=== block 1 ===
**Block 1: met1 routing**

Supply wires on this layer in gray.
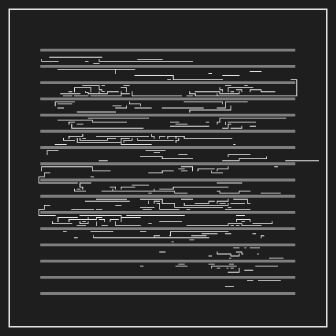

<file path="src/rtl/serial_frame_loader_pkg.sv">
// frame_pkg: shared state encoding and counter sizing for serial_frame_loader.
package frame_pkg;
    typedef enum logic [1:0] {IDLE, SHIFT, DONE} state_t;
    function automatic int cnt_w(input int width);
        return (width > 1) ? $clog2(width) : 1;
    endfunction
endpackage

</file>
<file path="src/rtl/serial_frame_loader_shift_collector.sv">
// shift_collector: serial-to-parallel shift register with a bit counter.
module shift_collector
    import frame_pkg::*;
#(
    parameter int WIDTH     = 8,
    parameter bit MSB_FIRST = 1'b1
) (
    input  logic             clk,
    input  logic             rst,
    input  logic             clear,
    input  logic             shift_en,
    input  logic             bit_in,
    output logic [WIDTH-1:0] word,
    output logic             last_bit
);
    localparam int CNT_W = cnt_w(WIDTH);
    logic [WIDTH-1:0] sreg;
    logic [CNT_W-1:0] cnt;
    // word is the value the register takes if bit_in is shifted in this cycle
    assign word     = MSB_FIRST ? {sreg[WIDTH-2:0], bit_in} : {bit_in, sreg[WIDTH-1:1]};
    assign last_bit = cnt == CNT_W'(WIDTH - 1);
    always_ff @(posedge clk or negedge rst) begin
        if (!rst) begin
            sreg <= '0;
            cnt  <= '0;
        end else if (clear) begin
            sreg <= '0;
            cnt  <= '0;
        end else if (shift_en) begin
            sreg <= word;
            cnt  <= last_bit ? '0 : cnt + CNT_W'(1);
        end
    end
endmodule

</file>
<file path="src/rtl/serial_frame_loader.sv">
// serial_frame_loader: assembles start-framed serial bits into a word with a load strobe.
module serial_frame_loader
    import frame_pkg::*;
#(
    parameter int WIDTH     = 8,
    parameter bit MSB_FIRST = 1'b1
) (
    input  logic             clk,
    input  logic             rst,
    input  logic             start,
    input  logic             ser_valid,
    input  logic             ser_in,
    output logic [WIDTH-1:0] par_out,
    output logic             load,
    output logic             busy,
    output logic             frame_err
);
    state_t           state, next;
    logic             shift_en, done_bit, last_bit;
    logic [WIDTH-1:0] word;
    shift_collector #(.WIDTH(WIDTH), .MSB_FIRST(MSB_FIRST)) u_col (
        .clk      (clk),
        .rst      (rst),
        .clear    (start),
        .shift_en (shift_en),
        .bit_in   (ser_in),
        .word     (word),
        .last_bit (last_bit)
    );
    // start always wins: it opens a frame from any state and the bit beside it is dropped
    always_comb begin
        shift_en = state == SHIFT && ser_valid && !start;
        done_bit = shift_en && last_bit;
        next     = start ? SHIFT : done_bit ? DONE : state == SHIFT ? SHIFT : IDLE;
    end
    always_ff @(posedge clk or negedge rst) begin
        if (!rst) begin
            state     <= IDLE;
            par_out   <= '0;
            load      <= 1'b0;
            busy      <= 1'b0;
            frame_err <= 1'b0;
        end else begin
            state     <= next;
            load      <= done_bit;
            busy      <= next == SHIFT;
            frame_err <= state == SHIFT && start;
            if (done_bit) par_out <= word;
        end
    end
endmodule

</file>
<file path="config.mk">
export PLATFORM = sky130hd
export DESIGN_NAME = serial_frame_loader
export DESIGN_NICKNAME = d
export VERILOG_FILES = /design/src/rtl/serial_frame_loader_pkg.sv /design/src/rtl/serial_frame_loader_shift_collector.sv /design/src/rtl/serial_frame_loader.sv
export SDC_FILE = /design/constraint.sdc
export NUM_CORES = 1
export LEC_CHECK = 0
export ABC_AREA = 1
export CAP_MARGIN = 20
export CORE_MARGIN = 5
export CORE_UTILIZATION = 50
export DETAILED_ROUTE_END_ITERATION = 16
export MAX_ROUTING_LAYER = met4
export PLACE_DENSITY = 0.76
export SYNTH_ARGS = -nofsm -noshare
export SYNTH_HDL_FRONTEND = slang
export SYNTH_SLANG_ARGS = --single-unit
</file>
<file path="constraint.sdc">
create_clock -name clk -period 3.1 [get_ports clk]
set_input_delay 0.62 -clock clk [delete_from_list [all_inputs] [get_ports clk]]
set_output_delay 0.62 -clock clk [all_outputs]
set_load 0.05 [all_outputs]
</file>
=== block 2 ===
==> src/rtl/combo_lock_pkg.sv <==
// Shared definitions for the combination-lock controller: state encoding, default sizes, combo packing.
// Latency: none (declarations and a pure function only).
// Backpressure: not applicable.
package combo_lock_pkg;

    localparam int CODE_LEN_DEF = 4;
    localparam int DIGIT_W_DEF  = 4;

    // 3-bit state encoding shared by the controller and anything observing it
    localparam logic [2:0] ST_IDLE    = 3'd0;
    localparam logic [2:0] ST_ENTER   = 3'd1;
    localparam logic [2:0] ST_CHECK   = 3'd2;
    localparam logic [2:0] ST_OPEN    = 3'd3;
    localparam logic [2:0] ST_FAIL    = 3'd4;
    localparam logic [2:0] ST_LOCKOUT = 3'd5;
    localparam logic [2:0] ST_PROGRAM = 3'd6;

    // Packs digits into a combo word; digits[0] is entered first and lands in the MSBs
    function automatic logic [CODE_LEN_DEF*DIGIT_W_DEF-1:0] pack_combo(
        input logic [CODE_LEN_DEF-1:0][DIGIT_W_DEF-1:0] digits
    );
        logic [CODE_LEN_DEF*DIGIT_W_DEF-1:0] word;
        word = '0;
        for (int i = 0; i < CODE_LEN_DEF; i++) begin
            word = (word << DIGIT_W_DEF) | (CODE_LEN_DEF*DIGIT_W_DEF)'(digits[i]);
        end
        return word;
    endfunction

endpackage

==> src/rtl/combo_lock_timer.sv <==
// Loadable down-counter shared by the OPEN and LOCKOUT dwell periods.
// Latency: start loads on the next edge; done is combinational while enabled and the count is zero.
// Backpressure: none; the counter parks at zero and never wraps.
module combo_lock_timer #(
    parameter int W = 8
) (
    input  logic         Clock,
    input  logic         Resetn,
    input  logic         start,
    input  logic [W-1:0] load_value,
    input  logic         en,
    output logic         done
);

    logic [W-1:0] count;

    // Load on start, otherwise count down while enabled and hold at zero
    always_ff @(posedge Clock) begin
        if (!Resetn) begin
            count <= '0;
        end else if (start) begin
            count <= load_value;
        end else if (en && (count != '0)) begin
            count <= count - 1'b1;
        end
    end

    assign done = en && (count == '0);

endmodule

==> src/rtl/combo_lock_fsm.sv <==
// Combination-lock controller: collects digit pulses, checks the code, drives unlock/fail/lockout.
// Latency: last digit pulse -> unlocked or bad_pulse after 2 cycles (one CHECK cycle in between).
// Backpressure: none; digits arriving in CHECK/FAIL/OPEN/LOCKOUT are dropped. COMBO_LOCK_PROG_EN adds reprogramming.
module combo_lock_fsm
    import combo_lock_pkg::*;
#(
    parameter int                          CODE_LEN       = CODE_LEN_DEF,
    parameter int                          DIGIT_W        = DIGIT_W_DEF,
    parameter logic [CODE_LEN*DIGIT_W-1:0] COMBO          = 16'h1234,
    parameter int                          MAX_TRIES      = 3,
    parameter int                          OPEN_CYCLES    = 50_000_000,
    parameter int                          LOCKOUT_CYCLES = 250_000_000
) (
    input  logic                           Clock,
    input  logic                           Resetn,
    input  logic                           digit_valid,
    input  logic [DIGIT_W-1:0]             digit,
    input  logic                           clear,
`ifdef COMBO_LOCK_PROG_EN
    input  logic                           prog,
`endif
    output logic                           unlocked,
    output logic                           bad_pulse,
    output logic                           alarm,
    output logic [$clog2(CODE_LEN+1)-1:0]  digits_entered,
    output logic [$clog2(MAX_TRIES+1)-1:0] fail_count
);

    localparam int EW   = CODE_LEN * DIGIT_W;
    localparam int DW   = $clog2(CODE_LEN + 1);
    localparam int FW   = $clog2(MAX_TRIES + 1);
    localparam int TMAX = (OPEN_CYCLES > LOCKOUT_CYCLES) ? OPEN_CYCLES : LOCKOUT_CYCLES;
    localparam int TW   = (TMAX > 1) ? $clog2(TMAX) : 1;

    localparam logic [DW-1:0] LAST_IDX  = DW'(CODE_LEN - 1);
    localparam logic [FW-1:0] TRIES_MAX = FW'(MAX_TRIES);
    localparam logic [TW-1:0] OPEN_LOAD = TW'(OPEN_CYCLES - 1);
    localparam logic [TW-1:0] LOCK_LOAD = TW'(LOCKOUT_CYCLES - 1);

    logic [2:0]    state;
    logic [2:0]    state_nxt;
    logic [EW-1:0] entry;
    logic [EW-1:0] combo;
    logic [FW-1:0] fail_inc;
    logic          match;
    logic          last_digit;
    logic          tmr_start;
    logic [TW-1:0] tmr_load;
    logic          tmr_done;

`ifdef COMBO_LOCK_PROG_EN
    logic [EW-1:0] shadow;
    logic [EW-1:0] shadow_nxt;
    assign shadow_nxt = (shadow << DIGIT_W) | EW'(digit);
`else
    assign combo = COMBO;
`endif

    assign match      = (entry == combo);
    assign last_digit = digit_valid && (digits_entered == LAST_IDX);
    assign fail_inc   = fail_count + 1'b1;

    combo_lock_timer #(
        .W (TW)
    ) u_timer (
        .Clock      (Clock),
        .Resetn     (Resetn),
        .start      (tmr_start),
        .load_value (tmr_load),
        .en         ((state == ST_OPEN) || (state == ST_LOCKOUT)),
        .done       (tmr_done)
    );

    // Next-state logic; the timer is (re)loaded on the edge that enters OPEN or LOCKOUT
    always_comb begin
        state_nxt = state;
        tmr_start = 1'b0;
        tmr_load  = '0;
        case (state)
            ST_IDLE, ST_ENTER: begin
                if (clear) begin
                    state_nxt = ST_IDLE;
                end else if (digit_valid) begin
                    state_nxt = last_digit ? ST_CHECK : ST_ENTER;
                end
            end
            ST_CHECK: begin
                if (match) begin
                    state_nxt = ST_OPEN;
                    tmr_start = 1'b1;
                    tmr_load  = OPEN_LOAD;
                end else begin
                    state_nxt = ST_FAIL;
                end
            end
            ST_FAIL: begin
                if (fail_inc == TRIES_MAX) begin
                    state_nxt = ST_LOCKOUT;
                    tmr_start = 1'b1;
                    tmr_load  = LOCK_LOAD;
                end else begin
                    state_nxt = ST_IDLE;
                end
            end
            ST_OPEN: begin
                if (clear) begin
                    state_nxt = ST_IDLE;
`ifdef COMBO_LOCK_PROG_EN
                end else if (prog) begin
                    state_nxt = ST_PROGRAM;
`endif
                end else if (tmr_done) begin
                    state_nxt = ST_IDLE;
                end
            end
            ST_LOCKOUT: begin
                if (tmr_done) begin
                    state_nxt = ST_IDLE;
                end
            end
`ifdef COMBO_LOCK_PROG_EN
            ST_PROGRAM: begin
                if (clear || last_digit) begin
                    state_nxt = ST_IDLE;
                end
            end
`endif
            default: state_nxt = ST_IDLE;
        endcase
    end

    // State, entry shift register, digit and failure counters (and the programmable combo)
    always_ff @(posedge Clock) begin
        if (!Resetn) begin
            state          <= ST_IDLE;
            entry          <= '0;
            digits_entered <= '0;
            fail_count     <= '0;
`ifdef COMBO_LOCK_PROG_EN
            combo          <= COMBO;
            shadow         <= '0;
`endif
        end else begin
            state <= state_nxt;
            case (state)
                ST_IDLE, ST_ENTER: begin
                    if (clear) begin
                        entry          <= '0;
                        digits_entered <= '0;
                    end else if (digit_valid) begin
                        entry          <= (entry << DIGIT_W) | EW'(digit);
                        digits_entered <= digits_entered + 1'b1;
                    end
                end
                ST_CHECK: begin
                    digits_entered <= '0;
                    if (match) begin
                        fail_count <= '0;
                    end
                end
                ST_FAIL: begin
                    fail_count <= fail_inc;
                end
                ST_LOCKOUT: begin
                    if (tmr_done) begin
                        fail_count <= '0;
                    end
                end
`ifdef COMBO_LOCK_PROG_EN
                ST_OPEN: begin
                    if (!clear && prog) begin
                        shadow         <= '0;
                        digits_entered <= '0;
                    end
                end
                ST_PROGRAM: begin
                    if (clear) begin
                        digits_entered <= '0;
                    end else if (last_digit) begin
                        combo          <= shadow_nxt;
                        digits_entered <= '0;
                    end else if (digit_valid) begin
                        shadow         <= shadow_nxt;
                        digits_entered <= digits_entered + 1'b1;
                    end
                end
`endif
                default: ;
            endcase
        end
    end

    assign unlocked  = (state == ST_OPEN) || (state == ST_PROGRAM);
    assign bad_pulse = (state == ST_FAIL);
    assign alarm     = (state == ST_LOCKOUT);

endmodule

==> config.mk <==
export PLATFORM = sky130hd
export DESIGN_NAME = combo_lock_fsm
export DESIGN_NICKNAME = d
export VERILOG_FILES = /design/src/rtl/combo_lock_pkg.sv /design/src/rtl/combo_lock_timer.sv /design/src/rtl/combo_lock_fsm.sv
export SDC_FILE = /design/constraint.sdc
export NUM_CORES = 1
export LEC_CHECK = 0
export CORE_ASPECT_RATIO = 1.5
export CORE_MARGIN = 4
export CORE_UTILIZATION = 30
export CTS_BUF_LIST = sky130_fd_sc_hd__clkbuf_4
export CTS_CLUSTER_SIZE = 8
export DETAILED_ROUTE_END_ITERATION = 8
export MAX_ROUTING_LAYER = met4
export PLACE_DENSITY = 0.57
export SETUP_SLACK_MARGIN = 0.3
export SYNTH_ARGS = -nofsm -noshare
export SYNTH_HDL_FRONTEND = slang
export SYNTH_HIERARCHICAL = 1
export SYNTH_SLANG_ARGS = --single-unit
==> constraint.sdc <==
create_clock -name Clock -period 7.53 [get_ports Clock]
set_input_delay 1.1295 -clock Clock [delete_from_list [all_inputs] [get_ports Clock]]
set_output_delay 1.1295 -clock Clock [all_outputs]
set_load 0.005 [all_outputs]
=== block 3 ===
File: src/rtl/iir_cfg_ctrl.sv
// Coefficient sequencer in front of a first-order IIR filter: shadow/active
// coefficient banks, sample gating, in-flight tracking and drain-then-swap.
module iir_cfg_ctrl #(
    parameter int NB       = 12,
    parameter int MAX_INFL = 4,
    parameter int DRAIN_TO = 64
) (
    input  logic          i_clk,
    input  logic          i_rst,
    input  logic          i_cfg_we,
    input  logic [1:0]    i_cfg_addr,
    input  logic [NB-1:0] i_cfg_data,
    input  logic          i_cfg_commit,
    input  logic [NB-1:0] i_din,
    input  logic          i_vin,
    output logic          o_din_rdy,
    output logic [NB-1:0] o_f_din,
    output logic          o_f_vin,
    output logic [NB-1:0] o_b0,
    output logic [NB-1:0] o_b1,
    output logic [NB-1:0] o_a1,
    input  logic          i_f_vout,
    output logic          o_flt_clr,
    output logic          o_busy,
    output logic          o_err,
    output logic [7:0]    o_swap_cnt
);
    localparam int IW = $clog2(MAX_INFL + 1);
    localparam int TW = (DRAIN_TO > 1) ? $clog2(DRAIN_TO) : 1;
    localparam logic [IW:0]   INFL_LIMIT = (IW+1)'(MAX_INFL);
    localparam logic [TW-1:0] TO_LAST    = TW'(DRAIN_TO - 1);

    typedef enum logic [1:0] {S_RUN, S_DRAIN, S_SWAP, S_CLEAR} state_t;

    state_t        r_state;
    state_t        w_state_next;
    logic [NB-1:0] r_sh_b0, r_sh_b1, r_sh_a1;
    logic          r_clr_en;
    logic [NB-1:0] r_b0, r_b1, r_a1;
    logic [NB-1:0] r_f_din;
    logic          r_f_vin;
    logic [IW-1:0] r_infl;
    logic          r_pending;
    logic [TW-1:0] r_to;
    logic          r_err;
    logic [7:0]    r_swap_cnt;
    logic [IW:0]   w_infl_eff;
    logic          w_accept;
    logic          w_drained;
    logic          w_timeout;

    // The registered F_VIN is already committed to the filter, so it counts
    // against the in-flight limit before the counter itself sees it.
    assign w_infl_eff = {1'b0, r_infl} + {{IW{1'b0}}, r_f_vin};
    assign o_din_rdy  = (r_state == S_RUN) && (w_infl_eff < INFL_LIMIT) && !i_rst;
    assign w_accept   = i_vin && o_din_rdy;
    assign w_drained  = (r_infl == '0) && !r_f_vin;
    assign w_timeout  = (r_state == S_DRAIN) && !w_drained && (r_to == TO_LAST);

    assign o_f_din    = r_f_din;
    assign o_f_vin    = r_f_vin;
    assign o_b0       = r_b0;
    assign o_b1       = r_b1;
    assign o_a1       = r_a1;
    assign o_err      = r_err;
    assign o_swap_cnt = r_swap_cnt;

    always_comb begin
        w_state_next = r_state;
        o_busy       = (r_state != S_RUN);
        o_flt_clr    = (r_state == S_CLEAR);
        case (r_state)
            S_RUN:   if (i_cfg_commit || r_pending) w_state_next = S_DRAIN;
            S_DRAIN: if (w_drained || w_timeout) w_state_next = S_SWAP;
            S_SWAP:  w_state_next = r_clr_en ? S_CLEAR : S_RUN;
            S_CLEAR: w_state_next = S_RUN;
            default: w_state_next = S_RUN;
        endcase
    end

    always_ff @(posedge i_clk) begin
        if (i_rst) begin
            r_state    <= S_RUN;
            r_sh_b0    <= '0;
            r_sh_b1    <= '0;
            r_sh_a1    <= '0;
            r_clr_en   <= 1'b0;
            r_b0       <= '0;
            r_b1       <= '0;
            r_a1       <= '0;
            r_f_din    <= '0;
            r_f_vin    <= 1'b0;
            r_infl     <= '0;
            r_pending  <= 1'b0;
            r_to       <= '0;
            r_err      <= 1'b0;
            r_swap_cnt <= '0;
        end else begin
            r_state <= w_state_next;
            if (i_cfg_we) begin
                case (i_cfg_addr)
                    2'd0:    r_sh_b0  <= i_cfg_data;
                    2'd1:    r_sh_b1  <= i_cfg_data;
                    2'd2:    r_sh_a1  <= i_cfg_data;
                    default: r_clr_en <= i_cfg_data[0];
                endcase
            end
            r_f_vin <= w_accept;
            if (w_accept) r_f_din <= i_din;
            // A commit seen in RUN starts the drain directly; elsewhere it is remembered.
            if (r_state == S_RUN) r_pending <= 1'b0;
            else if (i_cfg_commit) r_pending <= 1'b1;
            r_to <= (r_state == S_DRAIN) ? r_to + TW'(1) : '0;
            if (r_state == S_SWAP) r_infl <= '0;
            else if (r_f_vin && !i_f_vout) r_infl <= r_infl + IW'(1);
            else if (!r_f_vin && i_f_vout && (r_infl != '0)) r_infl <= r_infl - IW'(1);
            if (w_timeout || (i_f_vout && (r_infl == '0))) r_err <= 1'b1;
            if (r_state == S_SWAP) begin
                r_b0       <= r_sh_b0;
                r_b1       <= r_sh_b1;
                r_a1       <= r_sh_a1;
                r_swap_cnt <= r_swap_cnt + 8'd1;
            end
        end
    end
endmodule

File: config.mk
export PLATFORM = sky130hd
export DESIGN_NAME = iir_cfg_ctrl
export DESIGN_NICKNAME = d
export VERILOG_FILES = /design/src/rtl/iir_cfg_ctrl.sv
export SDC_FILE = /design/constraint.sdc
export NUM_CORES = 1
export LEC_CHECK = 0
export ABC_AREA = 1
export CORE_MARGIN = 5
export CORE_UTILIZATION = 30
export DETAILED_ROUTE_END_ITERATION = 10
export SLEW_MARGIN = 20
export SYNTH_ARGS = -nofsm -noshare
export SYNTH_HDL_FRONTEND = slang
export SYNTH_SLANG_ARGS = --single-unit
File: constraint.sdc
create_clock -name i_clk -period 3.4 [get_ports i_clk]
set_input_delay 0.68 -clock i_clk [delete_from_list [all_inputs] [get_ports i_clk]]
set_output_delay 0.68 -clock i_clk [all_outputs]
set_load 0.02 [all_outputs]

==> layout pictures side by side <==
Metal 2.
shot_01.png
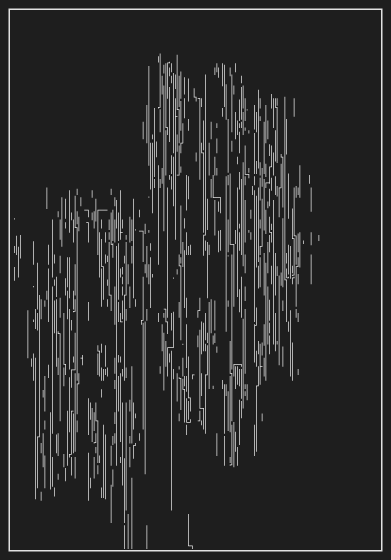
shot_02.png
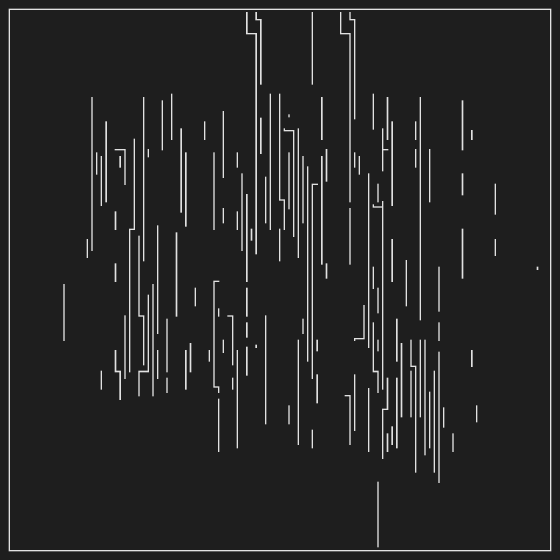
shot_03.png
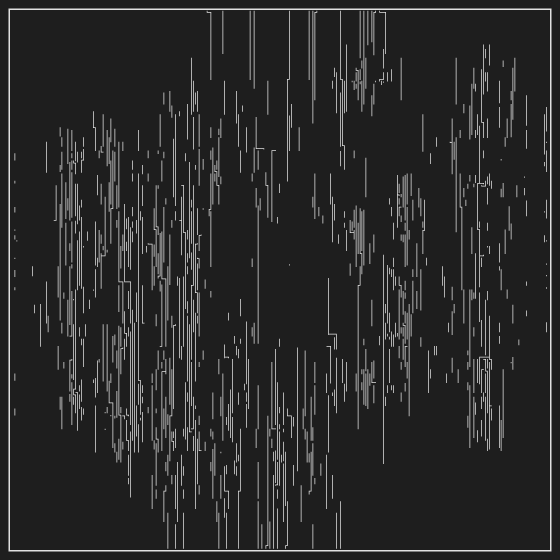
shot_02.png -> block 1
shot_01.png -> block 2
shot_03.png -> block 3

Key to shot_01.png:
nets with wire on the layer: 320
main direction: vertical
share of all routed wire: 52%

**Block 2: clock wiring as the flow saved it**

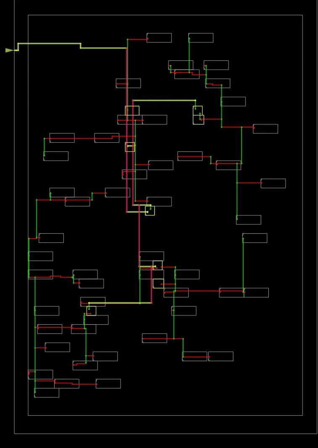
clkbuf count: 5
FFs & Latches: 52
CTS Buf Count: 5
clock network power: 147 uW

==> qor.yml, block 2 <==
cp-startpoint: "u_timer/count[0]$_SDFFE_PN0P_"
top_regs: "u_timer/count x28, entry x16"
report.final.slew_viol_count: 0
netlist_area_um2: 3050
drv_cap: 0
final.setup.tns_ns: 0
synthTopCellsByCount: "52 x dfxtp_1, 35 x nor2b_1, 35 x o21ai_0, 19 x mux2i_1, 18 x nor2_1"
h-tree-depth: 2
fillers: 1047
period_minus_slack_ns: 3.11
worst-path-stages: 10
dpl_cell_area_um2: 3310
outcome: "complete, no violations"
clock.latency.late_pin_ns: 0.41
antenna_found_initial: 0
cpLargestDelayFamily: "simple AND/OR/NAND/NOR gates"
largest_reg_flops: 28
chip_area_um2: 11900
simple_gate_area_share_pct: 30.8
ys_chip_area_um2: 3050
[block 2: final cells by class]
| type | instances | share of cell area (%) |
|---|---|---|
| tap | 115 | 4.27 |
| inverter | 9 | 1.00 |
| clock inverter | 3 | 0.853 |
| clock buffer | 5 | 1.11 |
| timing repair buffer | 19 | 5.34 |
| multi-input combinational | 284 | 56.6 |
| sequential | 52 | 30.9 |
[block 2: routing by layer]
metal  vias up  part of all wire, %  track usage [%]
li1       1348                    -                -
met1      1269                   44             14.6
met2        32                   52             23.2
met3        11                  2.4             2.12
met4         0                  1.8             5.20
met5         -                    0                -
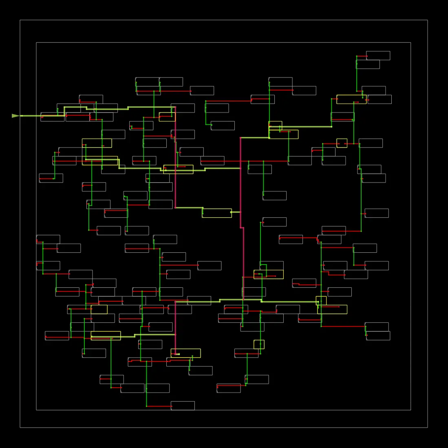
**Above:** block 3 (clock wiring as the flow saved it).
FFs & Latches: 107
clock network power: 1100 uW
Insertion Delay late pin: 0.35 ns
CTS Buf Count: 9
total clock sinks: 107

==> qor.yml, block 3 <==
outcome: "complete, no violations"
cp-end-kind: "primary output"
power.switching_uw: 933
cts_tree: "built"
dpl_cell_area_um2: 5130
simple_gate_area_share_pct: 23.8
p_per_area_nw_per_um2: 590
fin_util_pct: 41.0
swShare_pct: 29.0
cts_setup_buffers: 0
grt_max_degree: 93
report.final.slew_viol_count: 0
h-tree-depth: 3
clkPwrFrac_pct: 34.2
gr-usage-all-layers_pct: 12.8
dieWidth_um: 127
reg2reg_to: "o_a1[3]$_SDFFE_PP0P_"
buffers: 97
layout_top_cells: "143 x nor2_1, 107 x dfxtp_1, 92 x clkdlybuf4s50_1"
ys_chip_area_um2: 4080
drc_errors: 0
buf_share_pct: 17.6
wl_mm: 9.92
area_delta_synth_final_pct: 33.5
inverters: 54
wl_per_cell_um: 12.4
cp-startpoint: "i_rst"
period_minus_slack_ns: 2.89
path_clk_slew_ns: 0.07
worst-path-stages: 5
==> block 3: kinds of logic after synthesis <==
group	after synthesis
buffers and inverters	81
AND/OR/NAND/NOR	228
AND-OR/OR-AND	116
flip-flops	107
XOR/XNOR	1
adder cells (fa/ha/maj)	3
==> block 3: layer usage <==
| metal | track usage, % | vias to the layer above | part of all wire (%) |
|---|---|---|---|
| met5 | 0 | - | 0 |
| met4 | 3.22 | 0 | 0.99 |
| met3 | 5.80 | 9 | 7.6 |
| met2 | 21.1 | 92 | 47 |
| met1 | 15.1 | 1618 | 44 |
| li1 | - | 1851 | - |
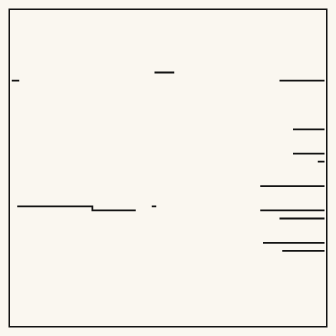
**Above:** block 1 (signal wires on met3).
nets with wire on the layer: 11
share of all routed wire: 5.5%
wire length on this layer: 87.5 um
longest straight run: 12.4 um
main direction: horizontal
Routed WL: 1.60 mm
met3 GRT Util: 2.54%

## Picture notes: 'met1 routing' of block 1
share of all routed wire: 44%
main direction: horizontal
wire length on this layer: 701 um
longest straight run: 19.3 um
routing usage on met1: 15.8%
total number of vias: 654

==> qor.yml, block 1 <==
outcome: "complete, no violations"
hp-start: "par_out[6]$_DFFE_PN0P_"
top_register: "par_out"
drt-pass1-iter-count: 4
max_freq_ghz: 0.472
viasPerCell: 4.61
min_path_type: "reg -> reg"
warnings: 26
cp.required_ns: 2.48
largest_reg_flops: 8
report.final.slew_viol_count: 0
setup_viol: 0
cp.arrival_ns: 1.50
buf_share_pct: 14.1
finalWeightedCongestion: 0.745
dpl_cell_area_um2: 1090
cp_slowest_stage_delay_ns: 0.82
ant_nets: 0
seq_share_pct: 51.6
reg2regPathDepth: 5
wl_met2_um: 772
drv_cap: 0
rr_startpoint: "u_col.cnt[0]$_DFFE_PN0P_"
grt-busiest-layer: "met2"
fillers: 157
top_cell: "nand2_1"
comb_area_um2: 290
==> block 1: power breakdown <==
part | switching, uW | internal, uW
combinational | 20.4 | 11.2
clock | 83.5 | 50.2
sequential | 2.88 | 304
==> block 1: stage by stage <==
stage / total power, uW / hold slack [ns]
6_report: 472 / 0.488
5_1_grt: 498 / 0.512
4_1_cts: 479 / 0.494
3_5_place_dp: 345 / 0.465
3_3_place_gp: 344 / 0.454
2_1_floorplan: 329 / 0.324
==> block 1: tightest hold or removal path: stages (launching register included) <==
cell and delay, ns:
dfrtp_1 0.37, nand2_1 0.05, nand2_1 0.04

=== block 4 ===
**Block 4: signal wires on met3**

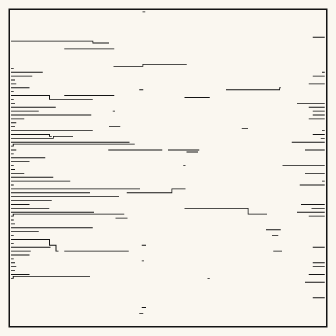

<file path="src/rtl/config_wr_master_if.sv">
// Register-map write bus between config_wr_master (master) and the register map (slave).
interface config_wr_master_if;
    logic        wr_cmd;
    logic [7:0]  wr_addr;
    logic [31:0] wr_data;
    logic [31:0] wr_keep;
    logic        wr_valid;
    logic        wr_ready;
    logic [1:0]  wr_err;

    modport master (
        output wr_cmd, wr_addr, wr_data, wr_keep,
        input  wr_valid, wr_ready, wr_err
    );

    modport slave (
        input  wr_cmd, wr_addr, wr_data, wr_keep,
        output wr_valid, wr_ready, wr_err
    );
endinterface

</file>
<file path="src/rtl/config_wr_master.sv">
// Turns 3-beat command frames (addr, data, keep) into one register write and reports one status word
// per frame. Optional macro CFG_WR_RETRY_EN: reissue once on keep-rejected (01/10) responses.
module config_wr_master #(
    parameter int RESP_TIMEOUT = 16,
    parameter int CNT_W        = 16
) (
    input  logic               clk_i,
    input  logic               rst_n_i,
    input  logic [31:0]        s_tdata,
    input  logic               s_tvalid,
    input  logic               s_tlast,
    output logic               s_tready,
    config_wr_master_if.master wr,
    output logic               st_valid,
    output logic [15:0]        st_data,
    input  logic               st_ready,
    output logic [CNT_W-1:0]   ok_count,
    output logic [CNT_W-1:0]   err_count,
    output logic               busy
);

    typedef enum logic [2:0] {
        IDLE, GET_DATA, GET_KEEP, ISSUE, RESP, STATUS, DRAIN
    } state_t;

    localparam int            TW     = $clog2(RESP_TIMEOUT);
    localparam logic [TW-1:0] T_LAST = TW'(RESP_TIMEOUT - 1);

    state_t            state_reg, state_next;
    logic [7:0]        addr_reg, addr_next;
    logic [31:0]       data_reg, data_next;
    logic [31:0]       keep_reg, keep_next;
    logic [TW-1:0]     timer_reg, timer_next;
    logic              retry_reg, retry_next;
    logic [15:0]       st_reg, st_next;
    logic [CNT_W-1:0]  ok_reg, ok_next;
    logic [CNT_W-1:0]  err_reg, err_next;
    logic              ok_inc, err_inc;
    logic              beat;
    logic              retry_allowed;

    function automatic logic [15:0] status_word(input logic [7:0] a, input logic tmo,
                                                input logic ferr, input logic rty,
                                                input logic [1:0] e);
        return {a, 3'b000, tmo, ferr, rty, e};
    endfunction

`ifdef CFG_WR_RETRY_EN
    assign retry_allowed = ~retry_reg;
`else
    assign retry_allowed = 1'b0;
`endif

    // Gated by reset so every output reads 0 while reset is held, even though the FSM sits in IDLE.
    assign s_tready = ~rst_n_i & ((state_reg == IDLE) || (state_reg == GET_DATA) ||
                                  (state_reg == GET_KEEP) || (state_reg == DRAIN));
    assign beat     = s_tvalid & s_tready;

    assign wr.wr_cmd  = (state_reg == ISSUE) & wr.wr_ready;
    assign wr.wr_addr = addr_reg;
    assign wr.wr_data = data_reg;
    assign wr.wr_keep = keep_reg;

    assign st_valid  = (state_reg == STATUS);
    assign st_data   = st_reg;
    assign ok_count  = ok_reg;
    assign err_count = err_reg;
    assign busy      = (state_reg != IDLE);

    always_comb begin
        state_next = state_reg;
        addr_next  = addr_reg;
        data_next  = data_reg;
        keep_next  = keep_reg;
        timer_next = timer_reg;
        retry_next = retry_reg;
        st_next    = st_reg;
        ok_inc     = 1'b0;
        err_inc    = 1'b0;

        case (state_reg)
            IDLE: begin
                if (beat) begin
                    addr_next  = s_tdata[7:0];
                    retry_next = 1'b0;
                    if (s_tlast) begin
                        err_inc    = 1'b1;
                        st_next    = status_word(s_tdata[7:0], 1'b0, 1'b1, 1'b0, 2'b00);
                        state_next = STATUS;
                    end else begin
                        state_next = GET_DATA;
                    end
                end
            end
            GET_DATA: begin
                if (beat) begin
                    data_next = s_tdata;
                    if (s_tlast) begin
                        err_inc    = 1'b1;
                        st_next    = status_word(addr_reg, 1'b0, 1'b1, 1'b0, 2'b00);
                        state_next = STATUS;
                    end else begin
                        state_next = GET_KEEP;
                    end
                end
            end
            GET_KEEP: begin
                if (beat) begin
                    keep_next = s_tdata;
                    if (s_tlast) begin
                        state_next = ISSUE;
                    end else begin
                        // Overlong frame: report now, then swallow the tail in DRAIN.
                        err_inc    = 1'b1;
                        st_next    = status_word(addr_reg, 1'b0, 1'b1, 1'b0, 2'b00);
                        state_next = DRAIN;
                    end
                end
            end
            DRAIN: begin
                if (beat && s_tlast) begin
                    state_next = STATUS;
                end
            end
            ISSUE: begin
                if (wr.wr_ready) begin
                    timer_next = '0;
                    state_next = RESP;
                end
            end
            RESP: begin
                timer_next = timer_reg + 1'b1;
                // An error code wins over a simultaneous wr_valid.
                if (wr.wr_err != 2'b00) begin
                    if (retry_allowed && (wr.wr_err != 2'b11)) begin
                        retry_next = 1'b1;
                        state_next = ISSUE;
                    end else begin
                        err_inc    = 1'b1;
                        st_next    = status_word(addr_reg, 1'b0, 1'b0, retry_reg, wr.wr_err);
                        state_next = STATUS;
                    end
                end else if (wr.wr_valid) begin
                    ok_inc     = 1'b1;
                    st_next    = status_word(addr_reg, 1'b0, 1'b0, retry_reg, 2'b00);
                    state_next = STATUS;
                end else if (timer_reg == T_LAST) begin
                    err_inc    = 1'b1;
                    st_next    = status_word(addr_reg, 1'b1, 1'b0, retry_reg, 2'b00);
                    state_next = STATUS;
                end
            end
            STATUS: begin
                if (st_ready) begin
                    state_next = IDLE;
                end
            end
            default: begin
                state_next = IDLE;
            end
        endcase
    end

    assign ok_next  = (ok_inc  && (ok_reg  != '1)) ? ok_reg  + 1'b1 : ok_reg;
    assign err_next = (err_inc && (err_reg != '1)) ? err_reg + 1'b1 : err_reg;

    always_ff @(posedge clk_i or posedge rst_n_i) begin
        if (rst_n_i) begin
            state_reg <= IDLE;
            addr_reg  <= '0;
            data_reg  <= '0;
            keep_reg  <= '0;
            timer_reg <= '0;
            retry_reg <= 1'b0;
            st_reg    <= '0;
            ok_reg    <= '0;
            err_reg   <= '0;
        end else begin
            state_reg <= state_next;
            addr_reg  <= addr_next;
            data_reg  <= data_next;
            keep_reg  <= keep_next;
            timer_reg <= timer_next;
            retry_reg <= retry_next;
            st_reg    <= st_next;
            ok_reg    <= ok_next;
            err_reg   <= err_next;
        end
    end

endmodule

</file>
<file path="src/flat_wrapper.sv">
// flat-port wrapper written by rule: the top's interface ports become plain ports
module config_wr_master_flat 
#(
    parameter int RESP_TIMEOUT = 16,
    parameter int CNT_W        = 16
)
  (clk_i, rst_n_i, s_tdata, s_tvalid, s_tlast, s_tready, st_valid, st_data, st_ready, ok_count, err_count, busy, wr_wr_cmd, wr_wr_addr, wr_wr_data, wr_wr_keep, wr_wr_valid, wr_wr_ready, wr_wr_err);
  config_wr_master_if wr_i ();
  input  logic clk_i;
  input  logic rst_n_i;
  input  logic [31:0] s_tdata;
  input  logic s_tvalid;
  input  logic s_tlast;
  output logic s_tready;
  output logic st_valid;
  output logic [15:0] st_data;
  input  logic st_ready;
  output logic [CNT_W-1:0] ok_count;
  output logic [CNT_W-1:0] err_count;
  output logic busy;
  output wire logic [$bits(wr_i.wr_cmd)-1:0] wr_wr_cmd;
  output wire logic [$bits(wr_i.wr_addr)-1:0] wr_wr_addr;
  output wire logic [$bits(wr_i.wr_data)-1:0] wr_wr_data;
  output wire logic [$bits(wr_i.wr_keep)-1:0] wr_wr_keep;
  input wire logic [$bits(wr_i.wr_valid)-1:0] wr_wr_valid;
  input wire logic [$bits(wr_i.wr_ready)-1:0] wr_wr_ready;
  input wire logic [$bits(wr_i.wr_err)-1:0] wr_wr_err;
  assign wr_wr_cmd = wr_i.wr_cmd;
  assign wr_wr_addr = wr_i.wr_addr;
  assign wr_wr_data = wr_i.wr_data;
  assign wr_wr_keep = wr_i.wr_keep;
  assign wr_i.wr_valid = wr_wr_valid;
  assign wr_i.wr_ready = wr_wr_ready;
  assign wr_i.wr_err = wr_wr_err;
  config_wr_master #(.RESP_TIMEOUT(RESP_TIMEOUT), .CNT_W(CNT_W)) u_core (.clk_i(clk_i), .rst_n_i(rst_n_i), .s_tdata(s_tdata), .s_tvalid(s_tvalid), .s_tlast(s_tlast), .s_tready(s_tready), .wr(wr_i), .st_valid(st_valid), .st_data(st_data), .st_ready(st_ready), .ok_count(ok_count), .err_count(err_count), .busy(busy));
endmodule
</file>
<file path="config.mk">
export PLATFORM = sky130hd
export DESIGN_NAME = config_wr_master_flat
export DESIGN_NICKNAME = d
export VERILOG_FILES = /design/src/rtl/config_wr_master_if.sv /design/src/rtl/config_wr_master.sv /design/src/flat_wrapper.sv
export SDC_FILE = /design/constraint.sdc
export NUM_CORES = 1
export LEC_CHECK = 0
export ABC_AREA = 0
export CORE_MARGIN = 4
export CORE_UTILIZATION = 51
export CTS_CLUSTER_SIZE = 14
export DETAILED_ROUTE_END_ITERATION = 6
export GPL_ROUTABILITY_DRIVEN = 0
export PLACE_DENSITY_LB_ADDON = 0.15
export SLEW_MARGIN = 25
export SYNTH_ARGS = -nofsm -noshare
export SYNTH_HDL_FRONTEND = slang
export SYNTH_SLANG_ARGS = --single-unit
</file>
<file path="constraint.sdc">
create_clock -name clk_i -period 5.44 [get_ports clk_i]
set_input_delay 0.544 -clock clk_i [delete_from_list [all_inputs] [get_ports clk_i]]
set_output_delay 0.544 -clock clk_i [all_outputs]
set_load 0.05 [all_outputs]
</file>
=== block 5 ===
### src/rtl/pipeline_ctrl_pkg.sv
// Shared definitions for the control-signal pipeline: bundle layout and RV32 branch types.
package pipeline_ctrl_pkg;

    // Bit positions of the fields the pipeline itself interprets
    localparam int JUMP_BIT    = 4;
    localparam int JALR_BIT    = 5;
    localparam int BRANCH_BIT  = 6;
    localparam int BR_TYPE_LSB = 7;

    // Full layout of the fixed low 14 bits; anything above bit 13 is spare
    typedef struct packed {
        logic       alu_src;
        logic [2:0] alu_ctrl;
        logic [2:0] br_type;
        logic       branch;
        logic       jalr;
        logic       jump;
        logic [1:0] result_src;
        logic       mem_write;
        logic       reg_write;
    } ctrl_fields_t;

    typedef enum logic [2:0] {
        BR_EQ  = 3'b000,
        BR_NE  = 3'b001,
        BR_LT  = 3'b100,
        BR_GE  = 3'b101,
        BR_LTU = 3'b110,
        BR_GEU = 3'b111
    } br_type_e;

    function automatic logic branch_cond(input logic [2:0] br_type, input logic zero,
                                         input logic lt, input logic ltu);
        logic cond;
        cond = 1'b0;
        case (br_type)
            BR_EQ:   cond = zero;
            BR_NE:   cond = ~zero;
            BR_LT:   cond = lt;
            BR_GE:   cond = ~lt;
            BR_LTU:  cond = ltu;
            BR_GEU:  cond = ~ltu;
            default: cond = 1'b0;
        endcase
        return cond;
    endfunction

endpackage

### src/rtl/ctrl_stage_reg.sv
// One pipeline stage register holding a control bundle and its valid bit.
module ctrl_stage_reg #(
    parameter int W = 16
) (
    input  logic         clk,
    input  logic         reset,
    input  logic         hold,
    input  logic         clear,
    input  logic [W-1:0] next_ctrl,
    input  logic         next_valid,
    output logic [W-1:0] ctrl,
    output logic         valid
);

    // Clear beats hold so a flushed stage never keeps a stale instruction
    always_ff @(posedge clk or posedge reset) begin
        if (reset) begin
            ctrl  <= '0;
            valid <= 1'b0;
        end else if (clear) begin
            ctrl  <= '0;
            valid <= 1'b0;
        end else if (!hold) begin
            ctrl  <= next_ctrl;
            valid <= next_valid;
        end
    end

endmodule

### src/rtl/pipeline_ctrl_chain.sv
// Control-bundle pipeline with per-stage stall/flush, branch resolution in a chosen
// execute stage, wrong-path squash and saturating retire/redirect counters.
module pipeline_ctrl_chain #(
    parameter int CTRL_W     = 16,
    parameter int NUM_STAGES = 3,
    parameter int EX_STAGE   = 0,
    parameter int CNT_W      = 32
) (
    input  logic                         clk,
    input  logic                         reset,
    input  logic [CTRL_W-1:0]            ctrl_d,
    input  logic                         valid_d,
    input  logic [NUM_STAGES-1:0]        stall,
    input  logic [NUM_STAGES-1:0]        flush,
    input  logic                         zero_e,
    input  logic                         lt_e,
    input  logic                         ltu_e,
    input  logic                         cnt_clr,
    output logic [NUM_STAGES*CTRL_W-1:0] ctrl_q,
    output logic [NUM_STAGES-1:0]        valid_q,
    output logic                         pc_src_e,
    output logic                         jalr_e,
    output logic [CNT_W-1:0]             retire_count,
    output logic [CNT_W-1:0]             redirect_count
);
    import pipeline_ctrl_pkg::*;

    logic [CTRL_W-1:0]     stage_ctrl [NUM_STAGES];
    logic [NUM_STAGES-1:0] stage_valid;
    logic [NUM_STAGES-1:0] hold;
    logic                  cond_ok;
    logic                  taken;
    logic                  retire_fire;

    // A stall anywhere downstream also freezes every stage behind it
    always_comb begin
        hold = '0;
        for (int i = 0; i < NUM_STAGES; i++) begin
            hold[i] = |(stall >> i);
        end
    end

    assign cond_ok  = branch_cond(stage_ctrl[EX_STAGE][BR_TYPE_LSB +: 3], zero_e, lt_e, ltu_e);
    assign taken    = stage_valid[EX_STAGE] &
                      (stage_ctrl[EX_STAGE][JUMP_BIT] | stage_ctrl[EX_STAGE][JALR_BIT] |
                       (stage_ctrl[EX_STAGE][BRANCH_BIT] & cond_ok));
    assign pc_src_e = taken & ~hold[EX_STAGE];
    assign jalr_e   = stage_valid[EX_STAGE] & stage_ctrl[EX_STAGE][JALR_BIT];

    for (genvar i = 0; i < NUM_STAGES; i++) begin : g_stage
        // Stages younger than EX are wrong-path once a redirect fires
        localparam bit SQUASH_CLEAR = (i < EX_STAGE);
        localparam bit SQUASH_LOAD  = (i <= EX_STAGE);

        logic [CTRL_W-1:0] up_ctrl;
        logic              up_valid;
        logic              bubble;

        if (i == 0) begin : g_head
            assign up_ctrl  = ctrl_d;
            assign up_valid = valid_d;
            assign bubble   = SQUASH_LOAD & pc_src_e;
        end else begin : g_body
            assign up_ctrl  = stage_ctrl[i-1];
            assign up_valid = stage_valid[i-1];
            assign bubble   = hold[i-1] | (SQUASH_LOAD & pc_src_e);
        end

        ctrl_stage_reg #(
            .W(CTRL_W)
        ) u_reg (
            .clk        (clk),
            .reset      (reset),
            .hold       (hold[i]),
            .clear      (flush[i] | (SQUASH_CLEAR & pc_src_e)),
            .next_ctrl  (bubble ? '0 : up_ctrl),
            .next_valid (up_valid & ~bubble),
            .ctrl       (stage_ctrl[i]),
            .valid      (stage_valid[i])
        );

        assign ctrl_q[i*CTRL_W +: CTRL_W] = stage_ctrl[i];
    end

    assign valid_q     = stage_valid;
    assign retire_fire = stage_valid[NUM_STAGES-1] & ~hold[NUM_STAGES-1];

    // Counters stick at all-ones; a clear wins over a same-cycle increment
    always_ff @(posedge clk or posedge reset) begin
        if (reset) begin
            retire_count   <= '0;
            redirect_count <= '0;
        end else if (cnt_clr) begin
            retire_count   <= '0;
            redirect_count <= '0;
        end else begin
            if (retire_fire && (retire_count != '1)) begin
                retire_count <= retire_count + CNT_W'(1);
            end
            if (pc_src_e && (redirect_count != '1)) begin
                redirect_count <= redirect_count + CNT_W'(1);
            end
        end
    end

endmodule

### config.mk
export PLATFORM = sky130hd
export DESIGN_NAME = pipeline_ctrl_chain
export DESIGN_NICKNAME = d
export VERILOG_FILES = /design/src/rtl/pipeline_ctrl_pkg.sv /design/src/rtl/ctrl_stage_reg.sv /design/src/rtl/pipeline_ctrl_chain.sv
export SDC_FILE = /design/constraint.sdc
export NUM_CORES = 1
export LEC_CHECK = 0
export ABC_AREA = 0
export CELL_PAD_IN_SITES_DETAIL_PLACEMENT = 1
export CELL_PAD_IN_SITES_GLOBAL_PLACEMENT = 1
export CORE_AREA = 2 2 184 96
export CTS_CLUSTER_SIZE = 40
export DETAILED_ROUTE_END_ITERATION = 16
export DIE_AREA = 0 0 186 98
export GPL_ROUTABILITY_DRIVEN = 0
export PLACE_DENSITY_LB_ADDON = 0.1
export SLEW_MARGIN = 20
export SYNTH_ARGS = -nofsm -noshare
export SYNTH_HDL_FRONTEND = slang
export SYNTH_SLANG_ARGS = --single-unit
### constraint.sdc
create_clock -name clk -period 3.3 [get_ports clk]
set_input_delay 0.33 -clock clk [delete_from_list [all_inputs] [get_ports clk]]
set_output_delay 0.33 -clock clk [all_outputs]
set_load 0.05 [all_outputs]
=== block 6 ===
**src/rtl/axi_hdr_arb_pkg.sv**
```systemverilog
// Shared types and constants for the AXI-Stream header arbiter.
//   state_e    : arbiter FSM states (IDLE, HDR, PAY), 2-bit encoding
//   PKT_CNT_WD : width of the completed-packet counter
package axi_hdr_arb_pkg;

  typedef enum logic [1:0] {
    IDLE = 2'd0,
    HDR  = 2'd1,
    PAY  = 2'd2
  } state_e;

  localparam int PKT_CNT_WD = 16;

endpackage

```
**src/rtl/rr_arbiter.sv**
```systemverilog
// Rotating-priority encoder: returns the first set request at or after ptr,
// searching ptr, ptr+1, ... modulo NUM_CH.
//   req     : per-channel request vector
//   ptr     : channel with highest priority this cycle
//   gnt_idx : index of the selected channel (0 when no request)
//   any_req : high when at least one request is set
module rr_arbiter #(
  parameter int NUM_CH = 4,
  parameter int CH_WD  = $clog2(NUM_CH)
) (
  input  logic [NUM_CH-1:0] req,
  input  logic [CH_WD-1:0]  ptr,
  output logic [CH_WD-1:0]  gnt_idx,
  output logic              any_req
);

  int unsigned idx;

  always_comb begin
    gnt_idx = '0;
    any_req = 1'b0;
    idx     = 0;
    for (int unsigned i = 0; i < NUM_CH; i++) begin
      idx = (32'(ptr) + i) % 32'(NUM_CH);
      if (!any_req && req[CH_WD'(idx)]) begin
        any_req = 1'b1;
        gnt_idx = CH_WD'(idx);
      end
    end
  end

endmodule

```
**src/rtl/axi_stream_header_arbiter.sv**
```systemverilog
// Shares one header-insertion engine among NUM_CH requesters. A channel is
// granted round-robin on its header valid; its header is forwarded, then its
// payload through the last beat, after which the arbiter returns to IDLE for
// one turnaround cycle.
//   s_*_insert    : per-channel header streams (packed, channel i at slice i)
//   s_*_in        : per-channel payload streams (packed)
//   m_*_insert    : header port toward the engine
//   m_*_in        : data port toward the engine
//   grant_id      : currently granted channel, stable for a whole packet
//   busy          : high while in HDR or PAY
//   pkt_cnt       : completed packets, wrapping
module axi_stream_header_arbiter
  import axi_hdr_arb_pkg::*;
#(
  parameter int DATA_WD      = 32,
  parameter int DATA_BYTE_WD = DATA_WD / 8,
  parameter int NUM_CH       = 4,
  parameter int CH_WD        = $clog2(NUM_CH)
) (
  input  logic                           clk,
  input  logic                           rst_n,
  input  logic [NUM_CH-1:0]              s_valid_insert,
  input  logic [NUM_CH*DATA_WD-1:0]      s_header_insert,
  input  logic [NUM_CH*DATA_BYTE_WD-1:0] s_keep_insert,
  output logic [NUM_CH-1:0]              s_ready_insert,
  input  logic [NUM_CH-1:0]              s_valid_in,
  input  logic [NUM_CH*DATA_WD-1:0]      s_data_in,
  input  logic [NUM_CH*DATA_BYTE_WD-1:0] s_keep_in,
  input  logic [NUM_CH-1:0]              s_last_in,
  output logic [NUM_CH-1:0]              s_ready_in,
  output logic                           m_valid_insert,
  output logic [DATA_WD-1:0]             m_header_insert,
  output logic [DATA_BYTE_WD-1:0]        m_keep_insert,
  input  logic                           m_ready_insert,
  output logic                           m_valid_in,
  output logic [DATA_WD-1:0]             m_data_in,
  output logic [DATA_BYTE_WD-1:0]        m_keep_in,
  output logic                           m_last_in,
  input  logic                           m_ready_in,
  output logic [CH_WD-1:0]               grant_id,
  output logic                           busy,
  output logic [PKT_CNT_WD-1:0]          pkt_cnt
);

  state_e           state;
  logic [CH_WD-1:0] rr_ptr;
  logic [CH_WD-1:0] arb_idx;
  logic             arb_any;
  logic             sel_valid_insert;
  logic             sel_valid_in;

  rr_arbiter #(
    .NUM_CH (NUM_CH),
    .CH_WD  (CH_WD)
  ) u_rr_arbiter (
    .req     (s_valid_insert),
    .ptr     (rr_ptr),
    .gnt_idx (arb_idx),
    .any_req (arb_any)
  );

  // Source mux: always driven from grant_id so the buses never float to X.
  always_comb begin
    sel_valid_insert = 1'b0;
    sel_valid_in     = 1'b0;
    m_header_insert  = '0;
    m_keep_insert    = '0;
    m_data_in        = '0;
    m_keep_in        = '0;
    m_last_in        = 1'b0;
    for (int unsigned i = 0; i < NUM_CH; i++) begin
      if (grant_id == CH_WD'(i)) begin
        sel_valid_insert = s_valid_insert[i];
        sel_valid_in     = s_valid_in[i];
        m_header_insert  = s_header_insert[i*DATA_WD +: DATA_WD];
        m_keep_insert    = s_keep_insert[i*DATA_BYTE_WD +: DATA_BYTE_WD];
        m_data_in        = s_data_in[i*DATA_WD +: DATA_WD];
        m_keep_in        = s_keep_in[i*DATA_BYTE_WD +: DATA_BYTE_WD];
        m_last_in        = s_last_in[i];
      end
    end
  end

  // Valids and readies are gated by state, so reset (state forced to IDLE)
  // drops them asynchronously; only the granted channel can ever be acked.
  always_comb begin
    m_valid_insert = (state == HDR) && sel_valid_insert;
    m_valid_in     = (state == PAY) && sel_valid_in;
    s_ready_insert = '0;
    s_ready_in     = '0;
    for (int unsigned i = 0; i < NUM_CH; i++) begin
      s_ready_insert[i] = (state == HDR) && (grant_id == CH_WD'(i)) && m_ready_insert;
      s_ready_in[i]     = (state == PAY) && (grant_id == CH_WD'(i)) && m_ready_in;
    end
  end

  always_ff @(posedge clk or negedge rst_n) begin
    if (!rst_n) begin
      state    <= IDLE;
      grant_id <= '0;
      rr_ptr   <= '0;
      pkt_cnt  <= '0;
      busy     <= 1'b0;
    end else begin
      case (state)
        IDLE: begin
          if (arb_any) begin
            grant_id <= arb_idx;
            state    <= HDR;
            busy     <= 1'b1;
          end
        end
        HDR: begin
          if (m_valid_insert && m_ready_insert) begin
            state <= PAY;
          end
        end
        PAY: begin
          if (m_valid_in && m_ready_in && m_last_in) begin
            state   <= IDLE;
            busy    <= 1'b0;
            pkt_cnt <= pkt_cnt + 1'b1;
            if (grant_id == CH_WD'(NUM_CH - 1)) begin
              rr_ptr <= '0;
            end else begin
              rr_ptr <= grant_id + 1'b1;
            end
          end
        end
        default: begin
          state <= IDLE;
          busy  <= 1'b0;
        end
      endcase
    end
  end

endmodule

```
**config.mk**
```make
export PLATFORM = sky130hd
export DESIGN_NAME = axi_stream_header_arbiter
export DESIGN_NICKNAME = d
export VERILOG_FILES = /design/src/rtl/axi_hdr_arb_pkg.sv /design/src/rtl/rr_arbiter.sv /design/src/rtl/axi_stream_header_arbiter.sv
export SDC_FILE = /design/constraint.sdc
export NUM_CORES = 1
export LEC_CHECK = 0
export CORE_AREA = 4 4 154 156
export CTS_CLUSTER_SIZE = 10
export DETAILED_ROUTE_END_ITERATION = 10
export DIE_AREA = 0 0 158 160
export SKIP_LAST_GASP = 1
export SLEW_MARGIN = 20
export SYNTH_ARGS = -nofsm -noshare
export SYNTH_HDL_FRONTEND = slang
export SYNTH_SLANG_ARGS = --single-unit
```
**constraint.sdc**
```tcl
create_clock -name clk -period 1.95 [get_ports clk]
set_input_delay 0.195 -clock clk [delete_from_list [all_inputs] [get_ports clk]]
set_output_delay 0.195 -clock clk [all_outputs]
set_load 0.05 [all_outputs]
```
**Block 6: signal wires on met3**

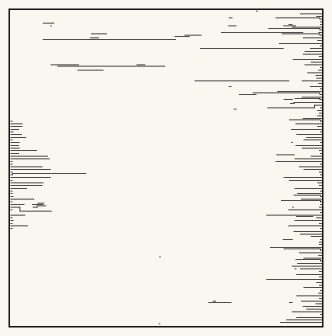
longest straight run: 67.2 um
wire length on this layer: 1,750 um
Routed WL: 26.4 mm
met3 GRT Util: 3.09%
total number of vias: 5,757

==> qor.yml, block 6 <==
rr_startpoint: "grant_id[0]$_DFFE_PN0P_"
violations: "negative setup slack"
simple_gate_area_share_pct: 19.8
finClkSkew_ns: 0.00309
synth_flops: 23
h-tree-depth: 1
nNetsFinal: 1236
placedCellCount: 1181
fillers: 2082
xor_share_pct: 3.99
setup_ws_ns: -0.357
syn_avg_cell_area_um2: 6.77
setup_viol: 97
outcome: "finished, violations left"
crit_type: "reg -> out"
## block 6: what timing repair did
| item | in CTS | in global routing |
|---|---|---|
| pin swaps | 10 | 8 |
| cloned | 14 | 1 |
| gates resized | 163 | 17 |
| buffers inserted | 9 | 2 |
| endpoints found under the setup margin | 95 | 97 |
## block 6: area by class of cell
cell class | instances | share of cell area [%]
flip-flops and latches | 23 | 5.52
well taps | 285 | 3.40
repair buffers | 490 | 55.5
inverters | 8 | 0.311
multi-input cells | 401 | 34.5
clock buffers | 4 | 0.752
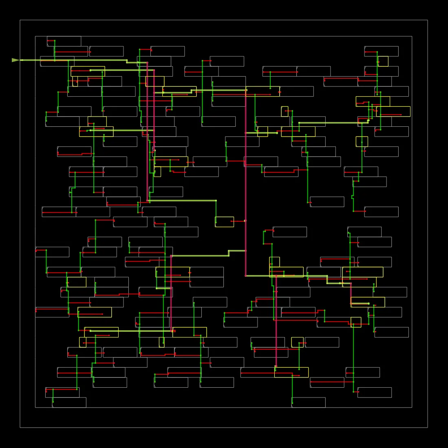
**Above:** block 4 (clock wiring as the flow saved it).
clock network power: 1040 uW
total clock sinks: 123
CTS Buf Count: 17

## Picture notes: 'signal wires on met3' of block 4
longest straight run: 44.9 um
main direction: horizontal
wire length on this layer: 1,080 um
nets with wire on the layer: 94
total number of vias: 4,003
Routed WL: 13.2 mm
met3 GRT Util: 10.5%

==> qor.yml, block 4 <==
seq_cells: 123
period_minus_slack_ns: 3.28
buf_share_pct: 21.3
top_cell: "dfrtp_1"
crit_path_frequent_cell: "clkdlybuf4s50_1"
rsz0062_at_grt: "no"
outcome: "complete, no violations"
route.top_layer_used: "met4"
chip_area_um2: 12200
netlist_area_um2: 5360
die-height_um: 110
comb_area_um2: 2170
nClkBuffers: 22
start_kind: "input port"
report.final.slew_viol_count: 0
final.setup.tns_ns: 0
fp_util_pct: 52.1
rr_startpoint: "u_core.state_reg[0]$_DFFE_PP0P_"
cp-end-kind: "primary output"
synthFlopType: "dfrtp_1"
area_leaders: "dfrtp_1 57%, mux2_2 16%, nand2_1 2.2%, xor2_1 2.1%, xnor2_1 1.8%"
hp-start: "u_core.st_data[14]$_DFFE_PP0P_"
cts_tree: "built"
n_antenna_cell: 0
ys_warn_count: 0
worstHoldPathCells: 2
==> block 4: power by group through the flow <==
stage,clock [uW],combinational [uW],sequential (uW)
2_1_floorplan,0,702,2550
3_3_place_gp,0,2580,1510
3_5_place_dp,0,2610,1520
4_1_cts,1050,2630,1520
5_1_grt,1100,2730,1570
6_report,1040,2610,1520
==> block 4: metrics by stage <==
stage	worst slack, ns	cell area, um^2	total power, uW	instances
after CTS	2.12	7620	5200	740
after detailed placement	2.11	7060	4140	708
final	2.16	7620	5160	740
after floorplan	0.820	5370	3250	428
after global routing	1.96	7620	5400	740
after global placement	2.17	7060	4090	708
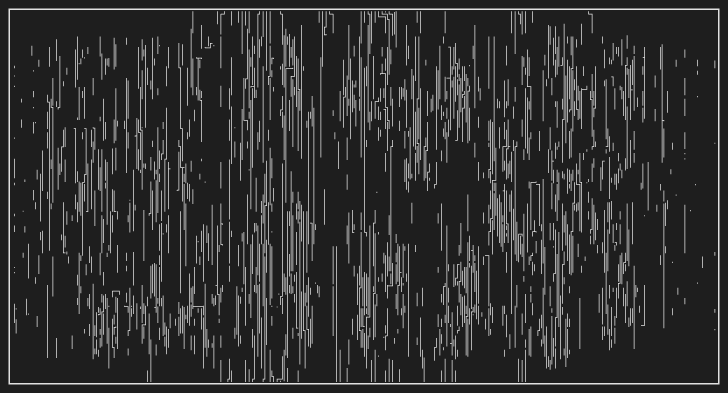
**Above:** block 5 (metal 2).
wire length on this layer: 7,840 um
main direction: vertical
Routed WL: 18.8 mm
total number of vias: 5,076
met2 usage: 30.3%

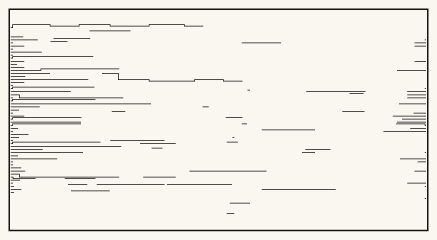
**Above:** block 5 (signal wires on met3).
longest straight run: 62.3 um
wire length on this layer: 1,520 um
share of all routed wire: 8.1%
nets with wire on the layer: 96
main direction: horizontal
met3 GRT Util: 8.02%

==> qor.yml, block 5 <==
cts_setup_buffers: 0
top_regs: "g_stage.u_reg.ctrl x48, redirect_count x32, retire_count x32"
buf_share_pct: 20.2
cp-end-kind: "primary output"
r2r_slack_ns: 0.66
gr-usage-all-layers_pct: 21.5
crit_type: "reg -> out"
postCtsHoldBufs: 0
wl_per_cell_um: 20.3
reg2regPathDepth: 6
cp.arrival_ns: 2.36
xor_share_pct: 2.68
postSynthCellCount: 532
clkCellAreaFrac_pct: 7.55
overflow: 0
worst-path-stages: 6
comb_area_um2: 2480
outcome: "complete, no violations"
seq_share_pct: 36.5
met3_length_mm: 1.52
report.final.slew_viol_count: 0
finalHoldViolations: 0
chip_area_um2: 18200
==> block 5: report_power, final <==
part / switching (uW) / internal, uW / total, uW
registers: 10.1 / 1420 / 1430
clock network: 736 / 1130 / 1870
logic: 116 / 64.7 / 181
==> block 5: stage by stage <==
step / instances / cell area (um^2) / setup WS [ns]
detailed placement: 892 / 7290 / 0.501
CTS: 924 / 7880 / 0.590
finish: 925 / 7890 / 0.611
floorplan: 532 / 5560 / 0.788
global route: 924 / 7880 / 0.494
global placement: 892 / 7290 / 0.581

==> gallery <==
Met1 routing.
Supply wires on this layer in gray.
picture 1
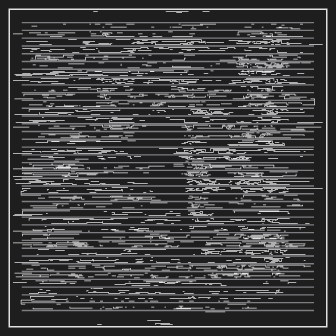
picture 2
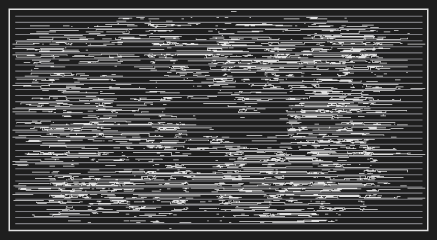
picture 3
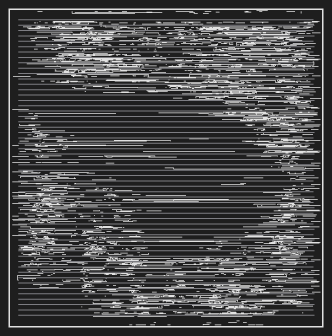
picture 2 -> block 5
picture 3 -> block 6
picture 1 -> block 4

Key to picture 1:
wire length on this layer: 5,210 um
longest straight run: 30.4 um
main direction: horizontal


=== block 7 ===
**Block 7: met1 routing**

Supply wires on this layer in gray.
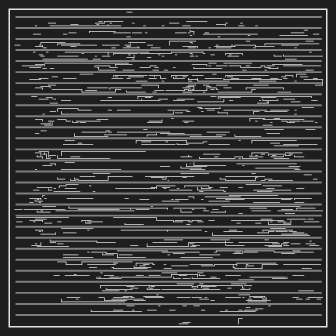

--- src/rtl/mux32_arb_rr_if.sv ---
// rtl/mux32_arb_rr_if.sv - stream bundle between NCH producers, the arbiter and the result bus
//
// Purpose: groups the input streams, channel select and registered output stream
// of mux32_arb_rr so the block and its neighbours connect through one port.
// Signals:
//   in_valid  [NCH]        per-channel data valid               (producer -> arbiter)
//   in_data   [NCH*WIDTH]  channel i at [i*WIDTH +: WIDTH]     (producer -> arbiter)
//   in_ready  [NCH]        per-channel accept, one-hot or zero  (arbiter -> producer)
//   sel       [SELW]       external channel select, MODE=0 only (producer -> arbiter)
//   out_valid              output register holds valid data     (arbiter -> sink)
//   out_data  [WIDTH]      registered winning word              (arbiter -> sink)
//   out_ch    [SELW]       channel that produced out_data       (arbiter -> sink)
//   out_ready              downstream accept                    (sink -> arbiter)
// Modports: slave = arbiter view, master = producer/sink view.

interface mux32_arb_rr_if #(
    parameter int WIDTH = 32,
    parameter int NCH   = 3
);
    localparam int SELW = (NCH > 1) ? $clog2(NCH) : 1;

    logic [NCH-1:0]       in_valid;
    logic [NCH*WIDTH-1:0] in_data;
    logic [NCH-1:0]       in_ready;
    logic [SELW-1:0]      sel;
    logic                 out_valid;
    logic [WIDTH-1:0]     out_data;
    logic [SELW-1:0]      out_ch;
    logic                 out_ready;

    modport slave (
        input  in_valid,
        input  in_data,
        input  sel,
        input  out_ready,
        output in_ready,
        output out_valid,
        output out_data,
        output out_ch
    );

    modport master (
        output in_valid,
        output in_data,
        output sel,
        output out_ready,
        input  in_ready,
        input  out_valid,
        input  out_data,
        input  out_ch
    );
endinterface

--- src/rtl/mux32_arb_rr.sv ---
// rtl/mux32_arb_rr.sv - NCH-to-1 valid/ready stream merger with one output register stage
//
// Purpose: picks one of NCH input streams each cycle, either by the external sel
// input (MODE=0) or round-robin over the valid inputs (MODE=1), and registers the
// winning word onto the shared result stream together with its channel index.
// Ports:
//   clk    in   rising-edge clock
//   rst_n  in   asynchronous active-low reset
//   bus    slave modport of mux32_arb_rr_if (in_valid/in_data/in_ready/sel,
//          out_valid/out_data/out_ch/out_ready)
// Parameters: WIDTH data width, NCH channel count (2..16), MODE 0=sel, 1=round-robin.

module mux32_arb_rr #(
    parameter int WIDTH = 32,
    parameter int NCH   = 3,
    parameter int MODE  = 0
) (
    input  logic          clk,
    input  logic          rst_n,
    mux32_arb_rr_if.slave bus
);
    localparam int SELW = (NCH > 1) ? $clog2(NCH) : 1;
    // One extra bit so NCH itself and ptr+k (< 2*NCH) are representable.
    localparam logic [SELW:0]   NCH_W   = (SELW + 1)'(NCH);
    localparam logic [SELW-1:0] LAST_CH = SELW'(NCH - 1);

    logic             r_out_valid;
    logic [WIDTH-1:0] r_out_data;
    logic [SELW-1:0]  r_out_ch;
    logic [SELW-1:0]  r_ptr;

    logic             w_load;
    logic             w_rr_found;
    logic [SELW-1:0]  w_rr_grant;
    logic [SELW:0]    w_rr_idx;
    logic             w_grant_ok;
    logic [SELW-1:0]  w_grant;
    logic             w_grant_valid;
    logic [NCH-1:0]   w_ready;
    logic [WIDTH-1:0] w_data;
    logic             w_xfer;

    // The output register can take a new word when it is empty or being drained.
    assign w_load = !r_out_valid || bus.out_ready;

    // Round-robin search starting at r_ptr and wrapping past NCH-1 to 0.
    // The inner loop maps the computed index onto a constant channel number so
    // in_valid is never indexed beyond NCH-1.
    always_comb begin
        w_rr_found = 1'b0;
        w_rr_grant = '0;
        w_rr_idx   = '0;
        for (int k = 0; k < NCH; k++) begin
            w_rr_idx = {1'b0, r_ptr} + (SELW + 1)'(k);
            if (w_rr_idx >= NCH_W) begin
                w_rr_idx = w_rr_idx - NCH_W;
            end
            for (int i = 0; i < NCH; i++) begin
                if (!w_rr_found && (w_rr_idx == (SELW + 1)'(i)) && bus.in_valid[i]) begin
                    w_rr_found = 1'b1;
                    w_rr_grant = SELW'(i);
                end
            end
        end
    end

    // Grant source. In MODE=0 an out-of-range sel means no grant at all, so the
    // output stream simply drains as if no producer were offering data.
    always_comb begin
        if (MODE == 0) begin
            w_grant    = bus.sel;
            w_grant_ok = ({1'b0, bus.sel} < NCH_W);
        end else begin
            w_grant    = w_rr_grant;
            w_grant_ok = w_rr_found;
        end
    end

    // Per-channel steering of ready, valid and data for the granted channel.
    // In MODE=0 ready follows load regardless of the channel's own valid.
    always_comb begin
        w_ready       = '0;
        w_grant_valid = 1'b0;
        w_data        = '0;
        for (int i = 0; i < NCH; i++) begin
            if (w_grant == SELW'(i)) begin
                w_ready[i]    = rst_n && w_grant_ok && w_load;
                w_grant_valid = bus.in_valid[i];
                w_data        = bus.in_data[i*WIDTH +: WIDTH];
            end
        end
    end

    assign w_xfer = w_grant_ok && w_load && w_grant_valid;

    // A new transfer always wins over draining, so out_ready together with a
    // transfer replaces the word without a bubble. The pointer only moves on a
    // transfer, which keeps stalls and idle cycles from skipping a channel.
    always_ff @(posedge clk or negedge rst_n) begin
        if (!rst_n) begin
            r_out_valid <= 1'b0;
            r_out_data  <= '0;
            r_out_ch    <= '0;
            r_ptr       <= '0;
        end else begin
            if (w_xfer) begin
                r_out_valid <= 1'b1;
                r_out_data  <= w_data;
                r_out_ch    <= w_grant;
                if (MODE == 1) begin
                    r_ptr <= (w_grant == LAST_CH) ? '0 : w_grant + 1'b1;
                end
            end else if (bus.out_ready) begin
                r_out_valid <= 1'b0;
            end
        end
    end

    assign bus.in_ready  = w_ready;
    assign bus.out_valid = r_out_valid;
    assign bus.out_data  = r_out_data;
    assign bus.out_ch    = r_out_ch;

endmodule

--- src/flat_wrapper.sv ---
// flat-port wrapper written by rule: the top's interface ports become plain ports
module mux32_arb_rr_flat 
#(
    parameter int WIDTH = 32,
    parameter int NCH   = 3,
    parameter int MODE  = 0
)
  (clk, rst_n, bus_in_valid, bus_in_data, bus_sel, bus_out_ready, bus_in_ready, bus_out_valid, bus_out_data, bus_out_ch);
  mux32_arb_rr_if #(.WIDTH(WIDTH), .NCH(NCH)) bus_i ();
  input  logic clk;
  input  logic rst_n;
  input wire logic [$bits(bus_i.in_valid)-1:0] bus_in_valid;
  input wire logic [$bits(bus_i.in_data)-1:0] bus_in_data;
  input wire logic [$bits(bus_i.sel)-1:0] bus_sel;
  input wire logic [$bits(bus_i.out_ready)-1:0] bus_out_ready;
  output wire logic [$bits(bus_i.in_ready)-1:0] bus_in_ready;
  output wire logic [$bits(bus_i.out_valid)-1:0] bus_out_valid;
  output wire logic [$bits(bus_i.out_data)-1:0] bus_out_data;
  output wire logic [$bits(bus_i.out_ch)-1:0] bus_out_ch;
  assign bus_i.in_valid = bus_in_valid;
  assign bus_i.in_data = bus_in_data;
  assign bus_i.sel = bus_sel;
  assign bus_i.out_ready = bus_out_ready;
  assign bus_in_ready = bus_i.in_ready;
  assign bus_out_valid = bus_i.out_valid;
  assign bus_out_data = bus_i.out_data;
  assign bus_out_ch = bus_i.out_ch;
  mux32_arb_rr #(.WIDTH(WIDTH), .NCH(NCH), .MODE(MODE)) u_core (.clk(clk), .rst_n(rst_n), .bus(bus_i));
endmodule
--- config.mk ---
export PLATFORM = sky130hd
export DESIGN_NAME = mux32_arb_rr_flat
export DESIGN_NICKNAME = d
export VERILOG_FILES = /design/src/rtl/mux32_arb_rr_if.sv /design/src/rtl/mux32_arb_rr.sv /design/src/flat_wrapper.sv
export SDC_FILE = /design/constraint.sdc
export NUM_CORES = 1
export LEC_CHECK = 0
export CORE_UTILIZATION = 36
export DETAILED_ROUTE_END_ITERATION = 7
export HOLD_SLACK_MARGIN = 0.05
export PLACE_DENSITY = 0.8
export SLEW_MARGIN = 20
export SYNTH_ARGS = -nofsm -noshare
export SYNTH_HDL_FRONTEND = slang
export SYNTH_SLANG_ARGS = --single-unit
--- constraint.sdc ---
create_clock -name clk -period 1.49 [get_ports clk]
set_input_delay 0.298 -clock clk [delete_from_list [all_inputs] [get_ports clk]]
set_output_delay 0.298 -clock clk [all_outputs]
set_load 0.01 [all_outputs]
=== block 8 ===
`src/rtl/mcu51_pkg.sv`:
```
// Shared definitions for the 8051 core: ALU opcodes, sequencer FSM encoding,
// the latched request payload and common widths.
package mcu51_pkg;

    localparam int unsigned OP_W   = 5;
    localparam int unsigned DATA_W = 8;
    localparam int unsigned OPND_W = 16;
    localparam int unsigned CNT_W  = 3;

    localparam int unsigned ALU_LAT_MAX = 7;

    localparam logic [OP_W-1:0] ALU_ADD  = 5'd0;
    localparam logic [OP_W-1:0] ALU_ADDC = 5'd1;
    localparam logic [OP_W-1:0] ALU_SUBB = 5'd4;

    typedef enum logic [1:0] {
        IDLE  = 2'd0,
        WAIT1 = 2'd1,
        WAIT2 = 2'd2
    } seq_state_e;

    // Request fields still needed after accept (pass-1 operand byte is consumed at accept).
    typedef struct packed {
        logic [OP_W-1:0]   op;
        logic              wide;
        logic [DATA_W-1:0] opnd_hi;
        logic              wr;
    } alu_req_t;

    // Only the carry-chaining arithmetic ops can run as two passes.
    function automatic logic wide_capable(input logic [OP_W-1:0] op);
        return (op == ALU_ADD) || (op == ALU_ADDC) || (op == ALU_SUBB);
    endfunction

endpackage

```
`src/rtl/alu_seq.sv`:
```
// alu_seq: drives the 8051 ALU on behalf of the decoder. Owns ACC, B and PSW.CY,
// issues one ALU pass (narrow) or two chained passes (16-bit add/sub), waits
// ALU_LAT cycles per pass, then writes back and pulses done.
//
// Ports:
//   clk, rst                      clock (rising edge), async active-high reset
//   req_valid/req_ready           request handshake (ready only in IDLE without load)
//   req_op/req_wide/req_opnd/req_wr  request payload, latched at accept
//   load_en/load_acc/load_b/load_cy  direct register load, IDLE only
//   alu_op/alu_a/alu_b/alu_cin    registered ALU inputs
//   alu_ans/alu_cout              ALU results, sampled ALU_LAT cycles after issue
//   acc/breg/cy                   architectural registers
//   result/done/busy              last result, completion pulse, op in flight
module alu_seq
    import mcu51_pkg::*;
#(
    parameter int unsigned        ALU_LAT = 1,
    parameter logic [DATA_W-1:0]  ACC_RST = 8'h00
) (
    input  logic                clk,
    input  logic                rst,
    input  logic                req_valid,
    output logic                req_ready,
    input  logic [OP_W-1:0]     req_op,
    input  logic                req_wide,
    input  logic [OPND_W-1:0]   req_opnd,
    input  logic                req_wr,
    input  logic                load_en,
    input  logic [DATA_W-1:0]   load_acc,
    input  logic [DATA_W-1:0]   load_b,
    input  logic                load_cy,
    output logic [OP_W-1:0]     alu_op,
    output logic [DATA_W-1:0]   alu_a,
    output logic [DATA_W-1:0]   alu_b,
    output logic                alu_cin,
    input  logic [DATA_W-1:0]   alu_ans,
    input  logic                alu_cout,
    output logic [DATA_W-1:0]   acc,
    output logic [DATA_W-1:0]   breg,
    output logic                cy,
    output logic [OPND_W-1:0]   result,
    output logic                done,
    output logic                busy
);

    // Wait counter reload: the pass is sampled when the counter reads zero.
    localparam logic [CNT_W-1:0] LAT_RELOAD = CNT_W'(ALU_LAT - 1);

    seq_state_e          state_q, state_d;
    logic [CNT_W-1:0]    cnt_q, cnt_d;
    alu_req_t            req_q, req_d;
    logic [DATA_W-1:0]   p1_ans_q, p1_ans_d;
    logic [OP_W-1:0]     alu_op_q, alu_op_d;
    logic [DATA_W-1:0]   alu_a_q, alu_a_d;
    logic [DATA_W-1:0]   alu_b_q, alu_b_d;
    logic                alu_cin_q, alu_cin_d;
    logic [DATA_W-1:0]   acc_q, acc_d;
    logic [DATA_W-1:0]   breg_q, breg_d;
    logic                cy_q, cy_d;
    logic [OPND_W-1:0]   result_q, result_d;
    logic                done_q, done_d;
    logic                busy_q, busy_d;

    // Ready is combinational on load_en so a same-cycle load wins over a request.
    assign req_ready = (state_q == IDLE) && !load_en && !rst;

    // State and datapath registers.
    always_ff @(posedge clk or posedge rst) begin
        if (rst) begin
            state_q   <= IDLE;
            cnt_q     <= '0;
            req_q     <= '0;
            p1_ans_q  <= '0;
            alu_op_q  <= '0;
            alu_a_q   <= '0;
            alu_b_q   <= '0;
            alu_cin_q <= 1'b0;
            acc_q     <= ACC_RST;
            breg_q    <= ACC_RST;
            cy_q      <= 1'b0;
            result_q  <= '0;
            done_q    <= 1'b0;
            busy_q    <= 1'b0;
        end else begin
            state_q   <= state_d;
            cnt_q     <= cnt_d;
            req_q     <= req_d;
            p1_ans_q  <= p1_ans_d;
            alu_op_q  <= alu_op_d;
            alu_a_q   <= alu_a_d;
            alu_b_q   <= alu_b_d;
            alu_cin_q <= alu_cin_d;
            acc_q     <= acc_d;
            breg_q    <= breg_d;
            cy_q      <= cy_d;
            result_q  <= result_d;
            done_q    <= done_d;
            busy_q    <= busy_d;
        end
    end

    // Next-state and register updates.
    always_comb begin
        state_d   = state_q;
        cnt_d     = cnt_q;
        req_d     = req_q;
        p1_ans_d  = p1_ans_q;
        alu_op_d  = alu_op_q;
        alu_a_d   = alu_a_q;
        alu_b_d   = alu_b_q;
        alu_cin_d = alu_cin_q;
        acc_d     = acc_q;
        breg_d    = breg_q;
        cy_d      = cy_q;
        result_d  = result_q;
        done_d    = 1'b0;
        busy_d    = busy_q;

        unique case (state_q)
            IDLE: begin
                if (load_en) begin
                    acc_d  = load_acc;
                    breg_d = load_b;
                    cy_d   = load_cy;
                end else if (req_valid) begin
                    req_d.op      = req_op;
                    req_d.wide    = req_wide && wide_capable(req_op);
                    req_d.opnd_hi = req_opnd[OPND_W-1:DATA_W];
                    req_d.wr      = req_wr;
                    alu_op_d      = req_op;
                    alu_a_d       = acc_q;
                    alu_b_d       = req_opnd[DATA_W-1:0];
                    alu_cin_d     = cy_q;
                    cnt_d         = LAT_RELOAD;
                    busy_d        = 1'b1;
                    state_d       = WAIT1;
                end
            end

            WAIT1: begin
                if (cnt_q != '0) begin
                    cnt_d = cnt_q - CNT_W'(1);
                end else if (req_q.wide) begin
                    // Chain the high byte: carry/borrow of pass 1 feeds pass 2.
                    p1_ans_d  = alu_ans;
                    alu_op_d  = (req_q.op == ALU_ADD) ? ALU_ADDC : req_q.op;
                    alu_a_d   = breg_q;
                    alu_b_d   = req_q.opnd_hi;
                    alu_cin_d = alu_cout;
                    cnt_d     = LAT_RELOAD;
                    state_d   = WAIT2;
                end else begin
                    result_d = {8'h00, alu_ans};
                    if (req_q.wr) begin
                        acc_d = alu_ans;
                        cy_d  = alu_cout;
                    end
                    done_d  = 1'b1;
                    busy_d  = 1'b0;
                    state_d = IDLE;
                end
            end

            WAIT2: begin
                if (cnt_q != '0) begin
                    cnt_d = cnt_q - CNT_W'(1);
                end else begin
                    result_d = {alu_ans, p1_ans_q};
                    if (req_q.wr) begin
                        acc_d  = p1_ans_q;
                        breg_d = alu_ans;
                        cy_d   = alu_cout;
                    end
                    done_d  = 1'b1;
                    busy_d  = 1'b0;
                    state_d = IDLE;
                end
            end

            default: begin
                busy_d  = 1'b0;
                state_d = IDLE;
            end
        endcase
    end

    assign alu_op  = alu_op_q;
    assign alu_a   = alu_a_q;
    assign alu_b   = alu_b_q;
    assign alu_cin = alu_cin_q;
    assign acc     = acc_q;
    assign breg    = breg_q;
    assign cy      = cy_q;
    assign result  = result_q;
    assign done    = done_q;
    assign busy    = busy_q;

endmodule

```
`config.mk`:
```
export PLATFORM = sky130hd
export DESIGN_NAME = alu_seq
export DESIGN_NICKNAME = d
export VERILOG_FILES = /design/src/rtl/mcu51_pkg.sv /design/src/rtl/alu_seq.sv
export SDC_FILE = /design/constraint.sdc
export NUM_CORES = 1
export LEC_CHECK = 0
export CAP_MARGIN = 10
export CORE_UTILIZATION = 23
export CTS_CLUSTER_DIAMETER = 120
export DETAILED_ROUTE_END_ITERATION = 8
export GPL_TIMING_DRIVEN = 0
export SLEW_MARGIN = 20
export SYNTH_ARGS = -nofsm -noshare
export SYNTH_HDL_FRONTEND = slang
export SYNTH_SLANG_ARGS = --single-unit
export TNS_END_PERCENT = 10
```
`constraint.sdc`:
```
create_clock -name clk -period 3.6 [get_ports clk]
set_clock_uncertainty 0.2 [all_clocks]
set_input_delay 0.9 -clock clk [delete_from_list [all_inputs] [get_ports clk]]
set_output_delay 0.9 -clock clk [all_outputs]
set_load 0.01 [all_outputs]
```
=== block 9 ===
[src/rtl/chamber_timer.sv]
// Fill/drain/wait duration timer: *Finished rises DUR*TICK_DIV edges after the request is sampled; every output is registered.
// Level requests with no backpressure; define CHAMBER_TIMER_FAULT_EN to trap conflicting requests in a FAULT state.
module chamber_timer #(
  parameter int TICK_DIV  = 50000000,
  parameter int FILL_SEC  = 7,
  parameter int DRAIN_SEC = 8,
  parameter int WAIT_SEC  = 5,
  parameter int CNT_W     = 8
) (
  input  logic             clk,
  input  logic             nReset,
  input  logic             filling,
  input  logic             draining,
  input  logic             waiting,
  output logic             fillFinished,
  output logic             drainFinished,
  output logic             waitFinished,
  output logic             busy,
  output logic             fault,
  output logic [CNT_W-1:0] secLeft
);

  localparam int PW = (TICK_DIV > 1) ? $clog2(TICK_DIV) : 1;
  localparam logic [PW-1:0] PRESC_MAX = PW'(TICK_DIV - 1);
  localparam logic [CNT_W-1:0] FILL_DUR  = (FILL_SEC  == 0) ? CNT_W'(1) : CNT_W'(FILL_SEC);
  localparam logic [CNT_W-1:0] DRAIN_DUR = (DRAIN_SEC == 0) ? CNT_W'(1) : CNT_W'(DRAIN_SEC);
  localparam logic [CNT_W-1:0] WAIT_DUR  = (WAIT_SEC  == 0) ? CNT_W'(1) : CNT_W'(WAIT_SEC);

`ifdef CHAMBER_TIMER_FAULT_EN
  typedef enum logic [1:0] {IDLE, RUN, DONE, FAULT} state_t;
`else
  typedef enum logic [1:0] {IDLE, RUN, DONE} state_t;
`endif
  typedef enum logic [1:0] {KIND_FILL, KIND_DRAIN, KIND_WAIT} kind_t;

  state_t          state, stateNext;
  kind_t           kind, kindNext;
  logic [PW-1:0]   presc, prescNext;
  logic [CNT_W-1:0] secNext;
  logic [2:0]      finNext;
  logic            busyNext;
  logic            activeReq;

  function automatic logic [CNT_W-1:0] durOf(input kind_t k);
    case (k)
      KIND_DRAIN: durOf = DRAIN_DUR;
      KIND_WAIT:  durOf = WAIT_DUR;
      default:    durOf = FILL_DUR;
    endcase
  endfunction

  always_comb begin
    case (kind)
      KIND_DRAIN: activeReq = draining;
      KIND_WAIT:  activeReq = waiting;
      default:    activeReq = filling;
    endcase
  end

`ifdef CHAMBER_TIMER_FAULT_EN
  logic [1:0] reqCount;
  logic       otherReq;
  logic       faultNext;
  assign reqCount = 2'(filling) + 2'(draining) + 2'(waiting);
  // With the active request high, any second high request is a conflict.
  assign otherReq = (reqCount > 2'd1);
`endif

  always_comb begin
    stateNext = state;
    kindNext  = kind;
    prescNext = presc;
    secNext   = secLeft;
    case (state)
      IDLE: begin
        prescNext = '0;
        secNext   = '0;
`ifdef CHAMBER_TIMER_FAULT_EN
        if (reqCount > 2'd1) begin
          stateNext = FAULT;
        end else if (reqCount == 2'd1) begin
          stateNext = RUN;
          kindNext  = draining ? KIND_DRAIN : (filling ? KIND_FILL : KIND_WAIT);
          secNext   = durOf(kindNext);
        end
`else
        if (draining || filling || waiting) begin
          stateNext = RUN;
          kindNext  = draining ? KIND_DRAIN : (filling ? KIND_FILL : KIND_WAIT);
          secNext   = durOf(kindNext);
        end
`endif
      end
      RUN: begin
        if (!activeReq) begin
          stateNext = IDLE;
          prescNext = '0;
          secNext   = '0;
`ifdef CHAMBER_TIMER_FAULT_EN
        end else if (otherReq) begin
          stateNext = FAULT;
          prescNext = '0;
          secNext   = '0;
`endif
        end else if (presc == PRESC_MAX) begin
          prescNext = '0;
          if (secLeft <= CNT_W'(1)) begin
            stateNext = DONE;
            secNext   = '0;
          end else begin
            secNext = secLeft - CNT_W'(1);
          end
        end else begin
          prescNext = presc + PW'(1);
        end
      end
      DONE: begin
        if (!activeReq) begin
          stateNext = IDLE;
`ifdef CHAMBER_TIMER_FAULT_EN
        end else if (otherReq) begin
          stateNext = FAULT;
`endif
        end
      end
`ifdef CHAMBER_TIMER_FAULT_EN
      FAULT: begin
        prescNext = '0;
        secNext   = '0;
        if (reqCount == 2'd0) stateNext = IDLE;
      end
`endif
      default: begin
        stateNext = IDLE;
        prescNext = '0;
        secNext   = '0;
      end
    endcase

    // Outputs are decoded from the next state so they leave a flop.
    finNext = 3'b000;
    if (stateNext == DONE) begin
      case (kindNext)
        KIND_DRAIN: finNext = 3'b010;
        KIND_WAIT:  finNext = 3'b100;
        default:    finNext = 3'b001;
      endcase
    end
    busyNext = (stateNext == RUN) || (stateNext == DONE);
`ifdef CHAMBER_TIMER_FAULT_EN
    faultNext = (stateNext == FAULT);
`endif
  end

  always_ff @(posedge clk) begin
    if (nReset) begin
      state         <= IDLE;
      kind          <= KIND_FILL;
      presc         <= '0;
      secLeft       <= '0;
      fillFinished  <= 1'b0;
      drainFinished <= 1'b0;
      waitFinished  <= 1'b0;
      busy          <= 1'b0;
    end else begin
      state         <= stateNext;
      kind          <= kindNext;
      presc         <= prescNext;
      secLeft       <= secNext;
      fillFinished  <= finNext[0];
      drainFinished <= finNext[1];
      waitFinished  <= finNext[2];
      busy          <= busyNext;
    end
  end

`ifdef CHAMBER_TIMER_FAULT_EN
  always_ff @(posedge clk) begin
    if (nReset) fault <= 1'b0;
    else        fault <= faultNext;
  end
`else
  assign fault = 1'b0;
`endif

endmodule

[config.mk]
export PLATFORM = sky130hd
export DESIGN_NAME = chamber_timer
export DESIGN_NICKNAME = d
export VERILOG_FILES = /design/src/rtl/chamber_timer.sv
export SDC_FILE = /design/constraint.sdc
export NUM_CORES = 1
export LEC_CHECK = 0
export CAP_MARGIN = 20
export CORE_ASPECT_RATIO = 1.25
export CORE_MARGIN = 2
export CORE_UTILIZATION = 60
export CTS_BUF_LIST = sky130_fd_sc_hd__clkbuf_4
export CTS_CLUSTER_SIZE = 10
export DETAILED_ROUTE_END_ITERATION = 8
export PLACE_DENSITY = 0.82
export SLEW_MARGIN = 20
export SYNTH_ARGS = -nofsm -noshare
export SYNTH_HDL_FRONTEND = slang
export SYNTH_SLANG_ARGS = --single-unit
[constraint.sdc]
create_clock -name clk -period 2.7 [get_ports clk]
set_clock_uncertainty 0.15 [all_clocks]
set_input_delay 0.54 -clock clk [delete_from_list [all_inputs] [get_ports clk]]
set_output_delay 0.54 -clock clk [all_outputs]
set_load 0.005 [all_outputs]
=== block 10 ===
==> src/rtl/k_fetch_if.sv <==
// Fetch unit bus: instruction-memory port, instruction stream to the
// decoder, and the redirect request from the back end.
interface k_fetch_if;
    logic [31:0] imem_addr;
    logic [31:0] imem_instr;
    logic        inst_valid;
    logic        inst_ready;
    logic [31:0] inst_data;
    logic [31:0] inst_pc;
    logic        redirect;
    logic [31:0] redirect_pc;

    modport master (
        output imem_addr,
        input  imem_instr,
        output inst_valid,
        input  inst_ready,
        output inst_data,
        output inst_pc,
        input  redirect,
        input  redirect_pc
    );

    modport slave (
        input  imem_addr,
        output imem_instr,
        input  inst_valid,
        output inst_ready,
        input  inst_data,
        input  inst_pc,
        output redirect,
        output redirect_pc
    );
endinterface

==> src/rtl/k_fetch_unit.sv <==
// Sequential instruction fetcher feeding a small FIFO with redirect/flush.
// Optional K_FETCH_STALL_CNT_EN adds a saturating full-stall counter output.
module k_fetch_unit #(
    parameter int IMEM_WORDS = 1024,
    parameter int FIFO_DEPTH = 4,
    parameter int RESET_PC   = 0
) (
    input  logic        clk,
    input  logic        reset,
    k_fetch_if.master   bus
`ifdef K_FETCH_STALL_CNT_EN
    ,
    output logic [31:0] stall_cnt
`endif
);
    localparam int PW = $clog2(IMEM_WORDS);
    localparam int AW = $clog2(FIFO_DEPTH);
    localparam int CW = AW + 1;
    localparam logic [CW-1:0] FULL   = CW'(FIFO_DEPTH);
    localparam logic [PW-1:0] PC_RST = PW'(RESET_PC);

    logic [PW-1:0] r_pc;
    logic [PW-1:0] w_pc_nxt;
    logic [AW-1:0] r_rd;
    logic [AW-1:0] r_wr;
    logic [AW-1:0] w_rd_nxt;
    logic [AW-1:0] w_wr_nxt;
    logic [CW-1:0] r_cnt;
    logic [CW-1:0] w_cnt_nxt;
    logic [CW-1:0] w_cnt_pop;

    logic [31:0]   r_data [FIFO_DEPTH];
    logic [PW-1:0] r_epc  [FIFO_DEPTH];

    logic [31:0]   r_head_data;
    logic [31:0]   w_head_data_nxt;
    logic [PW-1:0] r_head_pc;
    logic [PW-1:0] w_head_pc_nxt;

    logic w_xfer;
    logic w_push;
    logic w_unused;

    assign w_unused = ^bus.redirect_pc[31:PW];

    assign w_xfer = (r_cnt != '0) && bus.inst_ready;
    assign w_push = !bus.redirect && ((r_cnt != FULL) || w_xfer);

    always_comb begin
        w_rd_nxt        = r_rd + AW'(w_xfer);
        w_wr_nxt        = r_wr;
        w_pc_nxt        = r_pc;
        w_cnt_pop       = r_cnt - CW'(w_xfer);
        w_cnt_nxt       = w_cnt_pop;
        w_head_data_nxt = r_head_data;
        w_head_pc_nxt   = r_head_pc;

        if (bus.redirect) begin
            w_rd_nxt  = '0;
            w_wr_nxt  = '0;
            w_cnt_nxt = '0;
            w_pc_nxt  = bus.redirect_pc[PW-1:0];
        end else if (w_push) begin
            w_wr_nxt  = r_wr + AW'(1);
            w_cnt_nxt = w_cnt_pop + CW'(1);
            w_pc_nxt  = r_pc + PW'(1);
        end

        // Head register tracks the entry that will be at rd_ptr next cycle;
        // when the buffer drains it keeps the last value.
        if (!bus.redirect && (w_cnt_nxt != '0)) begin
            if (w_cnt_pop == '0) begin
                w_head_data_nxt = bus.imem_instr;
                w_head_pc_nxt   = r_pc;
            end else begin
                w_head_data_nxt = r_data[w_rd_nxt];
                w_head_pc_nxt   = r_epc[w_rd_nxt];
            end
        end
    end

    always_ff @(posedge clk) begin
        if (reset) begin
            r_pc        <= PC_RST;
            r_rd        <= '0;
            r_wr        <= '0;
            r_cnt       <= '0;
            r_head_data <= '0;
            r_head_pc   <= '0;
        end else begin
            r_pc        <= w_pc_nxt;
            r_rd        <= w_rd_nxt;
            r_wr        <= w_wr_nxt;
            r_cnt       <= w_cnt_nxt;
            r_head_data <= w_head_data_nxt;
            r_head_pc   <= w_head_pc_nxt;
        end
    end

    always_ff @(posedge clk) begin
        if (!reset && w_push) begin
            r_data[r_wr] <= bus.imem_instr;
            r_epc[r_wr]  <= r_pc;
        end
    end

    assign bus.imem_addr  = {{(32-PW){1'b0}}, r_pc};
    assign bus.inst_valid = (r_cnt != '0);
    assign bus.inst_data  = r_head_data;
    assign bus.inst_pc    = {{(32-PW){1'b0}}, r_head_pc};

`ifdef K_FETCH_STALL_CNT_EN
    logic [31:0] r_stall;

    always_ff @(posedge clk) begin
        if (reset) begin
            r_stall <= '0;
        end else if ((r_cnt == FULL) && !w_xfer && (r_stall != '1)) begin
            r_stall <= r_stall + 32'd1;
        end
    end

    assign stall_cnt = r_stall;
`endif
endmodule

==> src/flat_wrapper.sv <==
// flat-port wrapper written by rule: the top's interface ports become plain ports
module k_fetch_unit_flat 
#(
    parameter int IMEM_WORDS = 1024,
    parameter int FIFO_DEPTH = 4,
    parameter int RESET_PC   = 0
)
  (clk, reset, bus_imem_addr, bus_imem_instr, bus_inst_valid, bus_inst_ready, bus_inst_data, bus_inst_pc, bus_redirect, bus_redirect_pc);
  k_fetch_if bus_i ();
  input  logic clk;
  input  logic reset;
  output wire logic [$bits(bus_i.imem_addr)-1:0] bus_imem_addr;
  input wire logic [$bits(bus_i.imem_instr)-1:0] bus_imem_instr;
  output wire logic [$bits(bus_i.inst_valid)-1:0] bus_inst_valid;
  input wire logic [$bits(bus_i.inst_ready)-1:0] bus_inst_ready;
  output wire logic [$bits(bus_i.inst_data)-1:0] bus_inst_data;
  output wire logic [$bits(bus_i.inst_pc)-1:0] bus_inst_pc;
  input wire logic [$bits(bus_i.redirect)-1:0] bus_redirect;
  input wire logic [$bits(bus_i.redirect_pc)-1:0] bus_redirect_pc;
  assign bus_imem_addr = bus_i.imem_addr;
  assign bus_i.imem_instr = bus_imem_instr;
  assign bus_inst_valid = bus_i.inst_valid;
  assign bus_i.inst_ready = bus_inst_ready;
  assign bus_inst_data = bus_i.inst_data;
  assign bus_inst_pc = bus_i.inst_pc;
  assign bus_i.redirect = bus_redirect;
  assign bus_i.redirect_pc = bus_redirect_pc;
  k_fetch_unit #(.IMEM_WORDS(IMEM_WORDS), .FIFO_DEPTH(FIFO_DEPTH), .RESET_PC(RESET_PC)) u_core (.clk(clk), .reset(reset), .bus(bus_i));
endmodule
==> config.mk <==
export PLATFORM = sky130hd
export DESIGN_NAME = k_fetch_unit_flat
export DESIGN_NICKNAME = d
export VERILOG_FILES = /design/src/rtl/k_fetch_if.sv /design/src/rtl/k_fetch_unit.sv /design/src/flat_wrapper.sv
export SDC_FILE = /design/constraint.sdc
export NUM_CORES = 1
export LEC_CHECK = 0
export CORE_ASPECT_RATIO = 0.9
export CORE_MARGIN = 1
export CORE_UTILIZATION = 48
export CTS_CLUSTER_DIAMETER = 60
export DETAILED_ROUTE_END_ITERATION = 8
export GPL_TIMING_DRIVEN = 0
export PLACE_DENSITY_LB_ADDON = 0.15
export SLEW_MARGIN = 20
export SYNTH_ARGS = -nofsm -noshare
export SYNTH_HDL_FRONTEND = slang
export SYNTH_SLANG_ARGS = --single-unit
==> constraint.sdc <==
create_clock -name clk -period 2.9 [get_ports clk]
set_clock_uncertainty 0.15 [all_clocks]
set_input_delay 0.58 -clock clk [delete_from_list [all_inputs] [get_ports clk]]
set_output_delay 0.58 -clock clk [all_outputs]
set_load 0.005 [all_outputs]

## Gallery

The metal 4 layer.
panel A
Bar = 20 um. Supply wires on this layer in gray. Cells faint in the background.
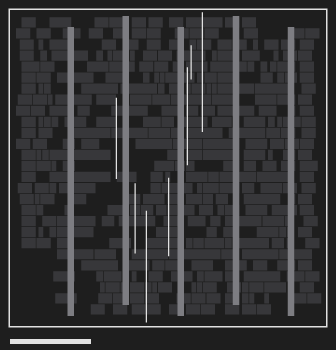
panel B
Bar = 50 um. Supply wires on this layer in gray. Cells faint in the background.
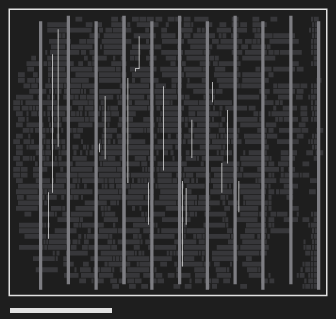
panel C
Bar = 20 um. Supply wires on this layer in gray. Cells faint in the background.
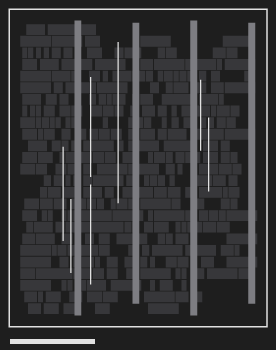
panel D
Bar = 50 um. Supply wires on this layer in gray. Cells faint in the background.
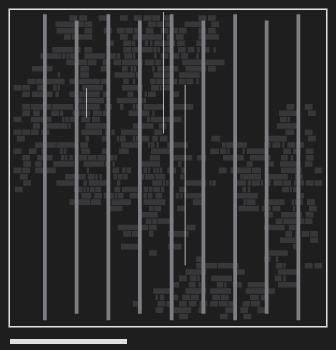
- smallest die: panel C
- largest die: panel B
Block 9 is panel C.
Block 7 is panel A.
Block 10 is panel B.
Block 8 is panel D.

Key to panel B:
nets with wire on the layer: 8
main direction: vertical

**Block 8: clock wiring as the flow saved it**

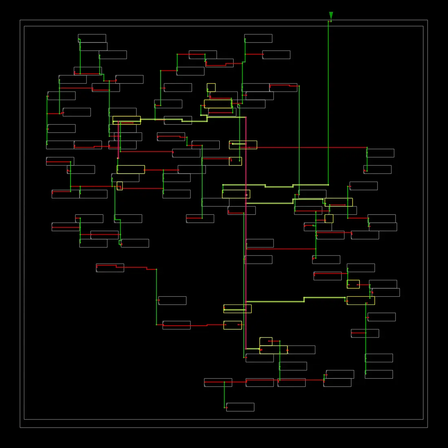
Insertion Delay late pin: 0.35 ns
CTS Buf Count: 9

==> qor.yml, block 8 <==
warnings: 30
wl_met2_mm: 5.43
swShare_pct: 37.0
fin_util_pct: 33.5
syn_avg_cell_area_um2: 11.7
yosysTopAreaCell: "dfrtp_1"
postSynthCellCount: 348
ant_nets: 0
outcome: "complete, no violations"
worst_pin_slew_ns: 0.702
ys_seq_share_pct: 52.0
route.top_layer_used: "met4"
worst-path-stages: 4
yosysTopAreaCellShare_pct: 52.0
cts_setup_buffers: 0
power_frac_seq_pct: 35.6
cp.buffers_inverters: 2
rows: 48
[block 8: kinds of logic after synthesis]
group	count (synthesis)	synth area share, %
muxes	63	16.2
buffers and inverters	27	4.29
and+or+nand+nor	86	9.55
adders and majority gates	6	1.84
AOI/OAI and AO/OA	81	16.1
DFF	85	52.0
[block 8: sequential cells by signal, summed over array words and instances (netlist names)]
register  cells
state_q       2
busy          1
alu_op        5
done          1
acc           8
p1_ans_q      8
breg          8
cy            1
alu_b         8
alu_cin       1
cnt_q         3
result       16
req_q        15
alu_a         8
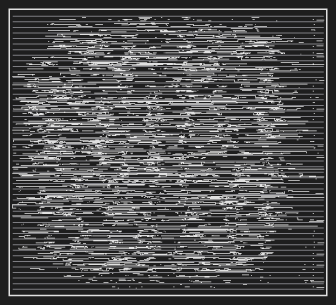
**Above:** block 10 (met1 routing).
Supply wires on this layer in gray.
longest straight run: 61.6 um
main direction: horizontal
routing usage on met1: 33.7%
Routed WL: 25.3 mm
total number of vias: 7,091

==> qor.yml, block 10 <==
setup_viol: 42
synthTopCellsByCount: "168 x edfxtp_1, 83 x nand2_1, 59 x dfxtp_1, 48 x clkbuf_1, 44 x buf_4"
antenna_found_initial: 0
worst-path-stages: 14
report.final.slew_viol_count: 0
h-tree-depth: 1
p_total_uw: 9720
grt_pass1_wl_mm: 38.3
crit_path_frequent_cell: "ha_4"
cp.arrival_ns: 3.41
top_cell: "edfxtp_1"
min_path_type: "reg -> reg"
layoutNonFillerInstCount: 1263
outcome: "finished, violations left"
setup_ws_ns: -0.252
ys_top_logic_family: "AND-OR/OR-AND gates"
violations: "negative setup slack"
[block 10: per-layer routing]
layer	global-route usage, %	vias up
met5	0	-
met3	3.44	40
met4	5.37	0
li1	-	3318
met1	33.7	3396
met2	36.8	337
[block 10: cell type report]
class	instances	area, um^2
timing repair buffer	108	1100
clock buffer	29	598
inverter	34	130
tap	255	319
clock inverter	11	155
sequential	227	6230
multi-input combinational	494	3410
fill	1618	7570
buffer	105	707
[block 10: power by group]
part | switching [uW] | leakage [uW] | internal, uW
logic | 1530 | 0.00209 | 1320
clock network | 1170 | 0.000359 | 1810
registers | 149 | 0.00202 | 3730
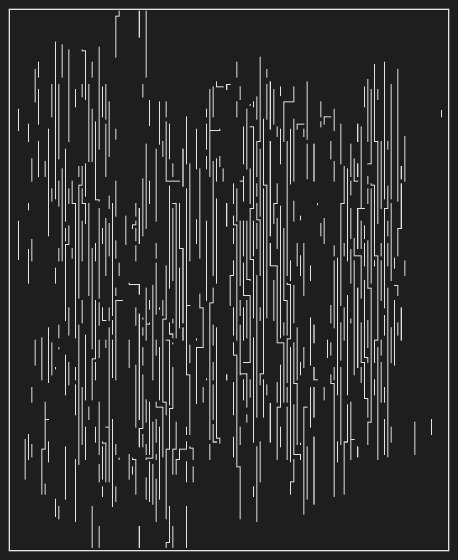
**Above:** block 9 (metal 2).
share of all routed wire: 50%
wire length on this layer: 2,610 um
longest straight run: 25.5 um
met2 usage: 44.6%
total number of vias: 2,137

==> qor.yml, block 9 <==
outcome: "complete, no violations"
setup_ws_ns: 0.294
p_per_area_nw_per_um2: 457
clk_path_buf_depth: 2
chip_area_um2: 4430
dp_hpwl_mm: 3.85
grt_pass1_wl_mm: 8.87
ant_nets: 0
final.setup.tns_ns: 0
cts_buffers: 5
holdWs_ns: 0.355
dr.first_iter.drc_count: 151
reg2regPathDepth: 8
worst-path-stages: 8
crit_path_frequent_cell: "ha_1"
cpLargestDelayFamily: "simple AND/OR/NAND/NOR gates"
wl_per_cell_um: 14.6
min_path_type: "reg -> reg"
cp.required_ns: 2.85
layout_top_cells: "42 x dfxtp_1, 26 x nor2_1, 25 x nand2_1"
grt_pass1_vias: 2002
grt_use_met3_pct: 4.87
powerComb_uw: 188
block 9: cell families (layout without fill, tap and decap cells):
family,count (synthesis),count (layout),synth area share [%]
adder cells (fa/ha/maj),8,8,4.26
XOR/XNOR,9,9,3.36
AND-OR/OR-AND,65,65,18.9
other,1,1,0.160
flip-flops,42,42,35.8
multiplexers,2,2,0.852
AND/OR/NAND/NOR,127,127,32.3
buffers and inverters,21,47,4.37
block 9: registers in the layout, summed over array words and instances (netlist names):
signal	count
secLeft	8
busy	1
drainFinished	1
waitFinished	1
kind	2
state	2
presc	26
fillFinished	1
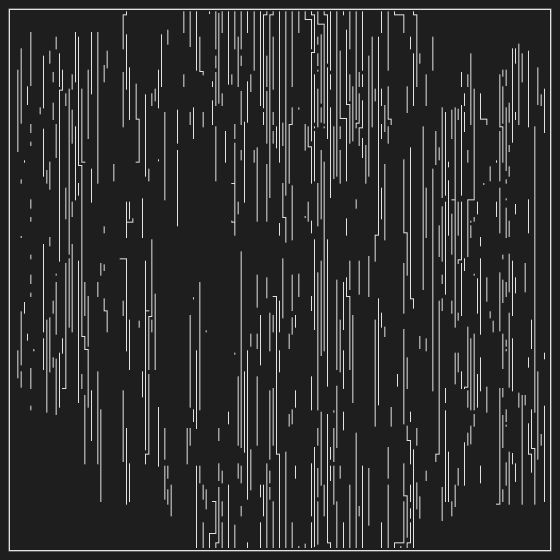
**Above:** block 7 (metal 2).
nets with wire on the layer: 401
share of all routed wire: 49%
met2 usage: 41.3%
Routed WL: 6.53 mm
total number of vias: 2,071

About 'met1 routing' of block 7:
longest straight run: 27.6 um
wire length on this layer: 2,550 um
main direction: horizontal
nets with wire on the layer: 378
share of all routed wire: 39%
routing usage on met1: 25.6%

==> qor.yml, block 7 <==
report.final.slew_viol_count: 0
overflow: 0
setup_ws_ns: -0.0655
cp-end-kind: "register"
wl_per_cell_um: 15.5
setup_viol: 14
finalWeightedCongestion: 0.679
dpl_cell_area_um2: 3590
synthAoiAreaFrac_pct: 9.18
comb-cell-share_pct: 30.8
grt_pass1_vias: 2177
largest_reg_flops: 32
lay_top_count: "clkdlybuf4s50_1"
inverters: 1
violations: "negative setup slack"
dr.first_iter.drc_count: 68
ys_chip_area_um2: 2070
dp_hpwl_mm: 4.73
synthFlopType: "dfrtp_1"
cp_slowest_stage_delay_ns: 0.40
finClkSkew_ns: 0.00441
ys_warn_count: 0
cpLargestDelayFamily: "buffers and inverters"
outcome: "finished, violations left"
buffers: 164
cp.arrival_ns: 1.73
power.group.top: "combinational cells"
[block 7: repair_timing]
item / in CTS / in global routing
setup buffers: 6 / 1
endpoints found under the hold margin: 21 / 0
resized: 80 / 22
pin swaps: 3 / 0
hold buffers: 1 / 0
endpoints found under the setup margin: 50 / 56
cloned: 2 / 0
[block 7: metal layers]
layer	GRT usage [%]	routed length (um)	share of wire (%)
met4	7.55	144	2.2
met5	0	0	0
met2	41.3	3220	49
met3	7.41	617	9.5
met1	25.6	2550	39


==> gallery <==
Signal metal coverage by tile.
(a)
Bar = 50 um. The die is cut into 37 by 20 equal tiles; dark purple is low, yellow is high, scaled to the fullest tile. Values are wire area over tile area, all layers added.
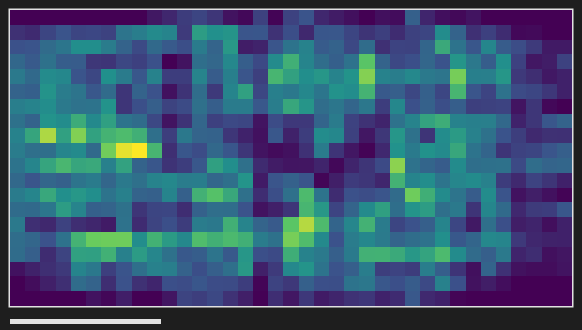
(b)
Bar = 20 um. The die is cut into 11 by 11 equal tiles; dark purple is low, yellow is high, scaled to the fullest tile. Values are wire area over tile area, all layers added.
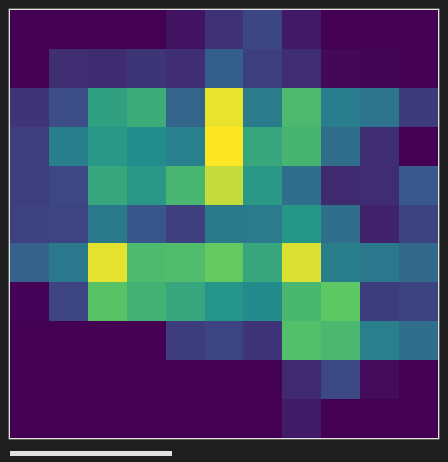
(c)
Bar = 20 um. The die is cut into 18 by 26 equal tiles; dark purple is low, yellow is high, scaled to the fullest tile. Values are wire area over tile area, all layers added.
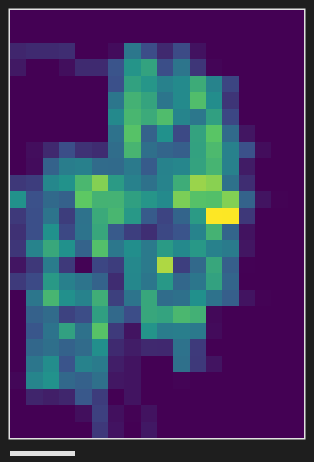
| from | picture |
|---|---|
| block 5 | (a) |
| block 1 | (b) |
| block 2 | (c) |
- smallest die: (b)
- largest die: (a)


==> gallery <==
The metal 4 layer.
image #1
Bar = 50 um. Supply wires on this layer in gray. Cells faint in the background.
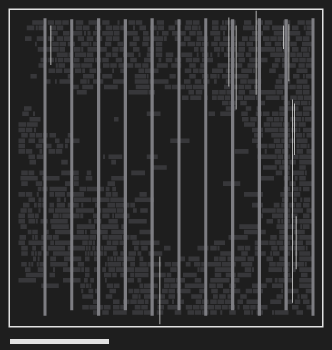
image #2
Bar = 50 um. Supply wires on this layer in gray. Cells faint in the background.
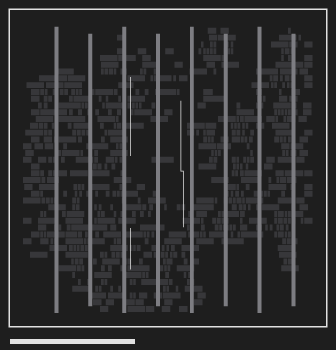
image #3
Bar = 20 um. Supply wires on this layer in gray. Cells faint in the background.
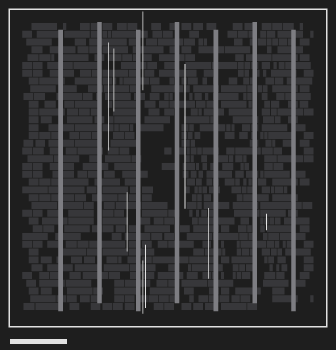
The one with the smallest die is image #3.
The one with the largest die is image #1.
For block 4, see image #3.
For block 6, see image #1.
For block 3, see image #2.

Power is estimated from default activity; no workload was simulated.
